# pwm_capture_ip

pwm_capture_ip, clock wiring as the flow saved it:
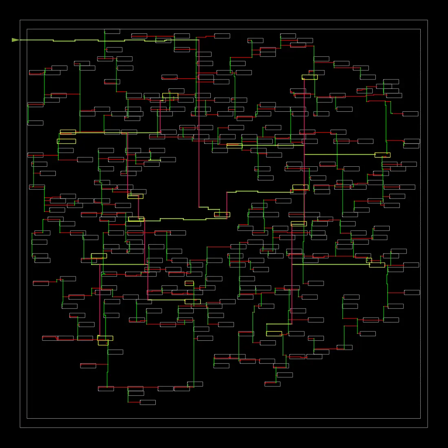
pwm_capture_ip, routed metal per tile:
Bar = 50 µm. 24 x 24 tiles, from dark blue (low) to red (high), scaled to the fullest tile. Values are wire area over tile area, all layers added.
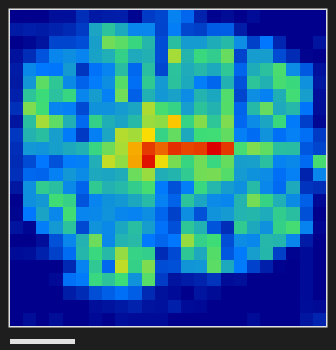
pwm_capture_ip, the metal 3 layer:
Bar = 50 µm.
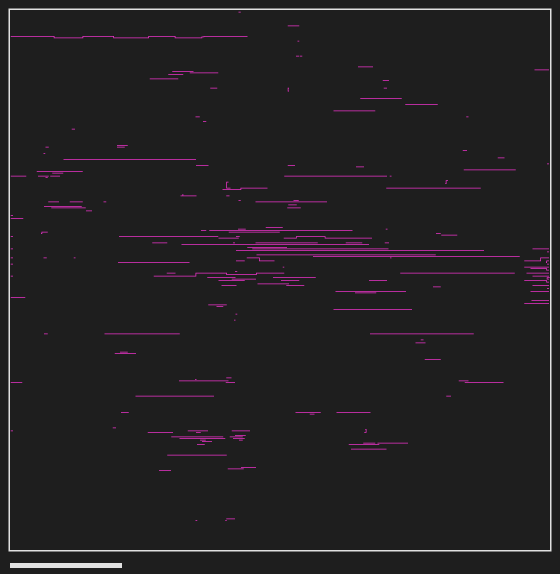
===== config.mk =====
export PLATFORM = sky130hd
export DESIGN_NAME = pwm_capture_ip
export DESIGN_NICKNAME = d
export VERILOG_FILES = /design/src/rtl/pwm_capture_ip.sv
export SDC_FILE = /design/constraint.sdc
export NUM_CORES = 1
export LEC_CHECK = 0
export ABC_AREA = 1
export CAP_MARGIN = 5
export CORE_MARGIN = 4
export CORE_UTILIZATION = 30
export CTS_CLUSTER_DIAMETER = 120
export CTS_CLUSTER_SIZE = 28
export DETAILED_ROUTE_END_ITERATION = 12
export GPL_TIMING_DRIVEN = 0
export MAX_ROUTING_LAYER = met4
export PLACE_DENSITY = 0.44
export SYNTH_ARGS = -nofsm -noshare
export SYNTH_HDL_FRONTEND = slang
export SYNTH_SLANG_ARGS = --single-unit
export TNS_END_PERCENT = 10

===== constraint.sdc =====
create_clock -name clk -period 11.45 [get_ports clk]
set_input_delay 1.7175 -clock clk [delete_from_list [all_inputs] [get_ports clk]]
set_output_delay 1.7175 -clock clk [all_outputs]
set_load 0.01 [all_outputs]

===== src/rtl/pwm_capture_ip.sv =====
// ---------------------------------------------------------------------------
// pwm_capture_ip
//   Four-channel PWM input-capture peripheral on the local register bus.
//   Each channel synchronises its cap_in pin, detects rising edges and
//   measures the period and the high time of the waveform in clk cycles.
//   Results are published as read-only registers; sticky valid/ovf flags
//   and a level interrupt report new captures and stalled inputs.
//
// Register map (byte offsets, bits [5:0] of the address are decoded):
//   0x00       CTRL     RW   [3:0] en, [11:8] ie
//   0x04       STATUS   W1C  [3:0] valid, [7:4] ovf
//   0x10+4n    HIGH_n   RO   [CNT_W-1:0]
//   0x20+4n    PERIOD_n RO   [CNT_W-1:0]
//   Everything else reads 0; writes to RO/unmapped offsets are dropped.
//
// Ports:
//   clk, rst            system clock, asynchronous active-high reset
//   cap_in[3:0]         asynchronous PWM inputs, bit n = channel n
//   waddr/wdata/wen/wstrb/wready   write channel (wready tied high)
//   raddr/ren/rdata/rvalid         read channel (one-cycle latency)
//   irq                 level interrupt, OR of (valid & ie), registered
// ---------------------------------------------------------------------------
module pwm_capture_ip #(
  parameter int unsigned ADDR_W = 32,
  parameter int unsigned DATA_W = 32,
  parameter int unsigned STRB_W = DATA_W / 8,
  parameter int unsigned CNT_W  = 16
) (
  input  logic              clk,
  input  logic              rst,
  input  logic [3:0]        cap_in,
  input  logic [ADDR_W-1:0] waddr,
  input  logic [DATA_W-1:0] wdata,
  input  logic              wen,
  input  logic [STRB_W-1:0] wstrb,
  output logic              wready,
  input  logic [ADDR_W-1:0] raddr,
  input  logic              ren,
  output logic [DATA_W-1:0] rdata,
  output logic              rvalid,
  output logic              irq
);

  localparam logic [CNT_W-1:0] CNT_MAX    = '1;
  localparam logic [CNT_W-1:0] CNT_MAX_M1 = CNT_MAX - CNT_W'(1);
  localparam logic [CNT_W-1:0] CNT_ONE    = CNT_W'(1);

  localparam logic [5:0] OFF_CTRL   = 6'h00;
  localparam logic [5:0] OFF_STATUS = 6'h04;

  typedef enum logic [1:0] {
    IDLE = 2'd0,
    ARM  = 2'd1,
    MEAS = 2'd2
  } ch_state_t;

  // -------------------------------------------------------------------------
  // Register state
  // -------------------------------------------------------------------------
  logic [3:0]       en_q;
  logic [3:0]       ie_q;
  logic [3:0]       valid_q;
  logic [3:0]       ovf_q;
  logic [CNT_W-1:0] high_q   [4];
  logic [CNT_W-1:0] period_q [4];

  // -------------------------------------------------------------------------
  // Input conditioning: two-flop synchroniser plus edge-detect flop
  // -------------------------------------------------------------------------
  logic [3:0] sync1_q;
  logic [3:0] sync2_q;
  logic [3:0] prev_q;
  logic [3:0] sync;
  logic [3:0] rise;

  always_ff @(posedge clk or posedge rst) begin
    if (rst) begin
      sync1_q <= '0;
      sync2_q <= '0;
      prev_q  <= '0;
    end else begin
      sync1_q <= cap_in;
      sync2_q <= sync1_q;
      prev_q  <= sync2_q;
    end
  end

  assign sync = sync2_q;
  assign rise = sync2_q & ~prev_q;

  // -------------------------------------------------------------------------
  // Per-channel measurement FSM
  // -------------------------------------------------------------------------
  ch_state_t        state_q [4];
  ch_state_t        state_d [4];
  logic [CNT_W-1:0] per_q   [4];
  logic [CNT_W-1:0] per_d   [4];
  logic [CNT_W-1:0] hi_q    [4];
  logic [CNT_W-1:0] hi_d    [4];
  logic [3:0]       cap;
  logic [3:0]       ovf_set;

  always_ff @(posedge clk or posedge rst) begin
    if (rst) begin
      for (int unsigned i = 0; i < 4; i++) begin
        state_q[i] <= IDLE;
        per_q[i]   <= '0;
        hi_q[i]    <= '0;
      end
    end else begin
      for (int unsigned i = 0; i < 4; i++) begin
        state_q[i] <= state_d[i];
        per_q[i]   <= per_d[i];
        hi_q[i]    <= hi_d[i];
      end
    end
  end

  // ARM keeps counting the period so that a pin that never toggles after
  // enable still saturates and raises ovf. ovf is flagged once, on the
  // increment that reaches the saturation value; the counter then holds.
  always_comb begin
    state_d = state_q;
    per_d   = per_q;
    hi_d    = hi_q;
    cap     = '0;
    ovf_set = '0;
    for (int unsigned i = 0; i < 4; i++) begin
      if (!en_q[i]) begin
        state_d[i] = IDLE;
        per_d[i]   = '0;
        hi_d[i]    = '0;
      end else begin
        case (state_q[i])
          IDLE: begin
            state_d[i] = ARM;
            per_d[i]   = '0;
            hi_d[i]    = '0;
          end
          ARM: begin
            if (rise[i]) begin
              state_d[i] = MEAS;
              per_d[i]   = CNT_ONE;
              hi_d[i]    = CNT_ONE;
            end else if (per_q[i] != CNT_MAX) begin
              per_d[i]   = per_q[i] + CNT_ONE;
              ovf_set[i] = (per_q[i] == CNT_MAX_M1);
            end
          end
          MEAS: begin
            if (rise[i]) begin
              cap[i]   = 1'b1;
              per_d[i] = CNT_ONE;
              hi_d[i]  = CNT_ONE;
            end else begin
              if (per_q[i] != CNT_MAX) begin
                per_d[i] = per_q[i] + CNT_ONE;
                if (per_q[i] == CNT_MAX_M1) ovf_set[i] = 1'b1;
              end
              if (sync[i] && (hi_q[i] != CNT_MAX)) begin
                hi_d[i] = hi_q[i] + CNT_ONE;
                if (hi_q[i] == CNT_MAX_M1) ovf_set[i] = 1'b1;
              end
            end
          end
          default: begin
            state_d[i] = IDLE;
            per_d[i]   = '0;
            hi_d[i]    = '0;
          end
        endcase
      end
    end
  end

  // -------------------------------------------------------------------------
  // Write path
  // -------------------------------------------------------------------------
  logic       wr_ctrl;
  logic       wr_status;
  logic [3:0] valid_clr;
  logic [3:0] ovf_clr;

  assign wready    = 1'b1;
  assign wr_ctrl   = wen && (waddr[5:0] == OFF_CTRL);
  assign wr_status = wen && (waddr[5:0] == OFF_STATUS);
  assign valid_clr = (wr_status && wstrb[0]) ? wdata[3:0] : 4'h0;
  assign ovf_clr   = (wr_status && wstrb[0]) ? wdata[7:4] : 4'h0;

  always_ff @(posedge clk or posedge rst) begin
    if (rst) begin
      en_q <= '0;
      ie_q <= '0;
    end else if (wr_ctrl) begin
      if (wstrb[0]) en_q <= wdata[3:0];
      if (wstrb[1]) ie_q <= wdata[11:8];
    end
  end

  // Hardware set is ORed in after the W1C mask so a coincident set wins.
  always_ff @(posedge clk or posedge rst) begin
    if (rst) begin
      valid_q <= '0;
      ovf_q   <= '0;
      irq     <= 1'b0;
    end else begin
      valid_q <= (valid_q & ~valid_clr) | cap;
      ovf_q   <= (ovf_q & ~ovf_clr) | ovf_set;
      irq     <= |(valid_q & ie_q);
    end
  end

  always_ff @(posedge clk or posedge rst) begin
    if (rst) begin
      for (int unsigned i = 0; i < 4; i++) begin
        high_q[i]   <= '0;
        period_q[i] <= '0;
      end
    end else begin
      for (int unsigned i = 0; i < 4; i++) begin
        if (cap[i]) begin
          high_q[i]   <= hi_q[i];
          period_q[i] <= per_q[i];
        end
      end
    end
  end

  // -------------------------------------------------------------------------
  // Read path
  // -------------------------------------------------------------------------
  logic [DATA_W-1:0] rd_word;

  always_comb begin
    rd_word = '0;
    case (raddr[5:0])
      6'h00: begin
        rd_word[3:0]  = en_q;
        rd_word[11:8] = ie_q;
      end
      6'h04: begin
        rd_word[3:0] = valid_q;
        rd_word[7:4] = ovf_q;
      end
      6'h10, 6'h14, 6'h18, 6'h1C: rd_word = DATA_W'(high_q[raddr[3:2]]);
      6'h20, 6'h24, 6'h28, 6'h2C: rd_word = DATA_W'(period_q[raddr[3:2]]);
      default: rd_word = '0;
    endcase
  end

  always_ff @(posedge clk or posedge rst) begin
    if (rst) begin
      rdata  <= '0;
      rvalid <= 1'b0;
    end else begin
      rvalid <= ren;
      if (ren) rdata <= rd_word;
    end
  end

  // Address/data bits beyond the decoded fields are intentionally ignored.
  logic unused_ok;
  assign unused_ok = ^{waddr, raddr, wdata, wstrb};

endmodule


==> flow_metrics.tcl <==
# flow metrics
set metrics [dict create \
    worst_slew_pin_slew_ps 906 \
    dpl.hpwl_mm 40.9 \
    top_layer "met4" \
    grt_pass1_wl_mm 82.3 \
    ys_sh_adder_pct 2.44 \
    synth-xor-area-share_pct 0.160 \
    worst_slack_ps 7960 \
    hold_start "sync1_q[3]$_DFF_PP0_" \
    slew_headroom_pct 39.4 \
    ys_sh_mux_pct 0.997 \
    grt_antenna_before_repair 2 \
    post_cts_buffers 0 \
    worst-path-stages 7 \
    die_h_um 242 \
    endpoint "rdata[4]$_DFFE_PP0P_" \
    edf_count 0 \
    final_layout_size_suffix_gt1_share_pct 7.10 \
    syn_to_final_growth_pct 11.8 \
    status "completed" \
    cts_root_buffer "clkbuf_16" \
    ys_dominant_reg_cell "dfrtp_1" \
    grt_max_degree 121 \
    max_freq_mhz 287 \
    cp_cell_sequence "clkdlybuf4s50_1 -> nor2_1 -> clkbuf_1 -> a22oi_1 -> o21ai_0 -> nand2_1 -> a31oi_1" \
    vias 14300 \
    cts-resized-gates 0 \
    use_met1_pct 25.0 \
    p_per_area_nw_per_um2 104 \
    path_clk_slew_ps 110 \
    cp-startpoint "raddr[3]" \
    post-place-ws_ps 7520 \
    simple_gate_share_pct 27.0 \
    chipArea_um2 58600 \
    core-area_um2 54000 \
    fin_crit_ps 3490 \
    synthTopLogicFamily "simple AND/OR/NAND/NOR gates" \
    finalNetCount 2320 \
    whs_ps 356 \
]
Notes on 'clock wiring as the flow saved it' of pwm_capture_ip above:
clock buf count: 16
clk sinks: 310
worst skew pair latency: 540 ps

Notes on 'routed metal per tile' of pwm_capture_ip above:
- tiles over half the peak: 13%
- emptiest ninth of the die: bottom right
- fullest tile: 0.54
- densest ninth of the die: middle

Notes on 'the metal 3 layer' of pwm_capture_ip above:
- wire length on this layer: 2200 µm
- main direction: horizontal
- nets with wire on the layer: 143
- share of all routed wire: 4.1%
- longest straight run: 111 µm

[sequential cells by signal, indices dropped and copies added, names as in the netlist, 8 cells and up]
signal,cells
period_q,64
hi_q,64
rdata,16
per_q,64
state_q,8
high_q,64
[cells in the mapped netlist, drive strengths merged, types with 32 or more instances]
library cell,number,area [µm²]
nand3,139,736
dfrtp,310,7760
o21ai,267,1430
a21oi,60,300
nand4,64,400
inv,261,995
clkbuf,47,176
nand2,516,2050
buf,32,243
nor3,72,360
ha,32,400
nor2,197,810
[cell type report]
cell class                 instances  area [µm²]  area share, %
antenna                            3        7.51         0.0409
sequential                       310        7760           42.2
buffer                            79         419           2.28
timing repair buffer              52         556           3.02
multi-input combinational       1461        7320           39.8
clock buffer                      16         389           2.12
inverter                         261        1000           5.45
clock inverter                     3        55.1          0.300
tap                              696         871           4.74
[stage by stage]
step	instances	TNS, ps	util [%]	total power, W
6_report	2881	0	34.0	0.00191
4_1_cts	2878	0	34.0	0.00194
2_1_floorplan	2111	0	-	0.00121
5_1_grt	2880	0	34.0	0.00199
3_5_place_dp	2859	0	33.2	0.00127
3_3_place_gp	2857	-1154730	33.1	0.00127

# filtro_chaves

filtro_chaves, the metal 3 layer:
Bar = 20 µm.
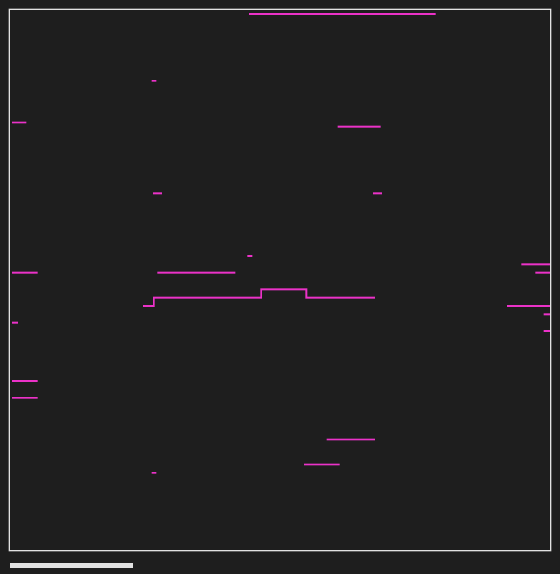
### config.mk
export PLATFORM = sky130hd
export DESIGN_NAME = filtro_chaves
export DESIGN_NICKNAME = d
export VERILOG_FILES = /design/src/rtl/filtro_chaves_pkg.sv /design/src/rtl/filtro_bit.sv /design/src/rtl/filtro_chaves.sv
export SDC_FILE = /design/constraint.sdc
export NUM_CORES = 1
export LEC_CHECK = 0
export ABC_AREA = 1
export CAP_MARGIN = 20
export CORE_MARGIN = 2
export CORE_UTILIZATION = 45
export CTS_CLUSTER_SIZE = 12
export DETAILED_ROUTE_END_ITERATION = 16
export GPL_TIMING_DRIVEN = 0
export PLACE_DENSITY = 0.71
export SYNTH_ARGS = -nofsm -noshare
export SYNTH_HDL_FRONTEND = slang
export SYNTH_SLANG_ARGS = --single-unit
### constraint.sdc
create_clock -name clk -period 6.8 [get_ports clk]
set_input_delay 1.7 -clock clk [delete_from_list [all_inputs] [get_ports clk]]
set_output_delay 1.7 -clock clk [all_outputs]
set_load 0.01 [all_outputs]
### src/rtl/filtro_chaves_pkg.sv
// Shared constants for the switch debouncer and the ones-counting adder top level.
// Both blocks size their switch buses and default debounce time from here.
package filtro_chaves_pkg;

  localparam int LARGURA_CHAVES        = 8;
  localparam int CICLOS_ESTAVEL_PADRAO = 16;

  typedef logic [LARGURA_CHAVES-1:0] chaves_t;

  // The counter must be able to represent CICLOS_ESTAVEL itself.
  function automatic int largura_contador(input int ciclos);
    return $clog2(ciclos + 1);
  endfunction

endpackage

### src/rtl/filtro_bit.sv
// One debounced switch: 2-flop synchronizer, disagreement counter and output flop.
// atualiza flags the edge on which chave takes a new value; ocioso means nothing pending.
module filtro_bit
  import filtro_chaves_pkg::*;
#(
  parameter int CICLOS_ESTAVEL = CICLOS_ESTAVEL_PADRAO
) (
  input  logic clk,
  input  logic rst,
  input  logic bruta,
  output logic chave,
  output logic atualiza,
  output logic ocioso
);

  localparam int              LC       = largura_contador(CICLOS_ESTAVEL);
  localparam logic [LC-1:0]   TERMINAL = LC'(CICLOS_ESTAVEL - 1);

  logic          sinc1;
  logic          sinc2;
  logic [LC-1:0] contador;
  logic          diverge;

  assign diverge  = (sinc2 != chave);
  // The CICLOS_ESTAVEL-th disagreeing edge is the one that sees contador at CICLOS_ESTAVEL-1.
  assign atualiza = diverge && (contador == TERMINAL);
  assign ocioso   = !diverge && (contador == '0);

  always_ff @(posedge clk or posedge rst) begin
    if (rst) begin
      sinc1 <= 1'b0;
      sinc2 <= 1'b0;
    end else begin
      sinc1 <= bruta;
      sinc2 <= sinc1;
    end
  end

  always_ff @(posedge clk or posedge rst) begin
    if (rst) begin
      chave    <= 1'b0;
      contador <= '0;
    end else if (!diverge) begin
      contador <= '0;
    end else if (atualiza) begin
      chave    <= sinc2;
      contador <= '0;
    end else begin
      contador <= contador + LC'(1);
    end
  end

endmodule

### src/rtl/filtro_chaves.sv
// Debouncer for a bank of bouncing switches feeding the ones-counting adder.
// Each bit is filtered independently; mudou pulses once per edge that changed any bit.
module filtro_chaves
  import filtro_chaves_pkg::*;
#(
  parameter int LARGURA        = LARGURA_CHAVES,
  parameter int CICLOS_ESTAVEL = CICLOS_ESTAVEL_PADRAO
) (
  input  logic               clk,
  input  logic               rst,
  input  logic [LARGURA-1:0] chaves_brutas,
  output logic [LARGURA-1:0] chaves,
  output logic               mudou,
  output logic               estavel
);

  logic [LARGURA-1:0] atualiza;
  logic [LARGURA-1:0] ocioso;

  for (genvar i = 0; i < LARGURA; i++) begin : g_bit
    filtro_bit #(
      .CICLOS_ESTAVEL(CICLOS_ESTAVEL)
    ) u_bit (
      .clk     (clk),
      .rst     (rst),
      .bruta   (chaves_brutas[i]),
      .chave   (chaves[i]),
      .atualiza(atualiza[i]),
      .ocioso  (ocioso[i])
    );
  end

  // Registered alongside chaves, so the pulse lines up with the new value.
  always_ff @(posedge clk or posedge rst) begin
    if (rst) mudou <= 1'b0;
    else     mudou <= |atualiza;
  end

  assign estavel = &ocioso;

endmodule

==> flow_metrics.tcl <==
# flow metrics
set metrics [dict create \
    status "completed" \
    n_antenna_cell 0 \
    seq_power_share_pct 54.8 \
    ant_nets 0 \
    layout_top_cells "nand2_1 (80), inv_1 (67), dfrtp_1 (65)" \
    p_comb_share_pct 8.7 \
    cts_tree "done" \
    ctsHoldBuffers 0 \
    dominant_cells "registers" \
    cts_inserted_buffers 9 \
    use_met1_pct 20.8 \
    io_buffers 19 \
    h-tree-depth 3 \
    die_w_um 88.0 \
    post_cts_buffers 0 \
    clkbuf_count 11 \
    cts_root_buffer "clkbuf_8" \
    final_layout_size_suffix_gt1_share_pct 15.7 \
    rows 30 \
    cp_num_buf_inv 2 \
    cp-start-kind "flip-flop" \
    fin_crit_ps 3790 \
    rsz0062_at_grt "false" \
    setup_viol 0 \
    bufAreaShareNonClock_pct 7.36 \
    regMostFlops "g_bit.u_bit.contador" \
    clkPwrFrac_pct 36.5 \
    synth_warnings 0 \
    flops 65 \
    edf_count 0 \
    first_pass_iters 4 \
    regArea_um2 1630 \
    maxCapViolCount 0 \
    routed_via_density 4.43 \
    grt_antenna_before_repair 0 \
    fp_util_pct 46.5 \
    slowest_stage "clkdlybuf4s50_1" \
    whs_ps 348 \
    dp_cells 483 \
    fin_area_um2 3670 \
    drt-met1-wl_mm 2.56 \
    synthCells 367 \
    synth_area_leader_cell "dfrtp_1" \
    skew_ps 4.83 \
    nWellTaps 96 \
    grt_overflow 0 \
    wl_met3_um 135 \
    yosysUniqueCellTypes 21 \
    top_layer "met4" \
    drc 0 \
    syn_area_um2 3180 \
    core-area_um2 6830 \
    finalNetCount 424 \
    post-place-ws_ps 3390 \
    ys_seq_elements 65 \
    swShare_pct 25.5 \
    yosysChipArea_um2 3180 \
    finalHoldViolations 0 \
    chipArea_um2 7750 \
    critical_path.top_delay_family "buffers and inverters" \
    wl_met2_mm 2.22 \
    buffers 28 \
    die_h_um 88.0 \
    stdcell_count 498 \
    lay_top_count "nand2_1" \
    pin_count 20 \
    fp_nets 393 \
]
Notes on 'the metal 3 layer' of filtro_chaves above:
- nets with wire on the layer: 14
- share of all routed wire: 2.7%
- wire length on this layer: 136 µm
- main direction: horizontal

==> final timing paths <==
path / slack, ps / cells past startpoint / end / from
setup / recovery: 3010 / 9 / estavel / g_bit[4].u_bit.contador[0]$_DFF_PP0_
max in group asynchronous: 4420 / 3 / g_bit[7].u_bit.contador[4]$_DFF_PP0_ / rst
setup reg to reg: 5420 / 7 / mudou$_DFF_PP0_ / g_bit[0].u_bit.contador[0]$_DFF_PP0_
hold / removal: 350 / 0 / g_bit[6].u_bit.sinc2$_DFF_PP0_ / g_bit[6].u_bit.sinc1$_DFF_PP0_
min in group asynchronous: 1760 / 2 / g_bit[7].u_bit.chave$_DFFE_PP0P_ / rst
hold reg to reg: 350 / 0 / g_bit[6].u_bit.sinc2$_DFF_PP0_ / g_bit[6].u_bit.sinc1$_DFF_PP0_
==> kinds of logic (layout without fill, tap and decap cells) <==
| logic type | Yosys count | count (layout) | share of synthesized area, % |
|---|---|---|---|
| compound gates | 13 | 13 | 2.64 |
| xor+xnor | 11 | 11 | 3.03 |
| fa+ha+maj | 16 | 16 | 6.30 |
| buf+inv | 84 | 119 | 10.9 |
| flops | 65 | 65 | 51.2 |
| simple gates | 178 | 178 | 26.0 |

# cordic_req_scheduler_flat

$ cat config.mk
export PLATFORM = sky130hd
export DESIGN_NAME = cordic_req_scheduler_flat
export DESIGN_NICKNAME = d
export VERILOG_FILES = /design/src/rtl/cordic_pkg.sv /design/src/rtl/cordic_req_scheduler_if.sv /design/src/rtl/cordic_req_scheduler_rr_arbiter.sv /design/src/rtl/cordic_req_scheduler.sv /design/src/flat_wrapper.sv
export SDC_FILE = /design/constraint.sdc
export NUM_CORES = 1
export LEC_CHECK = 0
export ABC_AREA = 0
export ABC_CLOCK_PERIOD_IN_PS = 1350
export CAP_MARGIN = 5
export CORE_AREA = 2 2 73 75
export CTS_CLUSTER_DIAMETER = 200
export DETAILED_ROUTE_END_ITERATION = 16
export DIE_AREA = 0 0 75 77
export PLACE_DENSITY_LB_ADDON = 0.3
export SLEW_MARGIN = 20
export SYNTH_ARGS = -nofsm -noshare
export SYNTH_HDL_FRONTEND = slang
export SYNTH_SLANG_ARGS = --single-unit
export TNS_END_PERCENT = 50
$ cat constraint.sdc
create_clock -name clk_i -period 1.35 [get_ports clk_i]
set_input_delay 0.3375 -clock clk_i [delete_from_list [all_inputs] [get_ports clk_i]]
set_output_delay 0.3375 -clock clk_i [all_outputs]
set_load 0.005 [all_outputs]
$ cat src/rtl/cordic_pkg.sv
// Shared types and constants for the CORDIC request scheduler slice.
package cordic_pkg;

  localparam int unsigned DATA_W_DEF  = 8;
  localparam int unsigned TIMEOUT_DEF = 15;
  localparam logic [7:0]  X_INIT_DEF  = 8'h4B;

  typedef enum logic [1:0] {
    ST_IDLE    = 2'd0,
    ST_ISSUE   = 2'd1,
    ST_WAIT    = 2'd2,
    ST_RESPOND = 2'd3
  } sched_state_e;

  // Watchdog counter width; a timeout of 1 still needs one bit.
  function automatic int unsigned wdog_cnt_w(input int unsigned timeout);
    return (timeout > 1) ? $clog2(timeout) : 1;
  endfunction

endpackage

$ cat src/rtl/cordic_req_scheduler_if.sv
// Requester-side and CORDIC-side signals of the scheduler bundled as one interface.
interface cordic_req_scheduler_if #(
  parameter int unsigned NUM_REQ = 2,
  parameter int unsigned DATA_W  = 8
);

  logic [NUM_REQ-1:0]        req_valid_i;
  logic [NUM_REQ*DATA_W-1:0] req_angle_i;
  logic [NUM_REQ-1:0]        req_ready_o;
  logic [NUM_REQ-1:0]        rsp_valid_o;
  logic [DATA_W-1:0]         rsp_cos_o;
  logic [DATA_W-1:0]         rsp_sin_o;
  logic                      rsp_err_o;
  logic                      busy_o;
  logic                      timeout_o;
  logic [DATA_W-1:0]         cordic_x_o;
  logic [DATA_W-1:0]         cordic_y_o;
  logic [DATA_W-1:0]         cordic_z_o;
  logic                      cordic_start_o;
  logic [DATA_W-1:0]         cordic_x_i;
  logic [DATA_W-1:0]         cordic_y_i;
  logic                      cordic_valid_i;

  modport master (
    output req_valid_i, req_angle_i, cordic_x_i, cordic_y_i, cordic_valid_i,
    input  req_ready_o, rsp_valid_o, rsp_cos_o, rsp_sin_o, rsp_err_o,
    input  busy_o, timeout_o, cordic_x_o, cordic_y_o, cordic_z_o, cordic_start_o
  );

  modport slave (
    input  req_valid_i, req_angle_i, cordic_x_i, cordic_y_i, cordic_valid_i,
    output req_ready_o, rsp_valid_o, rsp_cos_o, rsp_sin_o, rsp_err_o,
    output busy_o, timeout_o, cordic_x_o, cordic_y_o, cordic_z_o, cordic_start_o
  );

endinterface

$ cat src/rtl/cordic_req_scheduler_rr_arbiter.sv
// Combinational round-robin arbiter: searches from last_grant+1 with wrap and
// returns the first requester found as one-hot and binary index.
module rr_arbiter #(
  parameter  int unsigned NUM_REQ = 2,
  localparam int unsigned IDX_W   = (NUM_REQ > 1) ? $clog2(NUM_REQ) : 1
) (
  input  logic [NUM_REQ-1:0] req,
  input  logic [IDX_W-1:0]   last_grant,
  output logic [NUM_REQ-1:0] grant,
  output logic [IDX_W-1:0]   grant_idx,
  output logic               grant_valid
);

  always_comb begin : arb
    int unsigned k;
    k           = 0;
    grant       = '0;
    grant_idx   = '0;
    grant_valid = 1'b0;
    for (int unsigned i = 1; i <= NUM_REQ; i++) begin
      k = 32'(last_grant) + i;
      if (k >= NUM_REQ) k = k - NUM_REQ;
      if (!grant_valid && req[IDX_W'(k)]) begin
        grant_valid           = 1'b1;
        grant_idx             = IDX_W'(k);
        grant[IDX_W'(k)]      = 1'b1;
      end
    end
  end

endmodule

$ cat src/rtl/cordic_req_scheduler.sv
// Shares one iterative CORDIC between NUM_REQ angle requesters: round-robin
// accept, single job in flight, watchdog-protected wait, one-hot response.
module cordic_req_scheduler
  import cordic_pkg::*;
#(
  parameter int unsigned       NUM_REQ = 2,
  parameter int unsigned       DATA_W  = DATA_W_DEF,
  parameter logic [DATA_W-1:0] X_INIT  = DATA_W'(X_INIT_DEF),
  parameter int unsigned       TIMEOUT = TIMEOUT_DEF
) (
  input  logic                  clk_i,
  input  logic                  rst_i,
  cordic_req_scheduler_if.slave bus
);

  localparam int unsigned IDX_W = (NUM_REQ > 1) ? $clog2(NUM_REQ) : 1;
  localparam int unsigned CNT_W = wdog_cnt_w(TIMEOUT);

  sched_state_e        state,      state_n;
  logic [IDX_W-1:0]    last_grant, last_grant_n;
  logic [IDX_W-1:0]    owner,      owner_n;
  logic [DATA_W-1:0]   z_q,        z_n;
  logic [CNT_W-1:0]    cnt,        cnt_n;
  logic [DATA_W-1:0]   cos_q,      cos_n;
  logic [DATA_W-1:0]   sin_q,      sin_n;
  logic                err_q,      err_n;
  logic [NUM_REQ-1:0]  rsp_vld_q,  rsp_vld_n;
  logic                start_q,    start_n;
  logic                busy_q,     busy_n;
  logic                tmo_q,      tmo_n;

  logic [NUM_REQ-1:0]  arb_grant;
  logic [IDX_W-1:0]    arb_idx;
  logic                arb_valid;
  logic [DATA_W-1:0]   angle [NUM_REQ];

  for (genvar k = 0; k < NUM_REQ; k++) begin : g_angle
    assign angle[k] = bus.req_angle_i[k*DATA_W +: DATA_W];
  end

  rr_arbiter #(.NUM_REQ(NUM_REQ)) u_arb (
    .req         (bus.req_valid_i),
    .last_grant  (last_grant),
    .grant       (arb_grant),
    .grant_idx   (arb_idx),
    .grant_valid (arb_valid)
  );

  // State and datapath registers.
  always_ff @(posedge clk_i) begin
    if (!rst_i) begin
      state      <= ST_IDLE;
      last_grant <= IDX_W'(NUM_REQ - 1);
      owner      <= '0;
      z_q        <= '0;
      cnt        <= '0;
      cos_q      <= '0;
      sin_q      <= '0;
      err_q      <= 1'b0;
      rsp_vld_q  <= '0;
      start_q    <= 1'b0;
      busy_q     <= 1'b0;
      tmo_q      <= 1'b0;
    end else begin
      state      <= state_n;
      last_grant <= last_grant_n;
      owner      <= owner_n;
      z_q        <= z_n;
      cnt        <= cnt_n;
      cos_q      <= cos_n;
      sin_q      <= sin_n;
      err_q      <= err_n;
      rsp_vld_q  <= rsp_vld_n;
      start_q    <= start_n;
      busy_q     <= busy_n;
      tmo_q      <= tmo_n;
    end
  end

  // Next-state and registered-output logic; strobes default low every cycle.
  always_comb begin
    state_n      = state;
    last_grant_n = last_grant;
    owner_n      = owner;
    z_n          = z_q;
    cnt_n        = cnt;
    cos_n        = cos_q;
    sin_n        = sin_q;
    err_n        = err_q;
    tmo_n        = tmo_q;
    rsp_vld_n    = '0;
    start_n      = 1'b0;

    unique case (state)
      ST_IDLE: begin
        if (arb_valid) begin
          z_n     = angle[arb_idx];
          owner_n = arb_idx;
          start_n = 1'b1;
          state_n = ST_ISSUE;
        end
      end
      ST_ISSUE: begin
        cnt_n   = '0;
        state_n = ST_WAIT;
      end
      ST_WAIT: begin
        // A result on the last watchdog cycle still counts as a good result.
        if (bus.cordic_valid_i) begin
          cos_n            = bus.cordic_x_i;
          sin_n            = bus.cordic_y_i;
          err_n            = 1'b0;
          rsp_vld_n[owner] = 1'b1;
          state_n          = ST_RESPOND;
        end else if (cnt == CNT_W'(TIMEOUT - 1)) begin
          err_n            = 1'b1;
          tmo_n            = 1'b1;
          rsp_vld_n[owner] = 1'b1;
          state_n          = ST_RESPOND;
        end else begin
          cnt_n = cnt + CNT_W'(1);
        end
      end
      ST_RESPOND: begin
        last_grant_n = owner;
        state_n      = ST_IDLE;
      end
      default: state_n = ST_IDLE;
    endcase

    busy_n = (state_n != ST_IDLE);
  end

  assign bus.req_ready_o    = (state == ST_IDLE) ? arb_grant : '0;
  assign bus.rsp_valid_o    = rsp_vld_q;
  assign bus.rsp_cos_o      = cos_q;
  assign bus.rsp_sin_o      = sin_q;
  assign bus.rsp_err_o      = err_q;
  assign bus.busy_o         = busy_q;
  assign bus.timeout_o      = tmo_q;
  assign bus.cordic_x_o     = X_INIT;
  assign bus.cordic_y_o     = '0;
  assign bus.cordic_z_o     = z_q;
  assign bus.cordic_start_o = start_q;

endmodule

$ cat src/flat_wrapper.sv
// flat-port wrapper written by rule: the top's interface ports become plain ports
module cordic_req_scheduler_flat import cordic_pkg::*;
#(
  parameter int unsigned       NUM_REQ = 2,
  parameter int unsigned       DATA_W  = DATA_W_DEF,
  parameter logic [DATA_W-1:0] X_INIT  = DATA_W'(X_INIT_DEF),
  parameter int unsigned       TIMEOUT = TIMEOUT_DEF
)
  (clk_i, rst_i, bus_req_valid_i, bus_req_angle_i, bus_cordic_x_i, bus_cordic_y_i, bus_cordic_valid_i, bus_req_ready_o, bus_rsp_valid_o, bus_rsp_cos_o, bus_rsp_sin_o, bus_rsp_err_o, bus_busy_o, bus_timeout_o, bus_cordic_x_o, bus_cordic_y_o, bus_cordic_z_o, bus_cordic_start_o);
  cordic_req_scheduler_if #(.NUM_REQ(NUM_REQ), .DATA_W(DATA_W)) bus_i ();
  input  logic clk_i;
  input  logic rst_i;
  input wire logic [$bits(bus_i.req_valid_i)-1:0] bus_req_valid_i;
  input wire logic [$bits(bus_i.req_angle_i)-1:0] bus_req_angle_i;
  input wire logic [$bits(bus_i.cordic_x_i)-1:0] bus_cordic_x_i;
  input wire logic [$bits(bus_i.cordic_y_i)-1:0] bus_cordic_y_i;
  input wire logic [$bits(bus_i.cordic_valid_i)-1:0] bus_cordic_valid_i;
  output wire logic [$bits(bus_i.req_ready_o)-1:0] bus_req_ready_o;
  output wire logic [$bits(bus_i.rsp_valid_o)-1:0] bus_rsp_valid_o;
  output wire logic [$bits(bus_i.rsp_cos_o)-1:0] bus_rsp_cos_o;
  output wire logic [$bits(bus_i.rsp_sin_o)-1:0] bus_rsp_sin_o;
  output wire logic [$bits(bus_i.rsp_err_o)-1:0] bus_rsp_err_o;
  output wire logic [$bits(bus_i.busy_o)-1:0] bus_busy_o;
  output wire logic [$bits(bus_i.timeout_o)-1:0] bus_timeout_o;
  output wire logic [$bits(bus_i.cordic_x_o)-1:0] bus_cordic_x_o;
  output wire logic [$bits(bus_i.cordic_y_o)-1:0] bus_cordic_y_o;
  output wire logic [$bits(bus_i.cordic_z_o)-1:0] bus_cordic_z_o;
  output wire logic [$bits(bus_i.cordic_start_o)-1:0] bus_cordic_start_o;
  assign bus_i.req_valid_i = bus_req_valid_i;
  assign bus_i.req_angle_i = bus_req_angle_i;
  assign bus_i.cordic_x_i = bus_cordic_x_i;
  assign bus_i.cordic_y_i = bus_cordic_y_i;
  assign bus_i.cordic_valid_i = bus_cordic_valid_i;
  assign bus_req_ready_o = bus_i.req_ready_o;
  assign bus_rsp_valid_o = bus_i.rsp_valid_o;
  assign bus_rsp_cos_o = bus_i.rsp_cos_o;
  assign bus_rsp_sin_o = bus_i.rsp_sin_o;
  assign bus_rsp_err_o = bus_i.rsp_err_o;
  assign bus_busy_o = bus_i.busy_o;
  assign bus_timeout_o = bus_i.timeout_o;
  assign bus_cordic_x_o = bus_i.cordic_x_o;
  assign bus_cordic_y_o = bus_i.cordic_y_o;
  assign bus_cordic_z_o = bus_i.cordic_z_o;
  assign bus_cordic_start_o = bus_i.cordic_start_o;
  cordic_req_scheduler #(.NUM_REQ(NUM_REQ), .DATA_W(DATA_W), .X_INIT(X_INIT), .TIMEOUT(TIMEOUT)) u_core (.clk_i(clk_i), .rst_i(rst_i), .bus(bus_i));
endmodule
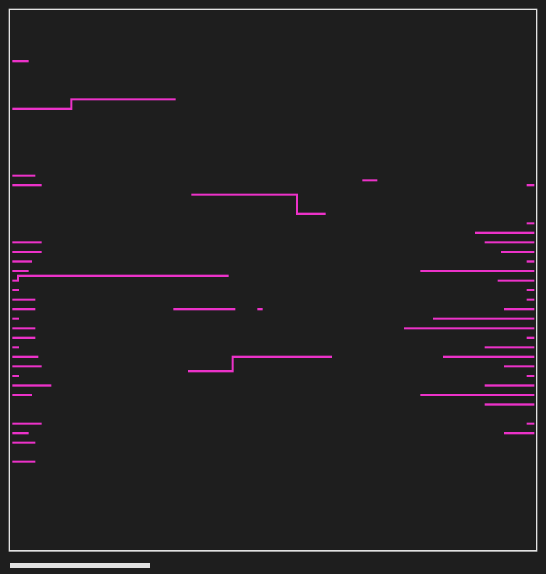
cordic_req_scheduler_flat: the metal 3 layer
Bar = 20 µm.
- longest straight run: 29.9 µm
- wire length on this layer: 313 µm
- share of all routed wire: 7.6%
- main direction: horizontal

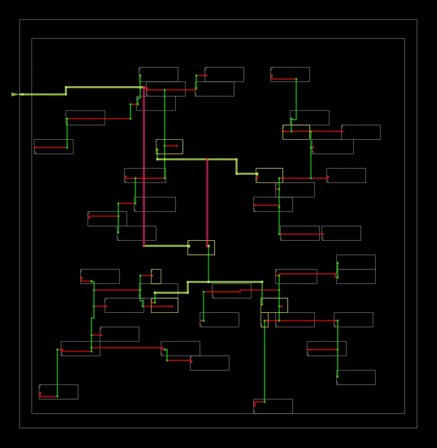
cordic_req_scheduler_flat: clock wiring as the flow saved it
P_clk: 0.000791 W
CTS Buf Count: 5
clock buf count: 7

==> state kept, by name, indices dropped and copies added (netlist names) <==
name,cells
u_core.bus.busy_o,1
u_core.bus.cordic_start_o,1
u_core.bus.rsp_valid_o,2
u_core.bus.timeout_o,1
u_core.cnt,4
u_core.last_grant,1
u_core.bus.rsp_sin_o,8
u_core.state,2
u_core.owner,1
u_core.bus.rsp_err_o,1
u_core.bus.rsp_cos_o,8
u_core.bus.cordic_z_o,8
==> placed cells by master (no fill, tap or decap), drive strengths merged, types with 2 or more instances in the layout <==
cell type	netlist	routed
nand2	55	55
dfxtp	38	38
clkdlybuf4s50	0	34
dlygate4sd2	0	32
buf	24	30
a21boi	17	17
conb	2	16
o21ai	9	9
a31oi	8	8
clkbuf	3	7
ha	6	6
nand3	5	5
nor2	5	5
inv	5	5
and2	4	4
nor3	3	3
nand2b	3	3
o21a	3	3
mux2i	2	2
a41oi	2	2
a21oi	2	2
==> per-layer routing <==
metal	vias to the layer above	share of wire, %	GRT usage [%]
met2	56	50	23.4
met4	0	1.1	4.82
met5	-	0	0
li1	835	-	-
met1	711	41	16.8
met3	4	7.6	5.12
==> flow_metrics.tcl <==
# flow metrics
set metrics [dict create \
    status "complete, but fails checks" \
    violations "setup timing" \
    rows 26 \
    seq_power_share_pct 36.0 \
    synthTopLogicFamily "AND-OR/OR-AND gates" \
    fin_crit_sh_pct 108 \
    simple_gate_share_pct 19.8 \
    worst_slack_ps -114 \
    drc 0 \
    cts_root_buffer "clkbuf_8" \
    cts_tree "done" \
    stdcell_count 366 \
    whs_ps 452 \
    power_leakage_nw 1.25 \
    syn_to_final_growth_pct 56.2 \
    setup_viol 2 \
    slew_violations 0 \
    bufAreaShareNonClock_pct 31.2 \
    skew_ps 4.68 \
    flops 38 \
    yosysMostFrequentCell "nand2_1" \
]

# out_port_arbiter

out_port_arbiter, cell classes on the final placement:
Fill, decap, tap and diode cells in gray.
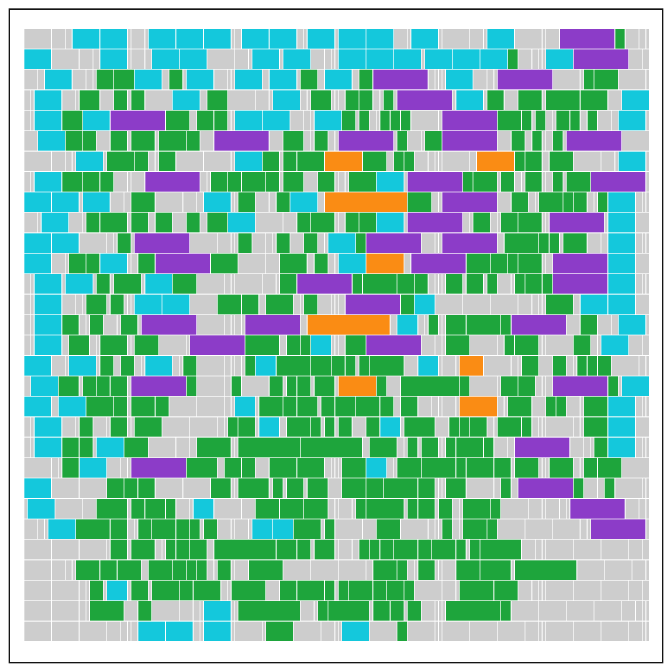
<file path="src/rtl/out_port_arbiter.sv">
`default_nettype none
// ============================================================================
// Module   : out_port_arbiter
// Purpose  : Round-robin arbiter that pops one input FIFO and hands its flit
//            to the serializer of this router output port.
// Revision : 1.0 - initial release
// ============================================================================

`ifndef PAYLOAD_SIZE
`define PAYLOAD_SIZE 8
`endif
`ifndef ADDR_BITS
`define ADDR_BITS 4
`endif

module out_port_arbiter #(
    parameter int routerid = -1,
    parameter int N_IN     = 5,
    parameter int ITEM_W   = `PAYLOAD_SIZE + `ADDR_BITS
) (
    input  logic                     clk,
    input  logic                     reset,
    input  logic [N_IN-1:0]          req,
    input  logic [N_IN*ITEM_W-1:0]   item_in,
    input  logic                     tx_busy,
    output logic [N_IN-1:0]          grant,
    output logic                     ena,
    output logic [ITEM_W-1:0]        item_out,
    output logic                     active,
    output logic [15:0]              grant_count
);

    localparam int LW = (N_IN > 1) ? $clog2(N_IN) : 1;

    localparam logic [1:0] S_IDLE  = 2'd0;
    localparam logic [1:0] S_SEND  = 2'd1;
    localparam logic [1:0] S_DRAIN = 2'd2;

    logic [1:0]        state_q, state_d;
    logic [LW-1:0]     last_q;
    logic [LW-1:0]     sel_idx;
    logic              sel_found;
    logic              take;
    logic [LW:0]       cand_sum;
    logic [LW-1:0]     cand;
    logic [N_IN-1:0]   sel_onehot;
    logic [ITEM_W-1:0] sel_item;
    logic [N_IN-1:0]   grant_q;
    logic [ITEM_W-1:0] item_q;
    logic [15:0]       count_q;

    // Scan from the farthest offset down to last+1 so the nearest hit wins.
    always_comb begin
        sel_idx   = '0;
        sel_found = 1'b0;
        cand_sum  = '0;
        cand      = '0;
        for (int k = N_IN; k >= 1; k--) begin
            cand_sum = {1'b0, last_q} + (LW+1)'(k);
            if (cand_sum >= (LW+1)'(N_IN)) begin
                cand_sum = cand_sum - (LW+1)'(N_IN);
            end
            cand = cand_sum[LW-1:0];
            if (req[cand]) begin
                sel_found = 1'b1;
                sel_idx   = cand;
            end
        end
    end

    always_comb begin
        sel_onehot = '0;
        sel_item   = '0;
        for (int i = 0; i < N_IN; i++) begin
            if (sel_idx == LW'(i)) begin
                sel_onehot[i] = 1'b1;
                sel_item      = item_in[i*ITEM_W +: ITEM_W];
            end
        end
    end

    assign take = (state_q == S_IDLE) && !tx_busy && sel_found;

    always_ff @(posedge clk) begin
        if (reset) begin
            state_q <= S_IDLE;
        end else begin
            state_q <= state_d;
        end
    end

    always_comb begin
        state_d = state_q;
        case (state_q)
            S_IDLE:  if (take)     state_d = S_SEND;
            S_SEND:  if (tx_busy)  state_d = S_DRAIN;
            S_DRAIN: if (!tx_busy) state_d = S_IDLE;
            default: state_d = S_IDLE;
        endcase
    end

    always_comb begin
        ena    = (state_q == S_SEND);
        active = (state_q != S_IDLE);
    end

    // Datapath only moves on a selection edge; SEND/DRAIN leave it frozen.
    always_ff @(posedge clk) begin
        if (reset) begin
            grant_q <= '0;
            item_q  <= '0;
            last_q  <= LW'(N_IN - 1);
            count_q <= '0;
        end else begin
            grant_q <= take ? sel_onehot : '0;
            if (take) begin
                item_q <= sel_item;
                last_q <= sel_idx;
                if (count_q != 16'hFFFF) begin
                    count_q <= count_q + 16'd1;
                end
            end
        end
    end

    assign grant       = grant_q;
    assign item_out    = item_q;
    assign grant_count = count_q;

endmodule

`default_nettype wire

</file>
<file path="config.mk">
export PLATFORM = sky130hd
export DESIGN_NAME = out_port_arbiter
export DESIGN_NICKNAME = d
export VERILOG_FILES = /design/src/rtl/out_port_arbiter.sv
export SDC_FILE = /design/constraint.sdc
export NUM_CORES = 1
export LEC_CHECK = 0
export CAP_MARGIN = 25
export CORE_MARGIN = 1.5
export CORE_UTILIZATION = 48
export CTS_CLUSTER_SIZE = 40
export DETAILED_ROUTE_END_ITERATION = 8
export PLACE_DENSITY_LB_ADDON = 0.1
export SYNTH_ARGS = -nofsm -noshare
export SYNTH_HDL_FRONTEND = slang
export SYNTH_SLANG_ARGS = --single-unit
export TNS_END_PERCENT = 10
</file>
<file path="constraint.sdc">
create_clock -name clk -period 4.5 [get_ports clk]
set_input_delay 0.675 -clock clk [delete_from_list [all_inputs] [get_ports clk]]
set_output_delay 0.675 -clock clk [all_outputs]
set_load 0.01 [all_outputs]
</file>
==> flow_metrics.tcl <==
# flow metrics
set metrics [dict create \
    design_power_total_w 0.00414 \
    netlist.area_leader.share_pct 22.6 \
    skew_ps 9.02 \
    path_clk_slew_ps 80 \
    dp_cells 605 \
    top_layer "met4" \
    grt_antenna_before_repair 0 \
    place_congestion 0.896 \
    yosysUniqueCellTypes 75 \
    min-delay-path-class "flip-flop to flip-flop" \
    switching_power_w 0.00208 \
    die_w_um 86.8 \
    cp-startpoint "last_q[1]$_SDFFE_PP0P_" \
    synth_seq_share_pct 22.6 \
    maxCapViolCount 0 \
    slew_headroom_pct 37.1 \
    first_global_vias 3530 \
    status "completed" \
    grt_busiest_layer "met2" \
    grt_pass1_wl_mm 16.4 \
    reg2reg_depth 10 \
    final_layout_size_suffix_gt1_share_pct 10.4 \
    worst_slew_pin_slew_ps 938 \
    required_ps 4650 \
    regArea_um2 761 \
    yosys-top-cells-area "dfxtp_1 (23%), o21ai_0 (4.9%), nor2_1 (4.7%)" \
    finalNetCount 595 \
    syn_to_final_growth_pct 35.7 \
    arrival_ps 4220 \
    buffers 115 \
    cts-resized-gates 0 \
    clkbuf_count 5 \
    endpoint "item_out[11]$_SDFFE_PP0P_" \
    h-tree-depth 2 \
    use_met1_pct 35.7 \
    drt-met1-wl_mm 4.25 \
    max_stage_delay_ps 540 \
    power_leakage_nw 1.64 \
    synth-xor-area-share_pct 5.72 \
    wl_per_cell_um 16.3 \
    whs_ps 548 \
    ys_sh_adder_pct 4.31 \
    fin_crit_sh_pct 90.4 \
    fill_cells 587 \
    die_h_um 86.8 \
    ys_cells 427 \
    yosysChipArea_um2 3370 \
    wl_met2_mm 4.64 \
    clk_path_buf_depth 2 \
    ant_nets 0 \
    tns_ps 0 \
    chipArea_um2 7530 \
    post-place-ws_ps 515 \
    n_antenna_cell 0 \
    edf_count 0 \
    clock_cell_area_share_pct 3.01 \
    swShare_pct 50.3 \
    bufAreaShareNonClock_pct 24.5 \
    syn_avg_cell_area_um2 7.89 \
    internal_power_w 0.00206 \
    syn_area_um2 3370 \
    criticalPathCategory "flip-flop to flip-flop" \
    gr-usage-met2_pct 44.2 \
    io_buffers 102 \
    routed_via_density 6.00 \
]
About 'cell classes on the final placement' of out_port_arbiter:
- clock drivers and dummy loads: orange (cells 8)
- remaining logic cells: green (cells 356)
- registers: purple (cells 38)
- remaining buffers and delay cells: cyan (cells 115)

[registers in the layout, indices dropped and copies added (netlist names)]
name	count
state_q	2
item_out	12
last_q	3
grant	5
grant_count	16
[worst max-delay path: cells and delay by family (launching register included)]
family,cells,cell delay [ps]
muxes,2,700
DFF,1,360
AOI/OAI and AO/OA,3,880
adders and majority gates,1,540
and+or+nand+nor,3,1220
buffers and inverters,1,220
[cell usage after synthesis, types with 4 or more instances]
master	number
a21boi_0	12
o21ai_0	33
nor2_1	42
xor2_1	4
a31oi_1	16
nor3_1	10
nand2b_1	6
mux2i_1	7
nor4_1	6
a21bo_2	11
ha_1	10
buf_2	13
and3_1	14
inv_1	19
nand3_1	18
nand4_1	5
dfxtp_1	38
nor2b_1	8
a21oi_1	15
xnor2_1	18
mux4_2	4
o221ai_1	13
nand2_1	22
clkbuf_1	14
[power groups by stage]
stage | clock network (W) | logic (W) | registers, W
floorplan | 0 | 0.00249 | 0.000488
global placement | 0 | 0.00322 | 0.000462
finish | 0.000355 | 0.00332 | 0.000457
CTS | 0.000355 | 0.00329 | 0.000457
detailed placement | 0 | 0.00328 | 0.000463
global route | 0.000369 | 0.00363 | 0.000465

# if_fetch_unit

if_fetch_unit, the metal 1 layer:
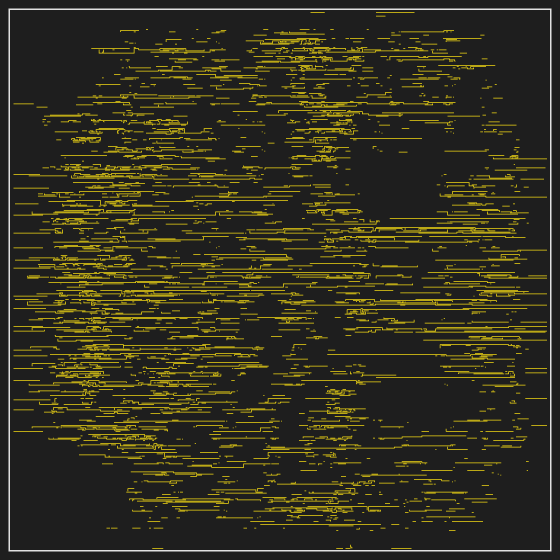
if_fetch_unit, the metal 3 layer:
Bar = 50 µm.
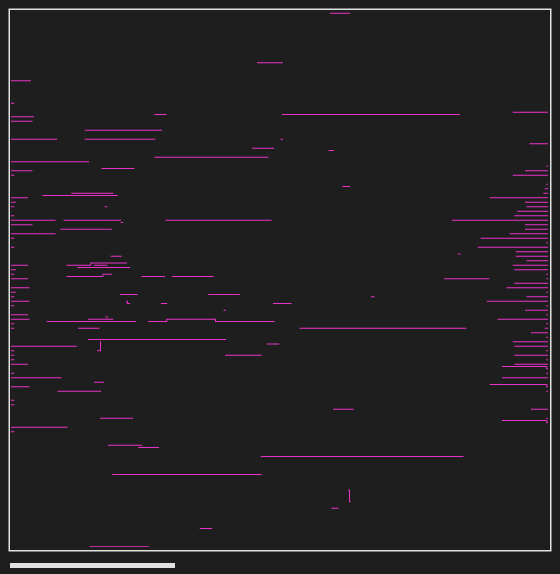
===== config.mk =====
export PLATFORM = sky130hd
export DESIGN_NAME = if_fetch_unit
export DESIGN_NICKNAME = d
export VERILOG_FILES = /design/src/rtl/if_fetch_unit.sv
export SDC_FILE = /design/constraint.sdc
export NUM_CORES = 1
export LEC_CHECK = 0
export CAP_MARGIN = 25
export CORE_MARGIN = 5
export CORE_UTILIZATION = 45
export DETAILED_ROUTE_END_ITERATION = 7
export PLACE_DENSITY = 0.73
export REMOVE_ABC_BUFFERS = 1
export SKIP_CTS_REPAIR_TIMING = 1
export SYNTH_ARGS = -nofsm -noshare
export SYNTH_HDL_FRONTEND = slang
export SYNTH_SLANG_ARGS = --single-unit

===== constraint.sdc =====
create_clock -name clk -period 5.7 [get_ports clk]
set_input_delay 0.57 -clock clk [delete_from_list [all_inputs] [get_ports clk]]
set_output_delay 0.57 -clock clk [all_outputs]
set_load 0.005 [all_outputs]

===== src/rtl/if_fetch_unit.sv =====
// Instruction-fetch stage: owns the fetch PC, issues in-order imem requests under a credit limit,
// buffers returned words with their PCs and presents the buffer head to the IF/ID register.
module if_fetch_unit #(
    parameter logic [31:0] RESET_PC  = 32'h0000_0000,
    parameter int unsigned BUF_DEPTH = 2
) (
    input  logic        clk,
    input  logic        rst,
    input  logic        pipeline_stop,
    input  logic        redirect_valid,
    input  logic [31:0] redirect_pc,
    output logic        imem_req,
    output logic [31:0] imem_addr,
    input  logic        imem_gnt,
    input  logic        imem_rvalid,
    input  logic [31:0] imem_rdata,
    output logic [31:0] pc_o,
    output logic [31:0] pc4_o,
    output logic [31:0] inst_o,
    output logic        inst_valid_o
);
    localparam int PW = (BUF_DEPTH > 1) ? $clog2(BUF_DEPTH) : 1;
    localparam int CW = $clog2(BUF_DEPTH + 1);
    localparam logic [PW-1:0] LAST_C  = PW'(BUF_DEPTH - 1);
    localparam logic [CW+1:0] DEPTH_W = (CW+2)'(BUF_DEPTH);

    logic [31:0]   fetch_pc_q, fetch_pc_d;
    logic [31:0]   buf_pc_q   [BUF_DEPTH];
    logic [31:0]   buf_inst_q [BUF_DEPTH];
    logic [31:0]   infl_pc_q  [BUF_DEPTH];
    logic [PW-1:0] buf_rd_q, buf_rd_d, buf_wr_q, buf_wr_d;
    logic [PW-1:0] infl_rd_q, infl_rd_d, infl_wr_q, infl_wr_d;
    logic [CW-1:0] buf_cnt_q, buf_cnt_d;
    logic [CW-1:0] infl_cnt_q, infl_cnt_d;
    logic [CW-1:0] disc_cnt_q, disc_cnt_d;
    logic [CW+1:0] occupancy;
    logic          issue, rsp_drop, rsp_keep, rsp_any, consume;
    logic [31:0]   head_pc;

    function automatic logic [PW-1:0] ptr_inc(input logic [PW-1:0] p);
        return (p == LAST_C) ? '0 : p + PW'(1);
    endfunction

    // Discarded (not yet returned) fetches still hold a credit, so they count toward occupancy.
    assign occupancy = {2'b00, buf_cnt_q} + {2'b00, infl_cnt_q} + {2'b00, disc_cnt_q};
    assign imem_req  = !rst && !redirect_valid && (occupancy < DEPTH_W);
    assign imem_addr = rst ? '0 : fetch_pc_q;
    assign issue     = imem_req && imem_gnt;

    assign rsp_drop  = imem_rvalid && (disc_cnt_q != '0);
    assign rsp_keep  = imem_rvalid && (disc_cnt_q == '0) && (infl_cnt_q != '0);
    assign rsp_any   = rsp_drop || rsp_keep;

    assign head_pc      = buf_pc_q[buf_rd_q];
    assign inst_valid_o = (buf_cnt_q != '0) && !rst && !redirect_valid;
    assign pc_o         = inst_valid_o ? head_pc : '0;
    assign pc4_o        = inst_valid_o ? head_pc + 32'd4 : '0;
    assign inst_o       = inst_valid_o ? buf_inst_q[buf_rd_q] : '0;
    assign consume      = inst_valid_o && !pipeline_stop;

    always_comb begin
        fetch_pc_d = fetch_pc_q;
        buf_rd_d   = buf_rd_q;
        buf_wr_d   = buf_wr_q;
        infl_rd_d  = infl_rd_q;
        infl_wr_d  = infl_wr_q;
        buf_cnt_d  = buf_cnt_q;
        infl_cnt_d = infl_cnt_q;
        disc_cnt_d = disc_cnt_q;
        if (redirect_valid) begin
            // Everything in flight becomes a discard; a response landing now is itself one of them.
            fetch_pc_d = {redirect_pc[31:2], 2'b00};
            buf_rd_d   = '0;
            buf_wr_d   = '0;
            infl_rd_d  = '0;
            infl_wr_d  = '0;
            buf_cnt_d  = '0;
            infl_cnt_d = '0;
            disc_cnt_d = disc_cnt_q + infl_cnt_q - CW'(rsp_any);
        end else begin
            if (issue) begin
                fetch_pc_d = fetch_pc_q + 32'd4;
                infl_wr_d  = ptr_inc(infl_wr_q);
            end
            if (rsp_keep) begin
                infl_rd_d = ptr_inc(infl_rd_q);
                buf_wr_d  = ptr_inc(buf_wr_q);
            end
            if (consume) begin
                buf_rd_d = ptr_inc(buf_rd_q);
            end
            disc_cnt_d = disc_cnt_q - CW'(rsp_drop);
            infl_cnt_d = infl_cnt_q + CW'(issue) - CW'(rsp_keep);
            buf_cnt_d  = buf_cnt_q + CW'(rsp_keep) - CW'(consume);
        end
    end

    always_ff @(posedge clk) begin
        if (rst) begin
            fetch_pc_q <= RESET_PC;
            buf_rd_q   <= '0;
            buf_wr_q   <= '0;
            infl_rd_q  <= '0;
            infl_wr_q  <= '0;
            buf_cnt_q  <= '0;
            infl_cnt_q <= '0;
            disc_cnt_q <= '0;
        end else begin
            fetch_pc_q <= fetch_pc_d;
            buf_rd_q   <= buf_rd_d;
            buf_wr_q   <= buf_wr_d;
            infl_rd_q  <= infl_rd_d;
            infl_wr_q  <= infl_wr_d;
            buf_cnt_q  <= buf_cnt_d;
            infl_cnt_q <= infl_cnt_d;
            disc_cnt_q <= disc_cnt_d;
        end
    end

    always_ff @(posedge clk) begin
        if (issue) begin
            infl_pc_q[infl_wr_q] <= fetch_pc_q;
        end
        if (rsp_keep && !redirect_valid) begin
            buf_pc_q[buf_wr_q]   <= infl_pc_q[infl_rd_q];
            buf_inst_q[buf_wr_q] <= imem_rdata;
        end
    end

    assert property (@(posedge clk) disable iff (rst) int'(occupancy) <= int'(BUF_DEPTH));

endmodule


==> flow_metrics.tcl <==
# flow metrics
set metrics [dict create \
    inverters 21 \
    clk_path_buf_depth 3 \
    cp-start-kind "flip-flop" \
    endpoint_kind "primary output" \
    maxCapViolCount 0 \
    ys_sh_mux_pct 9.56 \
    worst_slack_ps 1280 \
    post-place-ws_ps 1690 \
    largestRegisters "buf_inst_q x64, buf_pc_q x60, infl_pc_q x60" \
    stdcell_count 1386 \
    pin_count 200 \
    clock_latency_ps 510 \
    grt_busiest_layer "met2" \
    status "completed" \
    buffers 202 \
    vias 7176 \
    drt_iter0_drc 569 \
    syn_avg_cell_area_um2 12.2 \
    grt_use_met3_pct 2.70 \
    whs_ps 490 \
]
## Picture notes: 'the metal 1 layer' of if_fetch_unit
- nets with wire on the layer: 1055
- main direction: horizontal

## Picture notes: 'the metal 3 layer' of if_fetch_unit
- nets with wire on the layer: 122
- main direction: horizontal
- share of all routed wire: 5.7%
- wire length on this layer: 1360 µm

[where the power goes]
part           internal, W  switching (W)
Clock             0.000922       0.000605
Combinational     0.000141       0.000142
Sequential         0.00184      0.0000435
Total              0.00290       0.000790
[cell families (layout without fill, tap and decap cells)]
logic type	count (synthesis)	after routing
mux	96	96
xor+xnor	29	29
buf+inv	72	267
flops	226	226
other cells	1	6
fa+ha+maj	12	12
simple gates	327	327
compound gates	104	104
[layer usage]
| layer | part of all wire (%) | up-vias |
|---|---|---|
| met5 | 0 | - |
| met3 | 5.7 | 32 |
| met4 | 1.7 | 0 |
| met2 | 49 | 196 |
| met1 | 44 | 3407 |
| li1 | - | 3541 |
[final timing paths]
| kind | startpoint | to | slack, ps | depth (start not counted) |
|---|---|---|---|---|
| setup / recovery | flip-flop | pc4_o[31] | 1280 | 7 |
| hold / removal | rst | infl_cnt_q[0]$_SDFF_PP0_ | 490 | 3 |
| setup reg to reg | buf_cnt_q[1]$_SDFF_PP0_ | infl_cnt_q[1]$_SDFF_PP0_ | 2100 | 13 |
| hold reg to reg | buf_rd_q$_SDFFE_PP0P_ | flip-flop | 520 | 2 |

# vec_issue_ctrl

vec_issue_ctrl, the metal 1 layer:
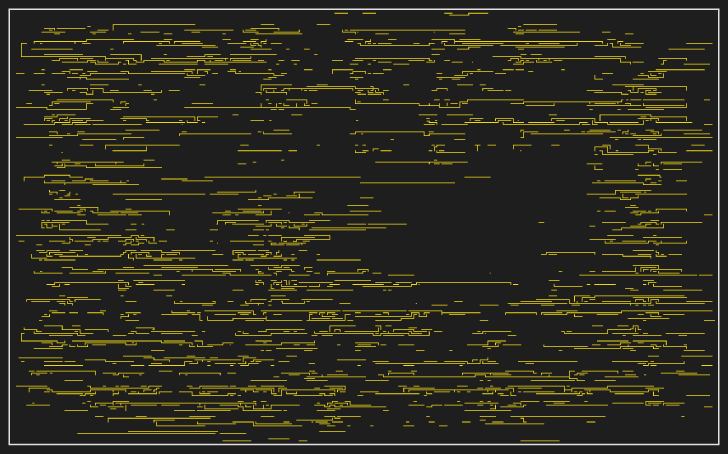
$ cat src/rtl/vec_issue_ctrl.sv
// Vector instruction issue sequencer: latches one instruction from the scalar core,
// drives decode selects, commits vset* to the CSRs, issues arith/load ops and stalls the core until done.
module vec_issue_ctrl #(
  parameter int XLEN         = 32,
  parameter int WAIT_TIMEOUT = 0
) (
  input  logic            clk,
  input  logic            reset,
  input  logic            inst_valid,
  output logic            inst_ready,
  input  logic [XLEN-1:0] vec_inst,
  input  logic [XLEN-1:0] rs1_data,
  input  logic [XLEN-1:0] rs2_data,
  output logic [XLEN-1:0] inst_q,
  output logic [XLEN-1:0] rs1_q,
  output logic [XLEN-1:0] rs2_q,
  input  logic            is_vec,
  output logic            vl_sel,
  output logic            vtype_sel,
  output logic            lumop_sel,
  output logic            rs1rd_de,
  output logic            rs1_sel,
  output logic            csr_we,
  output logic            csr_vl_keep,
  output logic            ex_valid,
  input  logic            ex_ready,
  input  logic            ex_done,
  output logic            busy,
  output logic            resp_valid,
  output logic            resp_err
);

  typedef enum logic [2:0] {S_IDLE, S_DECODE, S_ISSUE, S_WAIT, S_DONE} state_t;

  localparam int CW = (WAIT_TIMEOUT > 2) ? $clog2(WAIT_TIMEOUT) : 1;
  localparam logic [CW-1:0] CNT_LAST = CW'((WAIT_TIMEOUT > 0) ? WAIT_TIMEOUT - 1 : 0);

  state_t        state, state_n;
  logic          err_q, err_n;
  logic [CW-1:0] cnt;

  logic conf, is_vsetvli, is_vsetivli, arith, load;

  always_comb begin
    conf        = (inst_q[6:0] == 7'h57) && (inst_q[14:12] == 3'b111);
    is_vsetvli  = conf && !inst_q[31];
    is_vsetivli = conf && (inst_q[31:30] == 2'b11);
    arith       = (inst_q[6:0] == 7'h57) && (inst_q[14:12] != 3'b111);
    load        = (inst_q[6:0] == 7'h07);
  end

  always_ff @(posedge clk) begin
    if (reset) begin
      state <= S_IDLE;
      inst_q <= '0;
      rs1_q <= '0;
      rs2_q <= '0;
      err_q <= 1'b0;
      cnt <= '0;
    end else begin
      state <= state_n;
      err_q <= err_n;
      if (state == S_IDLE && inst_valid) begin
        inst_q <= vec_inst;
        rs1_q <= rs1_data;
        rs2_q <= rs2_data;
      end
      // counter only runs while waiting, so it is zero on every WAIT entry
      cnt <= (state == S_WAIT) ? cnt + CW'(1) : '0;
    end
  end

  always_comb begin
    state_n     = state;
    err_n       = err_q;
    inst_ready  = 1'b0;
    vl_sel      = 1'b0;
    vtype_sel   = 1'b0;
    lumop_sel   = 1'b0;
    rs1rd_de    = 1'b0;
    rs1_sel     = 1'b0;
    csr_we      = 1'b0;
    csr_vl_keep = 1'b0;
    ex_valid    = 1'b0;
    resp_valid  = 1'b0;
    resp_err    = 1'b0;
    busy        = (state != S_IDLE);

    if (state != S_IDLE) begin
      vl_sel    = is_vsetivli;
      vtype_sel = is_vsetvli || is_vsetivli;
      lumop_sel = load && (inst_q[27:26] == 2'b00);
      rs1rd_de  = is_vsetivli || (inst_q[19:15] != 5'd0);
      rs1_sel   = is_vsetivli;
    end

    case (state)
      S_IDLE: begin
        inst_ready = 1'b1;
        if (inst_valid) state_n = S_DECODE;
      end
      S_DECODE: begin
        if (!is_vec || !(conf || arith || load)) begin
          err_n   = 1'b1;
          state_n = S_DONE;
        end else if (conf) begin
          csr_we      = 1'b1;
          csr_vl_keep = (inst_q[19:15] == 5'd0) && (inst_q[11:7] == 5'd0) && !is_vsetivli;
          err_n       = 1'b0;
          state_n     = S_DONE;
        end else begin
          state_n = S_ISSUE;
        end
      end
      S_ISSUE: begin
        ex_valid = 1'b1;
        if (ex_ready) begin
          err_n   = 1'b0;
          state_n = ex_done ? S_DONE : S_WAIT;
        end
      end
      S_WAIT: begin
        if (ex_done) begin
          err_n   = 1'b0;
          state_n = S_DONE;
        end else if ((WAIT_TIMEOUT != 0) && (cnt == CNT_LAST)) begin
          err_n   = 1'b1;
          state_n = S_DONE;
        end
      end
      S_DONE: begin
        resp_valid = 1'b1;
        resp_err   = err_q;
        state_n    = S_IDLE;
      end
      default: state_n = S_IDLE;
    endcase

    // reset abandons the op combinationally: nothing leaks out in the reset cycle
    if (reset) begin
      inst_ready  = 1'b1;
      vl_sel      = 1'b0;
      vtype_sel   = 1'b0;
      lumop_sel   = 1'b0;
      rs1rd_de    = 1'b0;
      rs1_sel     = 1'b0;
      csr_we      = 1'b0;
      csr_vl_keep = 1'b0;
      ex_valid    = 1'b0;
      resp_valid  = 1'b0;
      resp_err    = 1'b0;
      busy        = 1'b0;
    end
  end

endmodule

$ cat config.mk
export PLATFORM = sky130hd
export DESIGN_NAME = vec_issue_ctrl
export DESIGN_NICKNAME = d
export VERILOG_FILES = /design/src/rtl/vec_issue_ctrl.sv
export SDC_FILE = /design/constraint.sdc
export NUM_CORES = 1
export LEC_CHECK = 0
export CORE_ASPECT_RATIO = 0.6
export CORE_MARGIN = 2
export CORE_UTILIZATION = 41
export CTS_CLUSTER_SIZE = 10
export DETAILED_ROUTE_END_ITERATION = 8
export PLACE_DENSITY = 0.95
export SYNTH_ARGS = -nofsm -noshare
export SYNTH_HDL_FRONTEND = slang
export SYNTH_SLANG_ARGS = --single-unit
$ cat constraint.sdc
create_clock -name clk -period 4.35 [get_ports clk]
set_clock_uncertainty 0.05 [all_clocks]
set_input_delay 0.87 -clock clk [delete_from_list [all_inputs] [get_ports clk]]
set_output_delay 0.87 -clock clk [all_outputs]
set_load 0.05 [all_outputs]
==> flow_metrics.tcl <==
# flow metrics
set metrics [dict create \
    dpl.hpwl_mm 8.29 \
    wl_mm 11.5 \
    wl_met2_mm 5.71 \
    die_h_um 78.3 \
    n_antenna_cell 0 \
    syn_to_final_growth_pct 62.4 \
    p_comb_share_pct 23.5 \
    grt_pass1_wl_mm 18.1 \
    worst_slew_pin_slew_ps 1010 \
    finalHoldViolations 0 \
    criticalPathCategory "primary input to primary output" \
    wl_met3_um 910 \
    switching_power_w 0.000697 \
    vias 3940 \
    fin_crit_sh_pct 91.7 \
    min-delay-path-class "flip-flop to flip-flop" \
    core-area_um2 9050 \
    cp_num_buf_inv 2 \
    drt_iter0_drc 232 \
    synthCells 485 \
    fin_crit_ps 3990 \
    top_layer "met4" \
    routed_via_density 4.97 \
    edf_count 0 \
    swShare_pct 30.3 \
    max_freq_mhz 251 \
    cts_root_buffer "clkbuf_16" \
    largestRegisters "inst_q x32, rs1_q x32, rs2_q x32" \
    pg_clk_w 0.000751 \
    pin_count 210 \
    fp_nets 587 \
    hold_depth 2 \
    ys_sh_adder_pct 0 \
    combinationalPower_w 0.000541 \
    yosysMostFrequentCell "nand2_1" \
    grt_antenna_before_repair 0 \
    power_leakage_nw 2.27 \
    synthTopLogicFamily "simple AND/OR/NAND/NOR gates" \
    rows 27 \
    ys_seq_elements 100 \
    yosysUniqueCellTypes 35 \
    gr-usage-all-layers_pct 22.6 \
    slew_headroom_pct 32.5 \
    max_stage_delay_ps 830 \
    r2r-end "rs1_q[29]$_SDFFE_PP0P_" \
    synth_seq_share_pct 53.1 \
    cp_cell_sequence "clkdlybuf4s50_1 -> nor4bb_1 -> and4_1 -> nor3b_2 -> clkdlybuf4s50_1" \
    drc 0 \
    path_clk_slew_ps 60 \
    finalNetCount 774 \
    rsz0062_at_grt "false" \
    logic_area_um2 1560 \
    endpoint_kind "primary output" \
    status "completed" \
    clock_latency_ps 330 \
    cts_tree "done" \
    place_congestion 0.914 \
    synth_area_leader_cell "dfxtp_1" \
]
About 'the metal 1 layer' of vec_issue_ctrl:
- share of all routed wire: 41%
- wire length on this layer: 4760 µm
- longest straight run: 29.9 µm
- nets with wire on the layer: 683
- main direction: horizontal

layout make-up:
cell class | instances | share of cell area (%)
Tap cell | 116 | 2.37
Sequential cell | 100 | 32.7
Clock buffer | 12 | 4.19
Clock inverter | 4 | 0.531
Inverter | 5 | 0.307
Timing Repair Buffer | 211 | 34.3
Multi-Input combinational cell | 345 | 25.6
stage by stage:
step | worst slack, ps | utilization [%] | cell area [µm²] | power (W) | hold WS [ps]
final | 362 | 67.6 | 6120 | 0.00230 | 405
after CTS | 363 | 67.6 | 6120 | 0.00232 | 406
after detailed placement | 404 | 64.4 | 5830 | 0.00157 | 397
after floorplan | 86.5 | - | 3770 | 0.00134 | 410
after global routing | 245 | 67.6 | 6120 | 0.00240 | 418
after global placement | 513 | 64.4 | 5830 | 0.00155 | 392
per-layer routing:
metal	track usage [%]	vias up
li1	-	1950
met1	25.5	1817
met2	40.9	163
met3	7.63	10
met4	5.93	0
met5	0	-
how the worst max path moves through the flow:
stage	startpoint	endpoint	cells past startpoint
4_1_cts	is_vec	csr_we	5
3_5_place_dp	is_vec	csr_we	5
6_report	is_vec	csr_we	5
3_3_place_gp	is_vec	csr_we	5
2_1_floorplan	reset	resp_err	3
5_1_grt	is_vec	csr_we	5

# sc_sobol_sng_serial

sc_sobol_sng_serial, the metal 3 layer:
Bar = 10 µm.
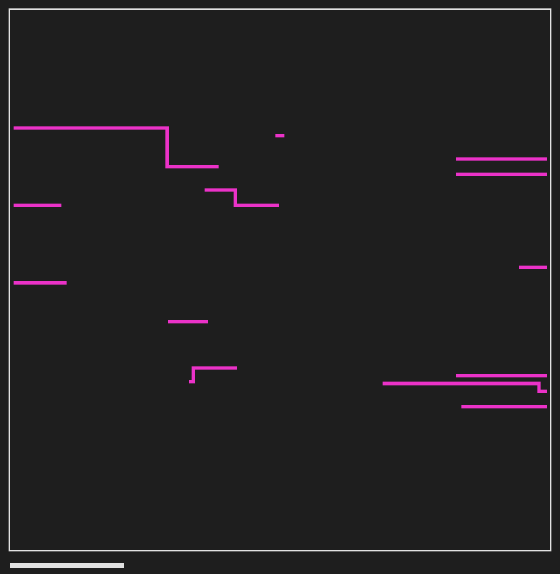
sc_sobol_sng_serial, the metal 1 layer:
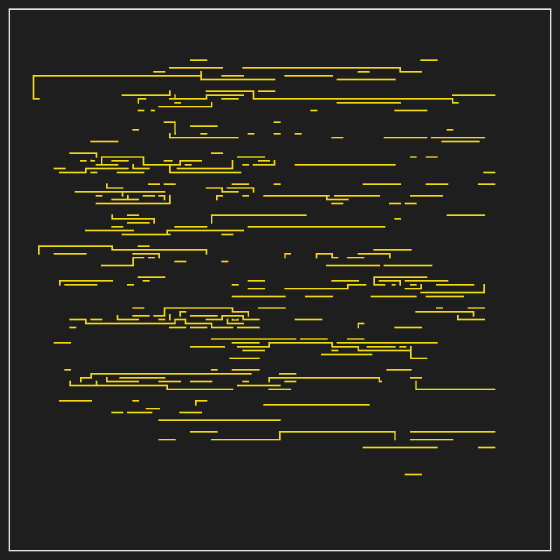
## config.mk

```make
export PLATFORM = sky130hd
export DESIGN_NAME = sc_sobol_sng_serial
export DESIGN_NICKNAME = d
export VERILOG_FILES = /design/src/rtl/sc_sobol_sng_serial.sv
export SDC_FILE = /design/constraint.sdc
export NUM_CORES = 1
export LEC_CHECK = 0
export ABC_AREA = 0
export CORE_MARGIN = 2
export CORE_UTILIZATION = 45
export CTS_CLUSTER_SIZE = 25
export DETAILED_ROUTE_END_ITERATION = 16
export PLACE_DENSITY = 0.73
export RECOVER_POWER = 25
export SLEW_MARGIN = 20
export SYNTH_ARGS = -nofsm -noshare
export SYNTH_HDL_FRONTEND = slang
export SYNTH_SLANG_ARGS = --single-unit
```

## constraint.sdc

```tcl
create_clock -name clk -period 3.6 [get_ports clk]
set_clock_uncertainty 0.05 [all_clocks]
set_input_delay 0.9 -clock clk [delete_from_list [all_inputs] [get_ports clk]]
set_output_delay 0.9 -clock clk [all_outputs]
set_load 0.005 [all_outputs]
```

## src/rtl/sc_sobol_sng_serial.sv

```systemverilog
// Bit-serial Sobol stochastic number generator with valid/ready operand intake and framed stream output.
// Optional macro SC_SNG_DUAL_EN adds a second operand compared against Sobol dimension 2.
module sc_sobol_sng_serial #(
  parameter int SEQ_WIDTH     = 4,
  parameter int STREAM_LENGTH = 2 ** SEQ_WIDTH,
  parameter int DATA_WIDTH    = SEQ_WIDTH + 1
) (
  input  logic                  clk,
  input  logic                  rst_n,
  input  logic                  in_valid,
  output logic                  in_ready,
  input  logic [DATA_WIDTH-1:0] a_in,
  input  logic [DATA_WIDTH-1:0] b_in,
  output logic                  sc_valid,
  input  logic                  sc_ready,
  output logic                  sc_a_bit,
  output logic                  sc_b_bit,
  output logic                  sc_first,
  output logic                  sc_last
);

  // state  | meaning
  // IDLE   | waiting for an operand, in_ready high
  // STREAM | emitting beats n = 0..STREAM_LENGTH-1
  typedef enum logic {S_IDLE, S_STREAM} state_t;

  localparam logic [SEQ_WIDTH-1:0] LAST_N = SEQ_WIDTH'(STREAM_LENGTH - 1);

  state_t                state_q, state_d;
  logic [SEQ_WIDTH-1:0]  n_q, n_d;
  logic [SEQ_WIDTH-1:0]  x1_q, x1_d;
  logic [DATA_WIDTH-1:0] a_q, a_d;
  logic                  streaming, last_xfer, accept, advance;

  // Direction vector selected by the lowest zero bit of n (trailing-ones count).
  function automatic logic [SEQ_WIDTH-1:0] dir_v1(input logic [SEQ_WIDTH-1:0] n);
    logic [SEQ_WIDTH-1:0] v;
    logic                 run;
    v   = '0;
    run = 1'b1;
    for (int i = 0; i < SEQ_WIDTH; i++) begin
      if (run && !n[i]) begin
        v[SEQ_WIDTH-1-i] = 1'b1;
        run              = 1'b0;
      end
    end
    return v;
  endfunction

  always_comb begin
    streaming = (state_q == S_STREAM);
    last_xfer = streaming && (n_q == LAST_N) && sc_ready;
    in_ready  = !streaming || last_xfer;
    accept    = in_valid && in_ready;
    advance   = streaming && sc_ready && !last_xfer;

    state_d = state_q;
    n_d     = n_q;
    x1_d    = x1_q;
    a_d     = a_q;
    if (accept) begin
      state_d = S_STREAM;
      n_d     = '0;
      x1_d    = '0;
      a_d     = a_in;
    end else if (last_xfer) begin
      state_d = S_IDLE;
    end else if (advance) begin
      n_d  = n_q + 1'b1;
      x1_d = x1_q ^ dir_v1(n_q);
    end
  end

  always_ff @(posedge clk or negedge rst_n) begin
    if (!rst_n) begin
      state_q <= S_IDLE;
      n_q     <= '0;
      x1_q    <= '0;
      a_q     <= '0;
    end else begin
      state_q <= state_d;
      n_q     <= n_d;
      x1_q    <= x1_d;
      a_q     <= a_d;
    end
  end

  assign sc_valid = streaming;
  assign sc_first = streaming && (n_q == '0);
  assign sc_last  = streaming && (n_q == LAST_N);
  assign sc_a_bit = streaming && (a_q > DATA_WIDTH'(x1_q));

`ifdef SC_SNG_DUAL_EN
  logic [SEQ_WIDTH-1:0]  x2_q, x2_d;
  logic [DATA_WIDTH-1:0] b_q, b_d;

  // Dimension 2 (polynomial x+1): v[k] = v[k-1] ^ (v[k-1] >> 1), starting at the MSB.
  function automatic logic [SEQ_WIDTH-1:0] dir_v2(input logic [SEQ_WIDTH-1:0] n);
    logic [SEQ_WIDTH-1:0] v, r;
    logic                 run;
    v              = '0;
    v[SEQ_WIDTH-1] = 1'b1;
    r              = '0;
    run            = 1'b1;
    for (int i = 0; i < SEQ_WIDTH; i++) begin
      if (run) begin
        if (!n[i]) begin
          r   = v;
          run = 1'b0;
        end else begin
          v = v ^ (v >> 1);
        end
      end
    end
    return r;
  endfunction

  always_comb begin
    x2_d = x2_q;
    b_d  = b_q;
    if (accept) begin
      x2_d = '0;
      b_d  = b_in;
    end else if (advance) begin
      x2_d = x2_q ^ dir_v2(n_q);
    end
  end

  always_ff @(posedge clk or negedge rst_n) begin
    if (!rst_n) begin
      x2_q <= '0;
      b_q  <= '0;
    end else begin
      x2_q <= x2_d;
      b_q  <= b_d;
    end
  end

  assign sc_b_bit = streaming && (b_q > DATA_WIDTH'(x2_q));
`else
  logic unused_b_in;
  assign unused_b_in = ^b_in;
  assign sc_b_bit    = 1'b0;
`endif

endmodule

```

==> flow_metrics.tcl <==
# flow metrics
set metrics [dict create \
    layout_top_cells "dfrtp_1 (14), clkdlybuf4s50_1 (12), inv_1 (9), ha_1 (9)" \
    netlist.area_leader.share_pct 41.3 \
    yosysChipArea_um2 848 \
    seq_power_w 0.000287 \
    stdcell_count 118 \
    clock_latency_ps 290 \
    min-delay-path-class "flip-flop to flip-flop" \
    final_util_pct 57.5 \
    top_power_group "combinational logic" \
    ys_top_cells_by_count "dfrtp_1 (14), ha_1 (9), inv_1 (9), a21oi_1 (5), o31ai_1 (5)" \
    h-tree-depth 1 \
    fp_util_pct 48.6 \
    pg_clk_w 0.0000907 \
    p_per_area_nw_per_um2 677 \
    rrSetupSlack_ps 1530 \
    clk_path_buf_depth 2 \
    place_congestion 0.720 \
    yosysMostFrequentCell "dfrtp_1" \
    logic_area_um2 435 \
    io_buffers 13 \
    first_global_vias 530 \
    worst_slew_pin_slew_ps 680 \
    syn_to_final_growth_pct 18.3 \
    grt_max_degree 15 \
    endpoint_kind "primary output" \
    cp_num_buf_inv 2 \
    cts-resized-gates 0 \
    status "completed" \
    ys_dominant_reg_cell "dfrtp_1" \
    ant_nets 0 \
    synth_seq_share_pct 41.3 \
    final_layout_size_suffix_gt1_share_pct 11.8 \
    cp-start-kind "primary input" \
    yosysUniqueCellTypes 30 \
    tns_ps 0 \
    synth_area_leader_cell "dfrtp_1" \
    edf_count 0 \
    crit_path_max_fanout 3 \
    rows 15 \
    swShare_pct 35.3 \
    dpl.hpwl_mm 1.15 \
    worst-path-stages 4 \
    slew_violations 0 \
    cp-startpoint "sc_ready" \
    worst_slack_ps 481 \
    chipArea_um2 2250 \
    drt_iter0_drc 12 \
    cts.sinks 14 \
    async_flop_share_pct 100 \
    core-area_um2 1750 \
    grt_pass1_wl_mm 2.34 \
    combinationalPower_w 0.000301 \
    syn_area_um2 848 \
    ys_seq_elements 14 \
    fill_cells 162 \
    clkPwrFrac_pct 13.4 \
    grt_antenna_before_repair 0 \
    setup_viol 0 \
    post_cts_buffers 0 \
    seq_power_share_pct 42.3 \
    hold_start "a_q[0]$_DFFE_PN0N_" \
    routed_via_density 5.31 \
]
Notes on 'the metal 3 layer' of sc_sobol_sng_serial above:
- wire length on this layer: 92.8 µm
- main direction: horizontal
- nets with wire on the layer: 11

Notes on 'the metal 1 layer' of sc_sobol_sng_serial above:
- wire length on this layer: 692 µm
- share of all routed wire: 44%
- longest straight run: 17.5 µm
- nets with wire on the layer: 97

==> logic make-up (layout without fill, tap and decap cells) <==
| kind of cell | count (synthesis) | in the layout | synth area share (%) |
|---|---|---|---|
| compound gates | 19 | 19 | 14.9 |
| xor+xnor | 1 | 1 | 1.03 |
| fa+ha+maj | 9 | 9 | 13.3 |
| buf+inv | 13 | 25 | 7.37 |
| flops | 14 | 14 | 41.3 |
| mux | 5 | 5 | 7.52 |
| other cells | 1 | 1 | 0.442 |
| simple gates | 19 | 19 | 14.2 |
==> metal layers <==
| layer | routed length, µm | vias up | part of all wire, % | global-route usage [%] |
|---|---|---|---|---|
| met4 | 20 | 0 | 1.3 | 6.67 |
| li1 | - | 310 | - | - |
| met1 | 691 | 298 | 44 | 19.5 |
| met3 | 92 | 4 | 5.9 | 3.77 |
| met2 | 767 | 14 | 49 | 24.9 |
| met5 | 0 | - | 0 | 0 |
==> flip-flops by register name, summed over array words and instances, names as in the netlist <==
signal and flops:
a_q 5, n_q 4, x1_q 4, sc_valid 1
==> cell type report <==
class	count	share of cell area, %
inverter	9	3.37
multi-input combinational	54	43.4
timing repair buffer	13	13.0
sequential	14	34.9
tap	25	3.12
clock buffer	3	2.24

# regfile_wb_arbiter

regfile_wb_arbiter, cell classes on the final placement:
Fill, decap, tap and diode cells in gray.
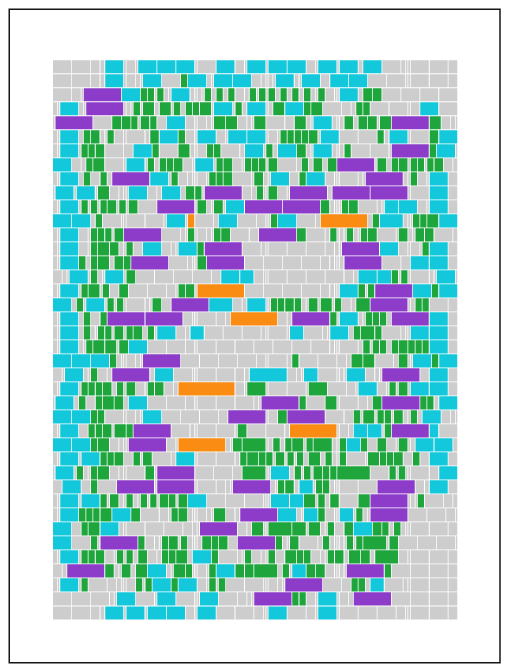
regfile_wb_arbiter, the metal 3 layer:
Bar = 20 µm.
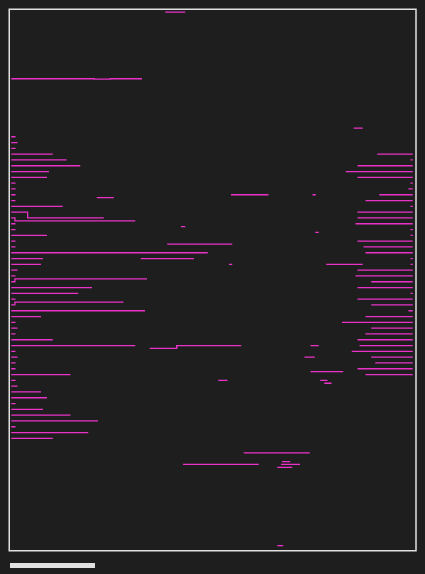
[config.mk]
export PLATFORM = sky130hd
export DESIGN_NAME = regfile_wb_arbiter
export DESIGN_NICKNAME = d
export VERILOG_FILES = /design/src/rtl/regfile_wb_arbiter_pkg.sv /design/src/rtl/regfile_wb_arbiter_wb_prio_select.sv /design/src/rtl/regfile_wb_arbiter.sv
export SDC_FILE = /design/constraint.sdc
export NUM_CORES = 1
export LEC_CHECK = 0
export ABC_AREA = 1
export CAP_MARGIN = 40
export CORE_ASPECT_RATIO = 1.4
export CORE_MARGIN = 8
export CORE_UTILIZATION = 35
export CTS_BUF_LIST = sky130_fd_sc_hd__clkbuf_16
export DETAILED_ROUTE_END_ITERATION = 10
export PLACE_DENSITY_LB_ADDON = 0.3
export SYNTH_ARGS = -nofsm -noshare
export SYNTH_HDL_FRONTEND = slang
export SYNTH_HIERARCHICAL = 1
export SYNTH_SLANG_ARGS = --single-unit
[constraint.sdc]
create_clock -name clk -period 3.86 [get_ports clk]
set_input_delay 0.772 -clock clk [delete_from_list [all_inputs] [get_ports clk]]
set_output_delay 0.772 -clock clk [all_outputs]
set_load 0.02 [all_outputs]
[src/rtl/regfile_wb_arbiter_pkg.sv]
// Shared write-back definitions: requester indices, counter width, request bundle.
package regfile_wb_arbiter_pkg;

  // Requester indices into the valid/ready/grant vectors
  localparam int unsigned REQ_ALU = 0;
  localparam int unsigned REQ_LSU = 1;
  localparam int unsigned REQ_MDU = 2;
  localparam int unsigned REQ_NUM = 3;

  // Starvation counter width; holds STARVE_LIMIT up to 15
  localparam int unsigned STARVE_W = 4;

  typedef logic [REQ_NUM-1:0]  req_vec_t;
  typedef logic [STARVE_W-1:0] starve_cnt_t;

  typedef struct packed {
    logic [4:0]  addr;
    logic [31:0] data;
  } wb_req_t;

  // Saturating increment of a starvation counter
  function automatic starve_cnt_t sat_inc(input starve_cnt_t cnt, input starve_cnt_t lim);
    if (cnt >= lim) begin
      return lim;
    end
    return cnt + starve_cnt_t'(1);
  endfunction

endpackage

[src/rtl/regfile_wb_arbiter_wb_prio_select.sv]
// Fixed-priority one-hot selector with promotion override. Index 0 has the highest
// base priority; any promoted valid requester beats every non-promoted one.
module wb_prio_select
  import regfile_wb_arbiter_pkg::*;
(
  input  logic [REQ_NUM-1:0] valid,
  input  logic [REQ_NUM-1:0] promoted,
  output logic [REQ_NUM-1:0] grant
);

  logic [REQ_NUM-1:0] prom_valid;
  logic [REQ_NUM-1:0] cand;

  // Restrict the candidate set to promoted requesters when any exist
  always_comb begin
    prom_valid = valid & promoted;
    cand       = (|prom_valid) ? prom_valid : valid;
  end

  // Pick the lowest-index candidate; scanning downward lets the lowest index win
  always_comb begin
    grant = '0;
    for (int i = int'(REQ_NUM) - 1; i >= 0; i--) begin
      if (cand[i]) begin
        grant    = '0;
        grant[i] = 1'b1;
      end
    end
  end

endmodule

[src/rtl/regfile_wb_arbiter.sv]
// Write-back arbiter: shares the register-file write port among ALU, LSU and MDU.
// Fixed priority ALU > LSU > MDU with per-requester starvation promotion; the winner
// is registered onto the register-file write inputs one cycle after the grant.
module regfile_wb_arbiter
  import regfile_wb_arbiter_pkg::*;
#(
  parameter int unsigned STARVE_LIMIT = 4
) (
  input  logic        clk,
  input  logic        rst,
  input  logic        wb_hold,
  input  logic        alu_valid,
  input  logic        lsu_valid,
  input  logic        mdu_valid,
  input  logic [4:0]  alu_addr,
  input  logic [4:0]  lsu_addr,
  input  logic [4:0]  mdu_addr,
  input  logic [31:0] alu_data,
  input  logic [31:0] lsu_data,
  input  logic [31:0] mdu_data,
  output logic        alu_ready,
  output logic        lsu_ready,
  output logic        mdu_ready,
  output logic        RegWE,
  output logic [4:0]  write_addr,
  output logic [31:0] write_data,
  output logic [4:0]  collision_addr,
  output logic [2:0]  starve_flag
);

  localparam starve_cnt_t Lim = starve_cnt_t'(STARVE_LIMIT);

  req_vec_t    valid;
  req_vec_t    promoted;
  req_vec_t    sel;
  req_vec_t    grant;
  wb_req_t     req [REQ_NUM];
  wb_req_t     win;
  logic        any_grant;
  starve_cnt_t cnt_q [REQ_NUM];
  starve_cnt_t cnt_d [REQ_NUM];

  logic        we_q;
  logic [4:0]  addr_q;
  logic [31:0] data_q;
  logic [4:0]  coll_q;

  assign valid[REQ_ALU] = alu_valid;
  assign valid[REQ_LSU] = lsu_valid;
  assign valid[REQ_MDU] = mdu_valid;

  assign req[REQ_ALU] = '{addr: alu_addr, data: alu_data};
  assign req[REQ_LSU] = '{addr: lsu_addr, data: lsu_data};
  assign req[REQ_MDU] = '{addr: mdu_addr, data: mdu_data};

  // Promotion: a still-valid requester whose counter has reached the limit
  always_comb begin
    promoted = '0;
    for (int i = 0; i < int'(REQ_NUM); i++) begin
      promoted[i] = valid[i] && (cnt_q[i] == Lim);
    end
  end

  wb_prio_select u_prio_select (
    .valid    (valid),
    .promoted (promoted),
    .grant    (sel)
  );

  // Gate grants off during reset and pipeline freeze
  always_comb begin
    grant = (rst && !wb_hold) ? sel : '0;
    any_grant = |grant;
  end

  assign alu_ready   = grant[REQ_ALU];
  assign lsu_ready   = grant[REQ_LSU];
  assign mdu_ready   = grant[REQ_MDU];
  assign starve_flag = promoted;

  // Winning request mux; zero when nothing is granted
  always_comb begin
    win = '0;
    for (int i = 0; i < int'(REQ_NUM); i++) begin
      if (grant[i]) begin
        win = req[i];
      end
    end
  end

  // Counter next state: frozen on hold, cleared on grant or idle, else saturating count
  always_comb begin
    for (int i = 0; i < int'(REQ_NUM); i++) begin
      cnt_d[i] = cnt_q[i];
      if (!wb_hold) begin
        if (!valid[i] || grant[i]) begin
          cnt_d[i] = '0;
        end else begin
          cnt_d[i] = sat_inc(cnt_q[i], Lim);
        end
      end
    end
  end

  // Starvation counter registers
  always_ff @(posedge clk) begin
    for (int i = 0; i < int'(REQ_NUM); i++) begin
      if (!rst) begin
        cnt_q[i] <= '0;
      end else begin
        cnt_q[i] <= cnt_d[i];
      end
    end
  end

  // Output stage: one entry, drained every cycle; r0 writes are granted but never enabled
  always_ff @(posedge clk) begin
    if (!rst) begin
      we_q   <= 1'b0;
      addr_q <= '0;
      data_q <= '0;
      coll_q <= '0;
    end else begin
      we_q   <= any_grant && (win.addr != 5'd0);
      coll_q <= win.addr;
      if (any_grant) begin
        addr_q <= win.addr;
        data_q <= win.data;
      end
    end
  end

  // Drop an in-flight write as soon as reset is asserted
  assign RegWE          = we_q && rst;
  assign write_addr     = addr_q;
  assign write_data     = data_q;
  assign collision_addr = coll_q;

endmodule

==> flow_metrics.tcl <==
# flow metrics
set metrics [dict create \
    first_global_vias 3645 \
    first_pass_iters 5 \
    whs_ps 465 \
    place_congestion 0.810 \
    skew_ps 5.04 \
    grt_overflow 0 \
    status "completed" \
    dp_cells 729 \
    use_met1_pct 18.3 \
    ys_seq_elements 55 \
    core-area_um2 8560 \
    fp_util_pct 35.7 \
    fin_crit_ps 3420 \
    h-tree-depth 2 \
    log.warning_count 29 \
    worst_slack_ps 441 \
    slew_violations 0 \
    reg2reg_depth 17 \
    cp_cell_sequence "clkdlybuf4s50_1 -> nand2_1 -> nor3_1 -> nand2_1 -> nand4_1 -> nand2_1 -> nand3_4 -> inv_1 -> clkdlybuf4s50_1" \
    clock_latency_ps 290 \
    hold_start "cnt_q[1][3]$_SDFFE_PN0N_" \
    syn_to_final_growth_pct 62.2 \
    drt_iter0_drc 131 \
    required_ps 3090 \
    cts_tree "done" \
    grt_busiest_layer "met2" \
    fin_area_um2 4960 \
    clkPwrFrac_pct 32.6 \
    post-place-ws_ps 112 \
    min-delay-path-class "flip-flop to flip-flop" \
    seq_power_share_pct 41.1 \
    layout_top_cells "clkdlybuf4s50_1 (162), nand2_1 (129), dfxtp_1 (55)" \
    fp_nets 596 \
    tns_ps 0 \
    switching_power_w 0.000395 \
    syn_area_um2 3060 \
    lay_top_count "clkdlybuf4s50_1" \
    vias 3594 \
    crit_top_cell "nand2_1" \
    max_freq_mhz 293 \
    design_power_total_w 0.00152 \
    yosysChipArea_um2 3060 \
    maxCapViolCount 0 \
    arrival_ps 2650 \
    drc 0 \
    pg_clk_w 0.000494 \
    crit_path_max_fanout 3 \
    die_w_um 95.0 \
    cts_inserted_buffers 5 \
    grt_antenna_before_repair 0 \
    drt-met1-wl_mm 4.07 \
    wl_met3_um 977 \
    place_area_um2 4800 \
    cp-startpoint "mdu_valid" \
    die_h_um 127 \
]
About 'cell classes on the final placement' of regfile_wb_arbiter:
- remaining buffers and delay cells: cyan (cells 181)
- registers: purple (cells 55)
- clock drivers and dummy loads: orange (cells 7)
- remaining logic cells: green (cells 388)

About 'the metal 3 layer' of regfile_wb_arbiter:
- longest straight run: 45.8 µm
- share of all routed wire: 9.0%
- nets with wire on the layer: 109
- main direction: horizontal
- wire length on this layer: 978 µm

-- synth_stat cells --
cell type	number	area [µm²]
o21ai_1	5	25.0
nand3_2	3	30.0
nand4_1	3	18.8
or2_2	3	18.8
nand2_2	3	18.8
buf_2	9	45.0
nand3_4	1	17.5
buf_6	4	45.0
o21ai_0	32	160
o31ai_1	1	7.51
buf_4	5	37.5
o22ai_1	34	213
nor2_2	2	12.5
ha_1	6	75.1
a21oi_1	34	170
o21bai_1	2	15.0
inv_2	3	11.3
nor2_1	53	199
nand3_1	21	105
nor3_1	4	20.0
clkbuf_1	12	45.0
inv_1	49	184
dfxtp_1	55	1100
nand2_1	129	484
-- area by class of cell --
type / count / share of cell area [%]
inverter: 52 / 3.93
clock buffer: 5 / 2.52
timing repair buffer: 181 / 36.0
tap: 105 / 2.65
clock inverter: 2 / 0.681
multi-input combinational: 336 / 32.1
sequential: 55 / 22.2
-- flip-flops by register name, summed over array words and instances (netlist names) --
signal and count:
write_addr 5, cnt_q 12, we_q 1, collision_addr 5, write_data 32
-- repair_timing --
item | CTS | global route
setup endpoints to repair | 0 | 2
setup buffers | 0 | 0
hold buffers | 0 | 0
endpoints found under the hold margin | 0 | 0
gates resized | 0 | 2

# line_raster_unit

line_raster_unit, cell classes on the final placement:
Fill, decap, tap and diode cells in gray.
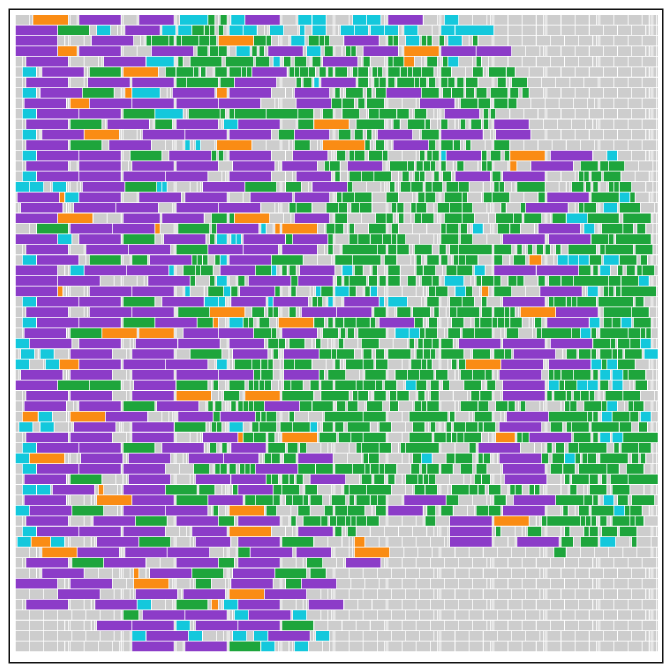
line_raster_unit, the metal 3 layer:
Bar = 50 µm.
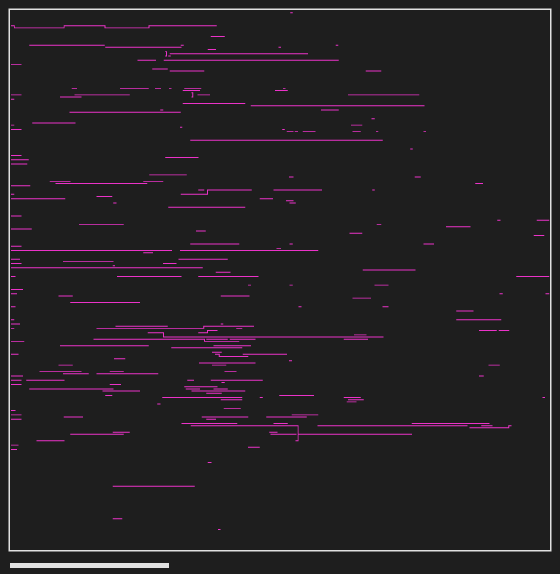
**src/rtl/line_raster_unit.sv**
```systemverilog
// line_raster_unit: 4-deep command FIFO feeding a Bresenham line stepper (IDLE/LOAD/DRAW).
// Build macro LINE_RASTER_CLIP_EN: pixels outside 640x480 are stepped silently instead of presented.
module line_raster_unit (
    input  logic        clk,
    input  logic        reset,
    input  logic        abort,
    input  logic        cmd_valid,
    output logic        cmd_ready,
    input  logic [10:0] cmd_x0,
    input  logic [10:0] cmd_y0,
    input  logic [10:0] cmd_x1,
    input  logic [10:0] cmd_y1,
    input  logic        cmd_color,
    output logic        pix_valid,
    input  logic        pix_ready,
    output logic [10:0] pix_x,
    output logic [10:0] pix_y,
    output logic        pix_color,
    output logic        line_done,
    output logic        busy
);
    localparam int ERR_W = 12;
    localparam logic [10:0] CLIP_W = 11'd640;
    localparam logic [10:0] CLIP_H = 11'd480;

    typedef enum logic [1:0] {IDLE, LOAD, DRAW} state_t;

    state_t                  r_state, w_state_nxt;
    logic [44:0]             r_fifo [4];
    logic [1:0]              r_wptr, r_rptr;
    logic [2:0]              r_count;
    logic [44:0]             r_cmd;
    logic                    w_push, w_pop, w_fifo_ne;
    logic [10:0]             w_x0, w_y0, w_x1, w_y1;
    logic signed [ERR_W-1:0] w_ddx, w_ddy, w_abs_dx, w_abs_dy;
    logic signed [ERR_W-1:0] r_dx, r_dy, r_err, w_err_nxt, w_add_x, w_add_y;
    logic                    r_sx, r_sy;
    logic [10:0]             r_cx, r_cy, w_cx_nxt, w_cy_nxt;
    logic signed [ERR_W:0]   w_e2, w_dx_ext, w_dy_ext;
    logic                    w_step_x, w_step_y, w_at_end, w_clip;
    logic                    w_draw, w_accept, w_adv;

    assign w_fifo_ne = (r_count != 3'd0);
    assign cmd_ready = (r_count != 3'd4);
    assign w_push    = cmd_valid & cmd_ready & ~abort;
    assign busy      = w_fifo_ne | (r_state != IDLE);

    // Entry layout {color, y1, x1, y0, x0}
    assign {w_y1, w_x1, w_y0, w_x0} = r_cmd[43:0];

    assign w_ddx    = $signed({1'b0, w_x1}) - $signed({1'b0, w_x0});
    assign w_ddy    = $signed({1'b0, w_y1}) - $signed({1'b0, w_y0});
    assign w_abs_dx = w_ddx[ERR_W-1] ? -w_ddx : w_ddx;
    assign w_abs_dy = w_ddy[ERR_W-1] ? -w_ddy : w_ddy;

    // 2*err needs one extra bit, so the step comparisons run at 13 bits
    assign w_e2     = {r_err, 1'b0};
    assign w_dx_ext = {r_dx[ERR_W-1], r_dx};
    assign w_dy_ext = {r_dy[ERR_W-1], r_dy};
    assign w_step_x = (w_e2 >= w_dy_ext);
    assign w_step_y = (w_e2 <= w_dx_ext);
    assign w_add_x  = w_step_x ? r_dy : '0;
    assign w_add_y  = w_step_y ? r_dx : '0;
    assign w_err_nxt = r_err + w_add_x + w_add_y;
    assign w_cx_nxt = !w_step_x ? r_cx : (r_sx ? r_cx - 11'd1 : r_cx + 11'd1);
    assign w_cy_nxt = !w_step_y ? r_cy : (r_sy ? r_cy - 11'd1 : r_cy + 11'd1);
    assign w_at_end = (r_cx == w_x1) && (r_cy == w_y1);

`ifdef LINE_RASTER_CLIP_EN
    assign w_clip = (r_cx >= CLIP_W) || (r_cy >= CLIP_H);
`else
    assign w_clip = 1'b0;
`endif

    assign w_draw    = (r_state == DRAW);
    assign w_accept  = w_draw & (pix_ready | w_clip);
    assign pix_valid = w_draw & ~w_clip;
    assign pix_x     = r_cx;
    assign pix_y     = r_cy;
    assign pix_color = r_cmd[44];

    always_comb begin
        w_state_nxt = r_state;
        w_pop       = 1'b0;
        w_adv       = 1'b0;
        line_done   = 1'b0;
        if (abort) begin
            w_state_nxt = IDLE;
        end else begin
            case (r_state)
                IDLE: begin
                    if (w_fifo_ne) begin
                        w_pop       = 1'b1;
                        w_state_nxt = LOAD;
                    end
                end
                LOAD: w_state_nxt = DRAW;
                DRAW: begin
                    if (w_accept) begin
                        if (w_at_end) begin
                            line_done = 1'b1;
                            if (w_fifo_ne) begin
                                w_pop       = 1'b1;
                                w_state_nxt = LOAD;
                            end else begin
                                w_state_nxt = IDLE;
                            end
                        end else begin
                            w_adv = 1'b1;
                        end
                    end
                end
                default: w_state_nxt = IDLE;
            endcase
        end
    end

    always_ff @(posedge clk or negedge reset) begin
        if (!reset) begin
            r_state <= IDLE;
        end else begin
            r_state <= w_state_nxt;
        end
    end

    always_ff @(posedge clk or negedge reset) begin
        if (!reset) begin
            r_wptr  <= 2'd0;
            r_rptr  <= 2'd0;
            r_count <= 3'd0;
        end else if (abort) begin
            r_wptr  <= 2'd0;
            r_rptr  <= 2'd0;
            r_count <= 3'd0;
        end else begin
            if (w_push) r_wptr <= r_wptr + 2'd1;
            if (w_pop)  r_rptr <= r_rptr + 2'd1;
            case ({w_push, w_pop})
                2'b10:   r_count <= r_count + 3'd1;
                2'b01:   r_count <= r_count - 3'd1;
                default: r_count <= r_count;
            endcase
        end
    end

    always_ff @(posedge clk) begin
        if (w_push) r_fifo[r_wptr] <= {cmd_color, cmd_y1, cmd_x1, cmd_y0, cmd_x0};
    end

    // Current command and pixel position are visible on outputs, so they clear on reset
    always_ff @(posedge clk or negedge reset) begin
        if (!reset) begin
            r_cmd <= '0;
            r_cx  <= 11'd0;
            r_cy  <= 11'd0;
        end else begin
            if (w_pop) r_cmd <= r_fifo[r_rptr];
            if (r_state == LOAD) begin
                r_cx <= w_x0;
                r_cy <= w_y0;
            end else if (w_adv) begin
                r_cx <= w_cx_nxt;
                r_cy <= w_cy_nxt;
            end
        end
    end

    always_ff @(posedge clk) begin
        if (r_state == LOAD) begin
            r_dx  <= w_abs_dx;
            r_dy  <= -w_abs_dy;
            r_err <= w_abs_dx - w_abs_dy;
            r_sx  <= w_ddx[ERR_W-1];
            r_sy  <= w_ddy[ERR_W-1];
        end else if (w_adv) begin
            r_err <= w_err_nxt;
        end
    end

endmodule

```
**config.mk**
```make
export PLATFORM = sky130hd
export DESIGN_NAME = line_raster_unit
export DESIGN_NICKNAME = d
export VERILOG_FILES = /design/src/rtl/line_raster_unit.sv
export SDC_FILE = /design/constraint.sdc
export NUM_CORES = 1
export LEC_CHECK = 0
export CORE_UTILIZATION = 55
export DETAILED_ROUTE_END_ITERATION = 12
export GPL_TIMING_DRIVEN = 0
export MAX_ROUTING_LAYER = met4
export PLACE_DENSITY = 0.77
export SYNTH_ARGS = -nofsm -noshare
export SYNTH_HDL_FRONTEND = slang
export SYNTH_SLANG_ARGS = --single-unit
```
**constraint.sdc**
```tcl
create_clock -name clk -period 4.4 [get_ports clk]
set_clock_uncertainty 0.2 [all_clocks]
set_input_delay 0.44 -clock clk [delete_from_list [all_inputs] [get_ports clk]]
set_output_delay 0.44 -clock clk [all_outputs]
set_load 0.005 [all_outputs]
```
==> flow_metrics.tcl <==
# flow metrics
set metrics [dict create \
    status "complete, but fails checks" \
    violations "setup timing" \
    endpoint "r_err[9]$_DFFE_PP_" \
    place_area_um2 16800 \
    ys_sh_adder_pct 9.76 \
    crit_path_max_fanout 4 \
    worst_slack_ps -96.8 \
    regArea_um2 8450 \
    routed_via_density 5.76 \
    syn_to_final_growth_pct 18.9 \
    drt_iter0_drc 709 \
    setup_viol 2 \
    criticalPathCategory "flip-flop to flip-flop" \
    fp_util_pct 55.8 \
    post-place-ws_ps -1350 \
    fin_crit_ps 4500 \
]
## Picture notes: 'cell classes on the final placement' of line_raster_unit
- clock drivers and dummy loads: orange (cells 53)
- registers: purple (cells 294)
- remaining buffers and delay cells: cyan (cells 149)
- remaining logic cells: green (cells 867)

## Picture notes: 'the metal 3 layer' of line_raster_unit
- wire length on this layer: 2030 µm
- longest straight run: 69.0 µm
- main direction: horizontal
- nets with wire on the layer: 144

## per-layer routing
layer | track usage, % | vias to the layer above | part of all wire, %
li1 | - | 4665 | -
met1 | 33.0 | 4943 | 42
met4 | 9.71 | 0 | 3.9
met2 | 42.9 | 326 | 49
met3 | 3.81 | 86 | 5.7
met5 | - | - | 0
## stage by stage
step	hold slack [ps]	util, %	setup TNS (ps)
floorplan	-55.6	-	0
global placement	286	60.3	-12280
detailed placement	96.9	60.7	-8330
CTS	70.9	65.4	-299
global route	74.5	66.3	-870
finish	75.7	66.3	-180
## state kept, by name, summed over array words and instances (netlist names)
signal   count
pix_x       11
pix_y       11
r_cmd       45
r_count      3
r_dx        12
r_dy        12
r_err       12
r_fifo     180
r_rptr       2
r_state      2
r_sx         1
r_sy         1
r_wptr       2

# fp_cmp_issue

==> config.mk <==
export PLATFORM = sky130hd
export DESIGN_NAME = fp_cmp_issue
export DESIGN_NICKNAME = d
export VERILOG_FILES = /design/src/rtl/fp_cmp_issue.sv
export SDC_FILE = /design/constraint.sdc
export NUM_CORES = 1
export LEC_CHECK = 0
export ABC_CLOCK_PERIOD_IN_PS = 3100
export CORE_ASPECT_RATIO = 1.2
export CORE_MARGIN = 2
export CORE_UTILIZATION = 45
export DETAILED_ROUTE_END_ITERATION = 10
export HOLD_SLACK_MARGIN = 0.1
export PLACE_DENSITY = 0.8
export SLEW_MARGIN = 20
export SYNTH_ARGS = -nofsm -noshare
export SYNTH_HDL_FRONTEND = slang
export SYNTH_SLANG_ARGS = --single-unit
==> constraint.sdc <==
create_clock -name clock -period 3.1 [get_ports clock]
set_input_delay 0.93 -clock clock [delete_from_list [all_inputs] [get_ports clock]]
set_output_delay 0.93 -clock clock [all_outputs]
set_load 0.05 [all_outputs]
==> src/rtl/fp_cmp_issue.sv <==
`timescale 1ns/1ps
`default_nettype none
// ============================================================================
// Module   : fp_cmp_issue
// Brief    : Initiator front end for a fixed-latency, non-stallable FP compare
//            unit; credit-protected result FIFO behind a valid/ready response.
// Revision : 1.0
// ============================================================================
module fp_cmp_issue #(
    parameter int TAG_WIDTH = 4,
    parameter int LATENCY   = 3,
    parameter int DEPTH     = 4
) (
    input  logic                 clock,
    input  logic                 reset_n,
    input  logic                 req_valid,
    output logic                 req_ready,
    input  logic [TAG_WIDTH-1:0] req_tag,
    input  logic [31:0]          req_a,
    input  logic [31:0]          req_b,
    output logic [TAG_WIDTH:0]   unit_go,
    output logic [31:0]          unit_a,
    output logic [31:0]          unit_b,
    input  logic [TAG_WIDTH:0]   unit_done,
    input  logic [2:0]           unit_result,
    output logic                 resp_valid,
    input  logic                 resp_ready,
    output logic [TAG_WIDTH-1:0] resp_tag,
    output logic [2:0]           resp_result,
    output logic                 idle,
    output logic                 overflow_err
);

    localparam int c_AW = $clog2(DEPTH);
    localparam int c_CW = $clog2(DEPTH + 1);
    localparam int c_DW = $clog2(LATENCY + 2);
    localparam int c_EW = TAG_WIDTH + 3;

    localparam logic [c_CW-1:0] c_CRED_INIT = c_CW'(DEPTH);
    localparam logic [c_CW-1:0] c_CRED_ONE  = c_CW'(1);
    localparam logic [c_DW-1:0] c_DRAIN_INIT = c_DW'(LATENCY + 1);
    localparam logic [c_DW-1:0] c_DRAIN_ONE  = c_DW'(1);
    localparam logic [c_AW:0]   c_PTR_ONE   = (c_AW+1)'(1);

    localparam logic [0:0] c_S_DRAIN = 1'b0;
    localparam logic [0:0] c_S_RUN   = 1'b1;

    logic [0:0]           r_state;
    logic [c_DW-1:0]      r_drain_cnt;
    logic [c_CW-1:0]      r_credits;
    logic [c_AW:0]        r_wr_ptr;
    logic [c_AW:0]        r_rd_ptr;
    logic [c_EW-1:0]      r_mem [DEPTH];
    logic [TAG_WIDTH:0]   r_unit_go;
    logic [31:0]          r_unit_a;
    logic [31:0]          r_unit_b;
    logic                 r_overflow;

    logic                 w_run;
    logic                 w_accept;
    logic                 w_empty;
    logic                 w_full;
    logic                 w_pop;
    logic                 w_push_req;
    logic                 w_push;
    logic                 w_drop;
    logic [c_EW-1:0]      w_head;

    assign w_run      = (r_state == c_S_RUN);
    assign req_ready  = w_run && (r_credits != '0);
    assign w_accept   = req_valid && req_ready;

    assign w_empty    = (r_wr_ptr == r_rd_ptr);
    assign w_full     = (r_wr_ptr[c_AW] != r_rd_ptr[c_AW]) &&
                        (r_wr_ptr[c_AW-1:0] == r_rd_ptr[c_AW-1:0]);
    assign w_pop      = resp_valid && resp_ready;

    // A full FIFO can still take a push when the head leaves on the same edge.
    assign w_push_req = w_run && unit_done[0];
    assign w_push     = w_push_req && (!w_full || w_pop);
    assign w_drop     = w_push_req && w_full && !w_pop;

    assign w_head      = r_mem[r_rd_ptr[c_AW-1:0]];
    assign resp_valid  = !w_empty;
    assign resp_tag    = w_head[c_EW-1:3];
    assign resp_result = w_head[2:0];

    assign unit_go      = r_unit_go;
    assign unit_a       = r_unit_a;
    assign unit_b       = r_unit_b;
    assign overflow_err = r_overflow;
    assign idle         = w_run && (r_credits == c_CRED_INIT) && w_empty;

    // DRAIN flushes tokens left inside the unit, which has no reset of its own.
    always_ff @(posedge clock or negedge reset_n) begin
        if (!reset_n) begin
            r_state     <= c_S_DRAIN;
            r_drain_cnt <= c_DRAIN_INIT;
        end else if (r_state == c_S_DRAIN) begin
            r_drain_cnt <= r_drain_cnt - c_DRAIN_ONE;
            if (r_drain_cnt == c_DRAIN_ONE) begin
                r_state <= c_S_RUN;
            end
        end
    end

    always_ff @(posedge clock or negedge reset_n) begin
        if (!reset_n) begin
            r_unit_go <= '0;
            r_unit_a  <= '0;
            r_unit_b  <= '0;
        end else if (w_accept) begin
            r_unit_go <= {req_tag, 1'b1};
            r_unit_a  <= req_a;
            r_unit_b  <= req_b;
        end else begin
            r_unit_go <= '0;
        end
    end

    always_ff @(posedge clock or negedge reset_n) begin
        if (!reset_n) begin
            r_credits <= c_CRED_INIT;
        end else begin
            case ({w_accept, w_pop})
                2'b10:   r_credits <= r_credits - c_CRED_ONE;
                2'b01:   r_credits <= r_credits + c_CRED_ONE;
                default: r_credits <= r_credits;
            endcase
        end
    end

    always_ff @(posedge clock or negedge reset_n) begin
        if (!reset_n) begin
            r_wr_ptr   <= '0;
            r_rd_ptr   <= '0;
            r_overflow <= 1'b0;
        end else begin
            if (w_push) begin
                r_wr_ptr <= r_wr_ptr + c_PTR_ONE;
            end
            if (w_pop) begin
                r_rd_ptr <= r_rd_ptr + c_PTR_ONE;
            end
            if (w_drop) begin
                r_overflow <= 1'b1;
            end
        end
    end

    // Storage is data-only; validity is carried entirely by the pointers.
    always_ff @(posedge clock) begin
        if (w_push) begin
            r_mem[r_wr_ptr[c_AW-1:0]] <= {unit_done[TAG_WIDTH:1], unit_result};
        end
    end

endmodule
`default_nettype wire

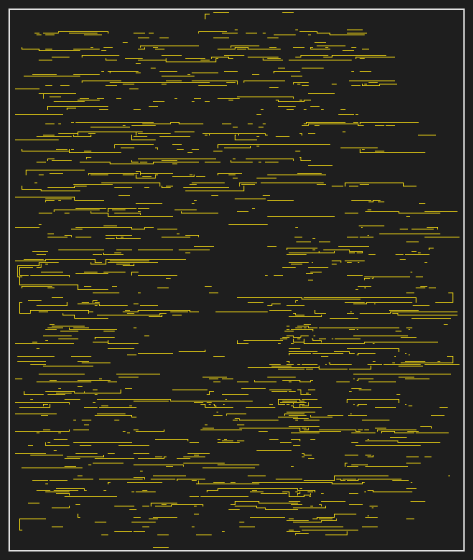
fp_cmp_issue: the metal 1 layer
- nets with wire on the layer: 439
- longest straight run: 23.9 µm
- wire length on this layer: 3760 µm
- main direction: horizontal

==> flow_metrics.tcl <==
# flow metrics
set metrics [dict create \
    syn_area_um2 4640 \
    maxCapViolCount 0 \
    power_leakage_nw 2.85 \
    ys_cells 258 \
    worst_slack_ps 125 \
    syn_to_final_growth_pct 44.4 \
    setup_viol 0 \
    dpl.hpwl_mm 6.90 \
    layout_top_cells "clkdlybuf4s50_1 (151), dfrtp_1 (79), mux2_4 (49)" \
    pin_count 160 \
    dp_cells 536 \
    slew_headroom_pct 62.2 \
    drt_iter0_drc 69 \
    syn_avg_cell_area_um2 18.0 \
    die_w_um 96.7 \
    yosysMostFrequentCell "dfrtp_1" \
    ys_top_cells_by_count "dfrtp_1 (81), mux2_4 (49), edfxtp_1 (28), mux2_2 (18), and2_1 (10)" \
    synthCells 258 \
    cp-startpoint "r_credits[0]$_DFFE_PN0P_" \
    rsz0062_at_grt "false" \
    yosys-top-cells-area "dfrtp_1 (44%), edfxtp_1 (18%), mux2_4 (16%)" \
    gr-usage-all-layers_pct 17.6 \
    log.warning_count 30 \
    place_congestion 0.737 \
    wl_met3_um 735 \
    ant_nets 0 \
    reg2reg_from "r_rd_ptr[0]$_DFFE_PN0N_" \
    rows 40 \
    place_area_um2 6310 \
    cts_inserted_buffers 9 \
    final_layout_size_suffix_gt1_share_pct 24.5 \
    max_freq_mhz 336 \
    fill_cells 713 \
    tns_ps 0 \
    post_cts_buffers 0 \
    routed_via_density 4.86 \
    arrival_ps 2040 \
    worstHoldEndpoint "unit_b[4]$_DFFE_PN0N_" \
    irDropWorstVdd_mv 0.547 \
    post-place-ws_ps 240 \
    grt_busiest_layer "met2" \
    max_stage_delay_ps 690 \
    wl_per_cell_um 17.3 \
    top_layer "met4" \
    fp_nets 347 \
    n_antenna_cell 0 \
    core-area_um2 10000 \
    cts-resized-gates 1 \
    vias 2692 \
    gr-usage-met2_pct 29.4 \
    ys_seq_elements 111 \
    first_pass_iters 4 \
    grt_antenna_before_repair 0 \
    status "completed" \
    cts_root_buffer "clkbuf_16" \
    wl_mm 9.60 \
    yosysUniqueCellTypes 34 \
    cts.sinks 111 \
    finalNetCount 512 \
    cp_cell_sequence "or3_1 -> and2_1 -> clkdlybuf4s50_1" \
    first_global_vias 2994 \
    design_power_total_w 0.00699 \
    crit_path_max_fanout 4 \
]
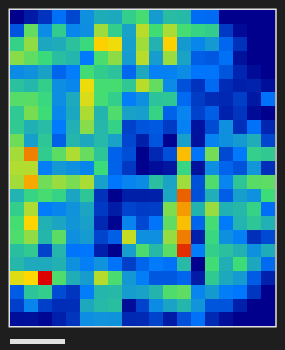
fp_cmp_issue: routed metal per tile
Bar = 20 µm. 19 x 23 tiles, from dark blue (low) to red (high), scaled to the fullest tile. Values are wire area over tile area, all layers added.
- fullest tile: 0.43
- emptiest ninth of the die: top right
- tiles over half the peak: 19%
- mean over tiles: 0.14

-- power breakdown --
group / internal (W) / leakage [nW] / total, W / switching, W
registers: 0.00194 / 1.23 / 0.00224 / 0.000300
logic: 0.00139 / 1.45 / 0.00338 / 0.00199
clock network: 0.000870 / 0.173 / 0.00137 / 0.000499
-- kinds of logic (layout without fill, tap and decap cells) --
family / count (synthesis) / count (layout) / share of synthesized area (%)
AND-OR/OR-AND: 8 / 8 / 1.35
XOR/XNOR: 13 / 13 / 2.45
adder cells (fa/ha/maj): 9 / 9 / 2.59
buffers and inverters: 20 / 190 / 4.20
flip-flops: 111 / 111 / 62.9
multiplexers: 74 / 74 / 23.6
AND/OR/NAND/NOR: 23 / 23 / 2.91
-- area by class of cell --
class                   count  area, µm²  share of cell area (%)
inverters                   9       38.8                   0.579
flip-flops and latches    111       2920                    43.6
clock buffers              10        229                    3.42
repair buffers            165       1680                    25.1
well taps                 126        158                    2.35
clock inverters             6        133                    1.98
multi-input cells         127       1540                    23.0
-- worst max-delay path, delay by kind of cell (launching register included) --
kind	cells	cell delay [ps]
AND/OR/NAND/NOR	2	550
flip-flops	1	460
buffers and inverters	1	690

# instr_fetch

instr_fetch, cell classes on the final placement:
Fill, decap, tap and diode cells in gray.
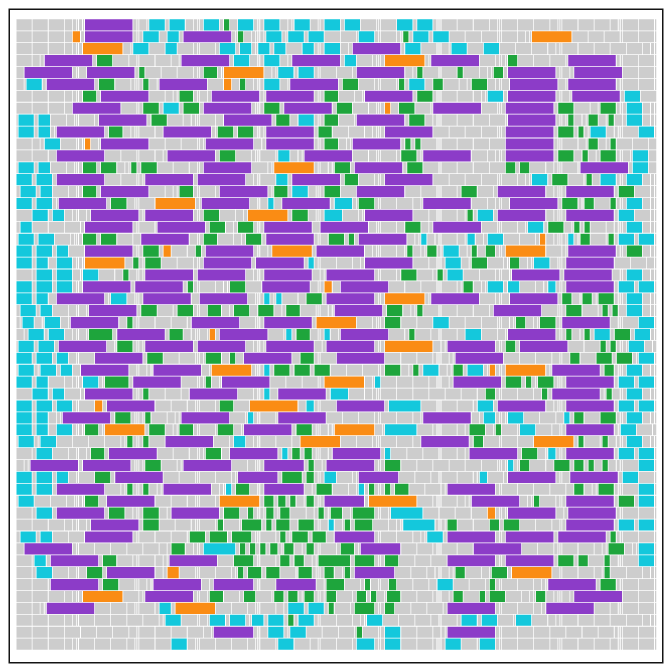
instr_fetch, clock wiring as the flow saved it:
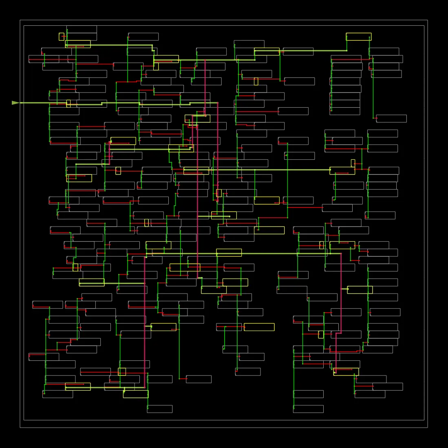
==> src/rtl/instr_fetch_pkg.sv <==
// instr_fetch_pkg: shared widths, the NOP returned for faulted fetches,
// and the layout of one buffered fetch entry.
package instr_fetch_pkg;
    localparam int XLEN = 32;
    localparam logic [XLEN-1:0] NOP_INSTR = 32'h0000_0013;
    typedef struct packed {
        logic [XLEN-1:0] pc;
        logic [XLEN-1:0] instr;
        logic            misaligned;
    } fetch_entry_t;
endpackage

==> src/rtl/instr_fetch_fifo.sv <==
// fetch_fifo: synchronous FIFO with occupancy count, flush and same-cycle push/pop at any level.
// dout reads as zero while empty.
module fetch_fifo #(
    parameter int W     = 32,
    parameter int DEPTH = 2,
    parameter int CW    = 2
) (
    input  logic          clk,
    input  logic          reset,
    input  logic          flush,
    input  logic          push,
    input  logic          pop,
    input  logic [W-1:0]  din,
    output logic [W-1:0]  dout,
    output logic [CW-1:0] count
);
    localparam int PW = DEPTH > 1 ? $clog2(DEPTH) : 1;
    logic [W-1:0]  mem [DEPTH];
    logic [PW-1:0] rd, wr;
    logic          do_pop;
    function automatic logic [PW-1:0] inc(input logic [PW-1:0] p);
        return (p == PW'(DEPTH - 1)) ? '0 : p + 1'b1;
    endfunction
    assign do_pop = pop && count != '0;
    assign dout   = count != '0 ? mem[rd] : '0;
    always_ff @(posedge clk or posedge reset) begin
        if (reset) begin
            rd    <= '0;
            wr    <= '0;
            count <= '0;
        end else if (flush) begin
            rd    <= '0;
            wr    <= '0;
            count <= '0;
        end else begin
            if (push) wr <= inc(wr);
            if (do_pop) rd <= inc(rd);
            count <= count + CW'(push) - CW'(do_pop);
        end
    end
    // When full, a push lands on the slot being popped this same cycle.
    always_ff @(posedge clk)
        if (push && !flush) mem[wr] <= din;
endmodule

==> src/rtl/instr_fetch.sv <==
// instr_fetch: issues in-order imem reads for pc, buffers returned words for decode,
// drops responses made stale by a redirect and faults misaligned fetch addresses.
module instr_fetch
    import instr_fetch_pkg::*;
#(
    parameter int FIFO_DEPTH = 2,
    parameter int CNT_W      = 2
) (
    input  logic            clk,
    input  logic            reset,
    input  logic [XLEN-1:0] pc,
    input  logic            pc_sel,
    output logic            pc_stall,
    output logic            imem_req_valid,
    output logic [XLEN-1:0] imem_req_addr,
    input  logic            imem_req_ready,
    input  logic            imem_rsp_valid,
    input  logic [XLEN-1:0] imem_rsp_data,
    output logic            if_valid,
    output logic [XLEN-1:0] if_instr,
    output logic [XLEN-1:0] if_pc,
    output logic            if_misaligned,
    input  logic            if_ready
);
    fetch_entry_t     push_entry, head;
    logic [CNT_W-1:0] fifo_count, aq_count, drop_cnt;
    logic [XLEN-1:0]  aq_head;
    logic             halted, credit, misaligned, req_fire, rsp, rsp_push, mis_push;

    // The address queue occupancy doubles as the outstanding-request count.
    assign credit = (CNT_W + 1)'(fifo_count) + (CNT_W + 1)'(aq_count) < (CNT_W + 1)'(FIFO_DEPTH);
    assign misaligned     = pc[1:0] != 2'b00;
    assign imem_req_valid = !reset && !pc_sel && !halted && credit && !misaligned;
    assign imem_req_addr  = pc;
    assign req_fire       = imem_req_valid && imem_req_ready;
    assign pc_stall       = !reset && !pc_sel && !req_fire;
    // A response with nothing in flight (issued before a reset) is ignored.
    assign rsp      = imem_rsp_valid && aq_count != '0;
    assign rsp_push = rsp && drop_cnt == '0 && !pc_sel;
    assign mis_push = misaligned && !pc_sel && !halted && aq_count == '0 && credit;
    assign push_entry = mis_push ? fetch_entry_t'{pc: pc, instr: NOP_INSTR, misaligned: 1'b1}
                                 : fetch_entry_t'{pc: aq_head, instr: imem_rsp_data, misaligned: 1'b0};
    assign if_valid      = fifo_count != '0 && !pc_sel;
    assign if_instr      = head.instr;
    assign if_pc         = head.pc;
    assign if_misaligned = head.misaligned;

    always_ff @(posedge clk or posedge reset) begin
        if (reset) begin
            halted   <= 1'b0;
            drop_cnt <= '0;
        end else if (pc_sel) begin
            halted   <= 1'b0;
            drop_cnt <= aq_count - CNT_W'(rsp);
        end else begin
            if (mis_push) halted <= 1'b1;
            if (rsp && drop_cnt != '0) drop_cnt <= drop_cnt - 1'b1;
        end
    end

    fetch_fifo #(.W(XLEN), .DEPTH(FIFO_DEPTH), .CW(CNT_W)) u_addr_q (
        .clk(clk), .reset(reset), .flush(1'b0), .push(req_fire), .pop(rsp),
        .din(pc), .dout(aq_head), .count(aq_count)
    );

    fetch_fifo #(.W($bits(fetch_entry_t)), .DEPTH(FIFO_DEPTH), .CW(CNT_W)) u_out_q (
        .clk(clk), .reset(reset), .flush(pc_sel), .push(rsp_push || mis_push),
        .pop(if_valid && if_ready), .din(push_entry), .dout(head), .count(fifo_count)
    );
endmodule
==> config.mk <==
export PLATFORM = sky130hd
export DESIGN_NAME = instr_fetch
export DESIGN_NICKNAME = d
export VERILOG_FILES = /design/src/rtl/instr_fetch_pkg.sv /design/src/rtl/instr_fetch_fifo.sv /design/src/rtl/instr_fetch.sv
export SDC_FILE = /design/constraint.sdc
export NUM_CORES = 1
export LEC_CHECK = 0
export ABC_AREA = 0
export CAP_MARGIN = 15
export CELL_PAD_IN_SITES_DETAIL_PLACEMENT = 1
export CELL_PAD_IN_SITES_GLOBAL_PLACEMENT = 1
export CORE_UTILIZATION = 40
export DETAILED_ROUTE_END_ITERATION = 16
export GPL_TIMING_DRIVEN = 0
export PLACE_DENSITY = 0.73
export SYNTH_ARGS = -nofsm -noshare
export SYNTH_HDL_FRONTEND = slang
export SYNTH_SLANG_ARGS = --single-unit
export TNS_END_PERCENT = 30
==> constraint.sdc <==
create_clock -name clk -period 6.5 [get_ports clk]
set_clock_uncertainty 0.05 [all_clocks]
set_input_delay 1.625 -clock clk [delete_from_list [all_inputs] [get_ports clk]]
set_output_delay 1.625 -clock clk [all_outputs]
set_load 0.02 [all_outputs]
==> flow_metrics.tcl <==
# flow metrics
set metrics [dict create \
    status "completed" \
    die_w_um 149 \
    dominant_cells "registers" \
    worst_slew_pin_slew_ps 886 \
    comb_area_share_pct 18.4 \
    ctsHoldBuffers 0 \
    stdcell_count 1043 \
    fin_crit_sh_pct 78.0 \
    async_flop_share_pct 5.37 \
    combinationalPower_w 0.00175 \
    required_ps 4830 \
    fp_util_pct 40.9 \
    h-tree-depth 1 \
    first_pass_iters 4 \
    core-area_um2 21100 \
    yosysChipArea_um2 8630 \
    io_buffers 168 \
    fin_area_um2 11500 \
    drt_iter0_drc 189 \
    synthAoiAreaFrac_pct 4.19 \
    synth-xor-area-share_pct 0.812 \
    cts_tree "done" \
    grt_overflow 0 \
    clock_cell_area_share_pct 6.28 \
    log.warning_count 26 \
    drt-met1-wl_mm 8.62 \
    min-delay-path-class "flip-flop to flip-flop" \
    fin_crit_ps 5070 \
    pin_count 170 \
    vias 5172 \
    syn_to_final_growth_pct 33.3 \
    rows 53 \
    wl_per_cell_um 19.2 \
    worstHoldEndpoint "halted$_DFFE_PP0P_" \
    finalHoldViolations 0 \
    wl_met2_mm 10.1 \
    bufAreaShareNonClock_pct 19.0 \
    power_leakage_nw 3.96 \
    irDropWorstVdd_mv 0.201 \
    final_util_pct 54.6 \
    seq_power_share_pct 36.8 \
    inverters 10 \
    buffers 236 \
    clkPwrFrac_pct 26.3 \
    grt_max_degree 33 \
    routed_via_density 4.96 \
    crit_path_max_fanout 6 \
    tns_ps 0 \
    rsz0062_at_grt "false" \
    dpl.hpwl_mm 13.6 \
    top_power_group "combinational logic" \
    r2r-end "u_addr_q.mem[1][26]$_DFFE_PP_" \
    post-place-ws_ps 1430 \
    lay_top_count "edfxtp_1" \
    grt_antenna_before_repair 0 \
    slew_headroom_pct 41.0 \
    clk_path_buf_depth 3 \
    wl_met3_mm 1.11 \
    place_area_um2 10800 \
    seq_share_pct 53.0 \
    ant_nets 0 \
    edf_count 194 \
    ys_cells 557 \
    wl_mm 20.1 \
]
Notes on 'cell classes on the final placement' of instr_fetch above:
- remaining logic cells: green (cells 289)
- registers: purple (cells 205)
- remaining buffers and delay cells: cyan (cells 236)
- clock drivers and dummy loads: orange (cells 38)

Notes on 'clock wiring as the flow saved it' of instr_fetch above:
clk sinks: 205
P_clk: 0.00124 W
worst skew pair latency: 500 ps
clock buf count: 26
registers: 205

==> logic make-up after synthesis <==
| family | count (synthesis) |
|---|---|
| xor+xnor | 8 |
| fa+ha+maj | 7 |
| buf+inv | 73 |
| simple gates | 124 |
| mux | 97 |
| flops | 205 |
| compound gates | 43 |
==> worst max path at each step <==
stage | end | cells after the start | from | slack (ps)
after CTS | imem_req_valid | 4 | pc[0] | 1420
after global placement | u_out_q.mem[1][43]$_DFFE_PP_ | 4 | pc_sel | -1630
after detailed placement | imem_req_valid | 4 | pc[0] | 1430
after global routing | imem_req_valid | 4 | pc[0] | 1390
after floorplan | u_out_q.mem[1][0]$_DFFE_PP_ | 4 | pc_sel | 510
final | imem_req_valid | 4 | pc[0] | 1430
==> sequential cells by signal, indices dropped and copies added (netlist names) <==
| name | cells |
|---|---|
| u_addr_q.mem | 64 |
| u_out_q.rd | 1 |
| u_addr_q.count | 2 |
| u_out_q.wr | 1 |
| drop_cnt | 2 |
| u_addr_q.rd | 1 |
| u_addr_q.wr | 1 |
| halted | 1 |
| u_out_q.count | 2 |
| u_out_q.mem | 130 |
==> worst max-delay path: stages <==
cell and delay [ps]:
clkdlybuf4s50_1 550, or2_2 380, nor3_1 190, clkdlybuf4s50_1 650


## Gallery

Routed metal per tile.
image #1
Bar = 50 µm. 26 x 16 tiles, from dark blue (low) to red (high), scaled to the fullest tile. Values are wire area over tile area, all layers added.
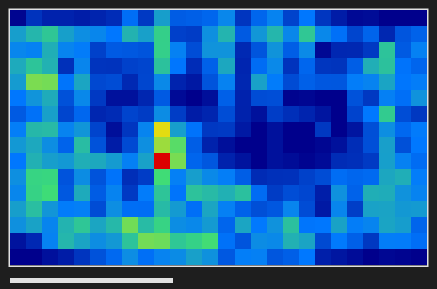
image #2
Bar = 50 µm. 30 x 30 tiles, from dark blue (low) to red (high), scaled to the fullest tile. Values are wire area over tile area, all layers added.
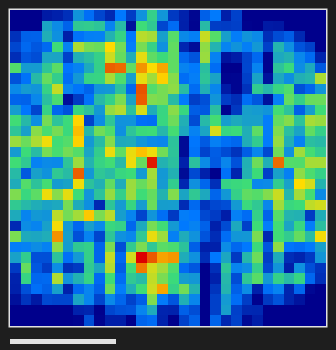
image #3
Bar = 20 µm. 15 x 15 tiles, from dark blue (low) to red (high), scaled to the fullest tile. Values are wire area over tile area, all layers added.
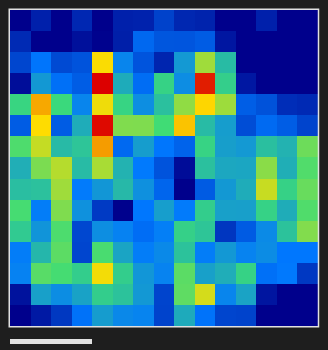
image #4
Bar = 20 µm. 19 x 25 tiles, from dark blue (low) to red (high), scaled to the fullest tile. Values are wire area over tile area, all layers added.
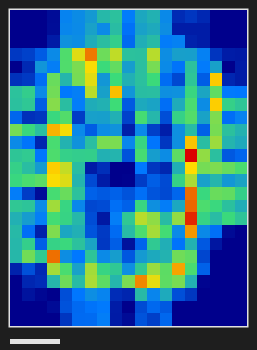
image #5
Bar = 50 µm. 33 x 33 tiles, from dark blue (low) to red (high), scaled to the fullest tile. Values are wire area over tile area, all layers added.
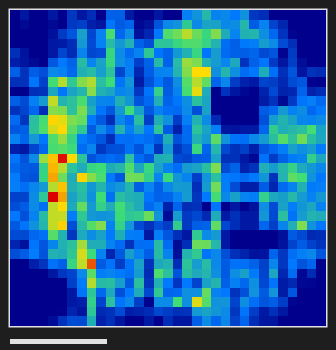
image #6
Bar = 50 µm. 34 x 34 tiles, from dark blue (low) to red (high), scaled to the fullest tile. Values are wire area over tile area, all layers added.
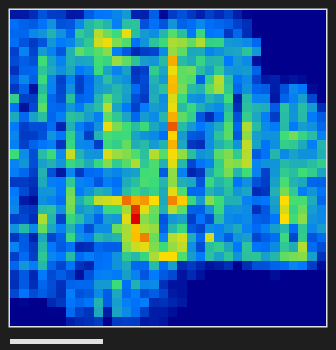
image #1 -> vec_issue_ctrl
image #2 -> instr_fetch
image #3 -> cordic_req_scheduler_flat
image #4 -> regfile_wb_arbiter
image #5 -> if_fetch_unit
image #6 -> line_raster_unit
Of these, smallest die: image #3


==> notes/layouts.md <==
Pictures saved along the way, in no particular order.

Clock wiring as the flow saved it.
picture 1
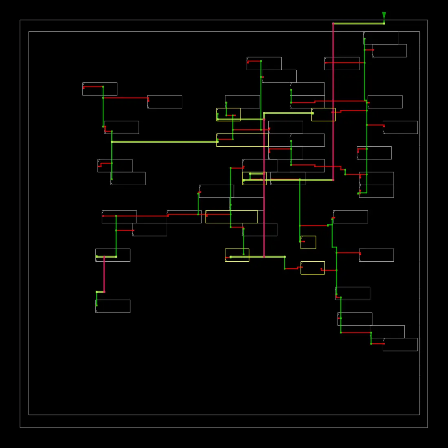
picture 2
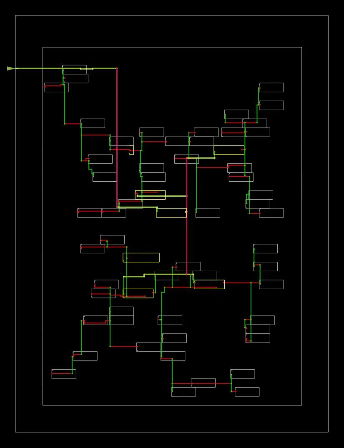
picture 3
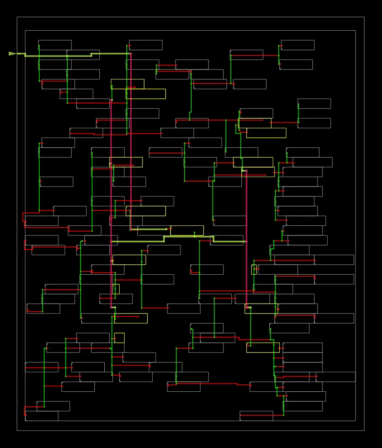
picture 4
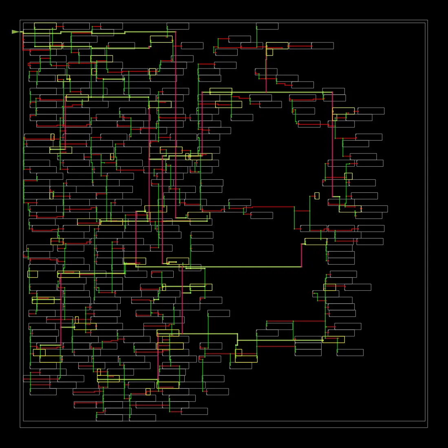
picture 5
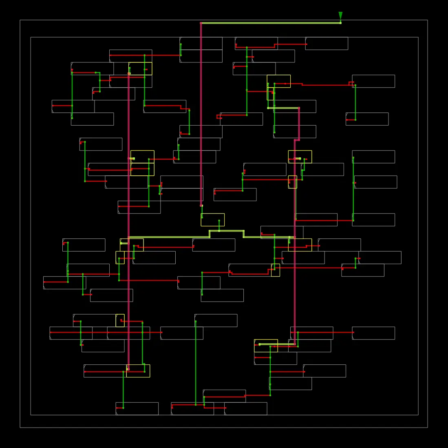
picture 6
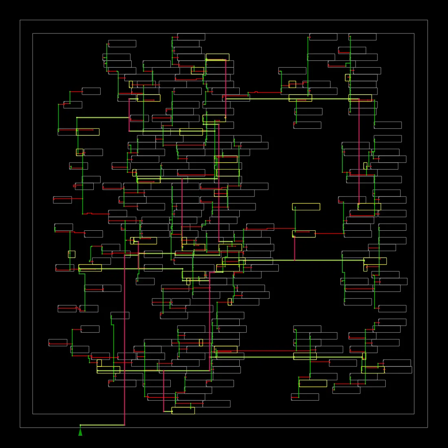
Picture 6 comes from if_fetch_unit.
Picture 4 comes from line_raster_unit.
Picture 5 comes from filtro_chaves.
Picture 2 comes from regfile_wb_arbiter.
Picture 3 comes from fp_cmp_issue.
Picture 1 comes from out_port_arbiter.
- fewest sequential cells: picture 1
- most sequential cells: picture 4

Power figures rest on the tool's default switching activity, not on a simulated workload.
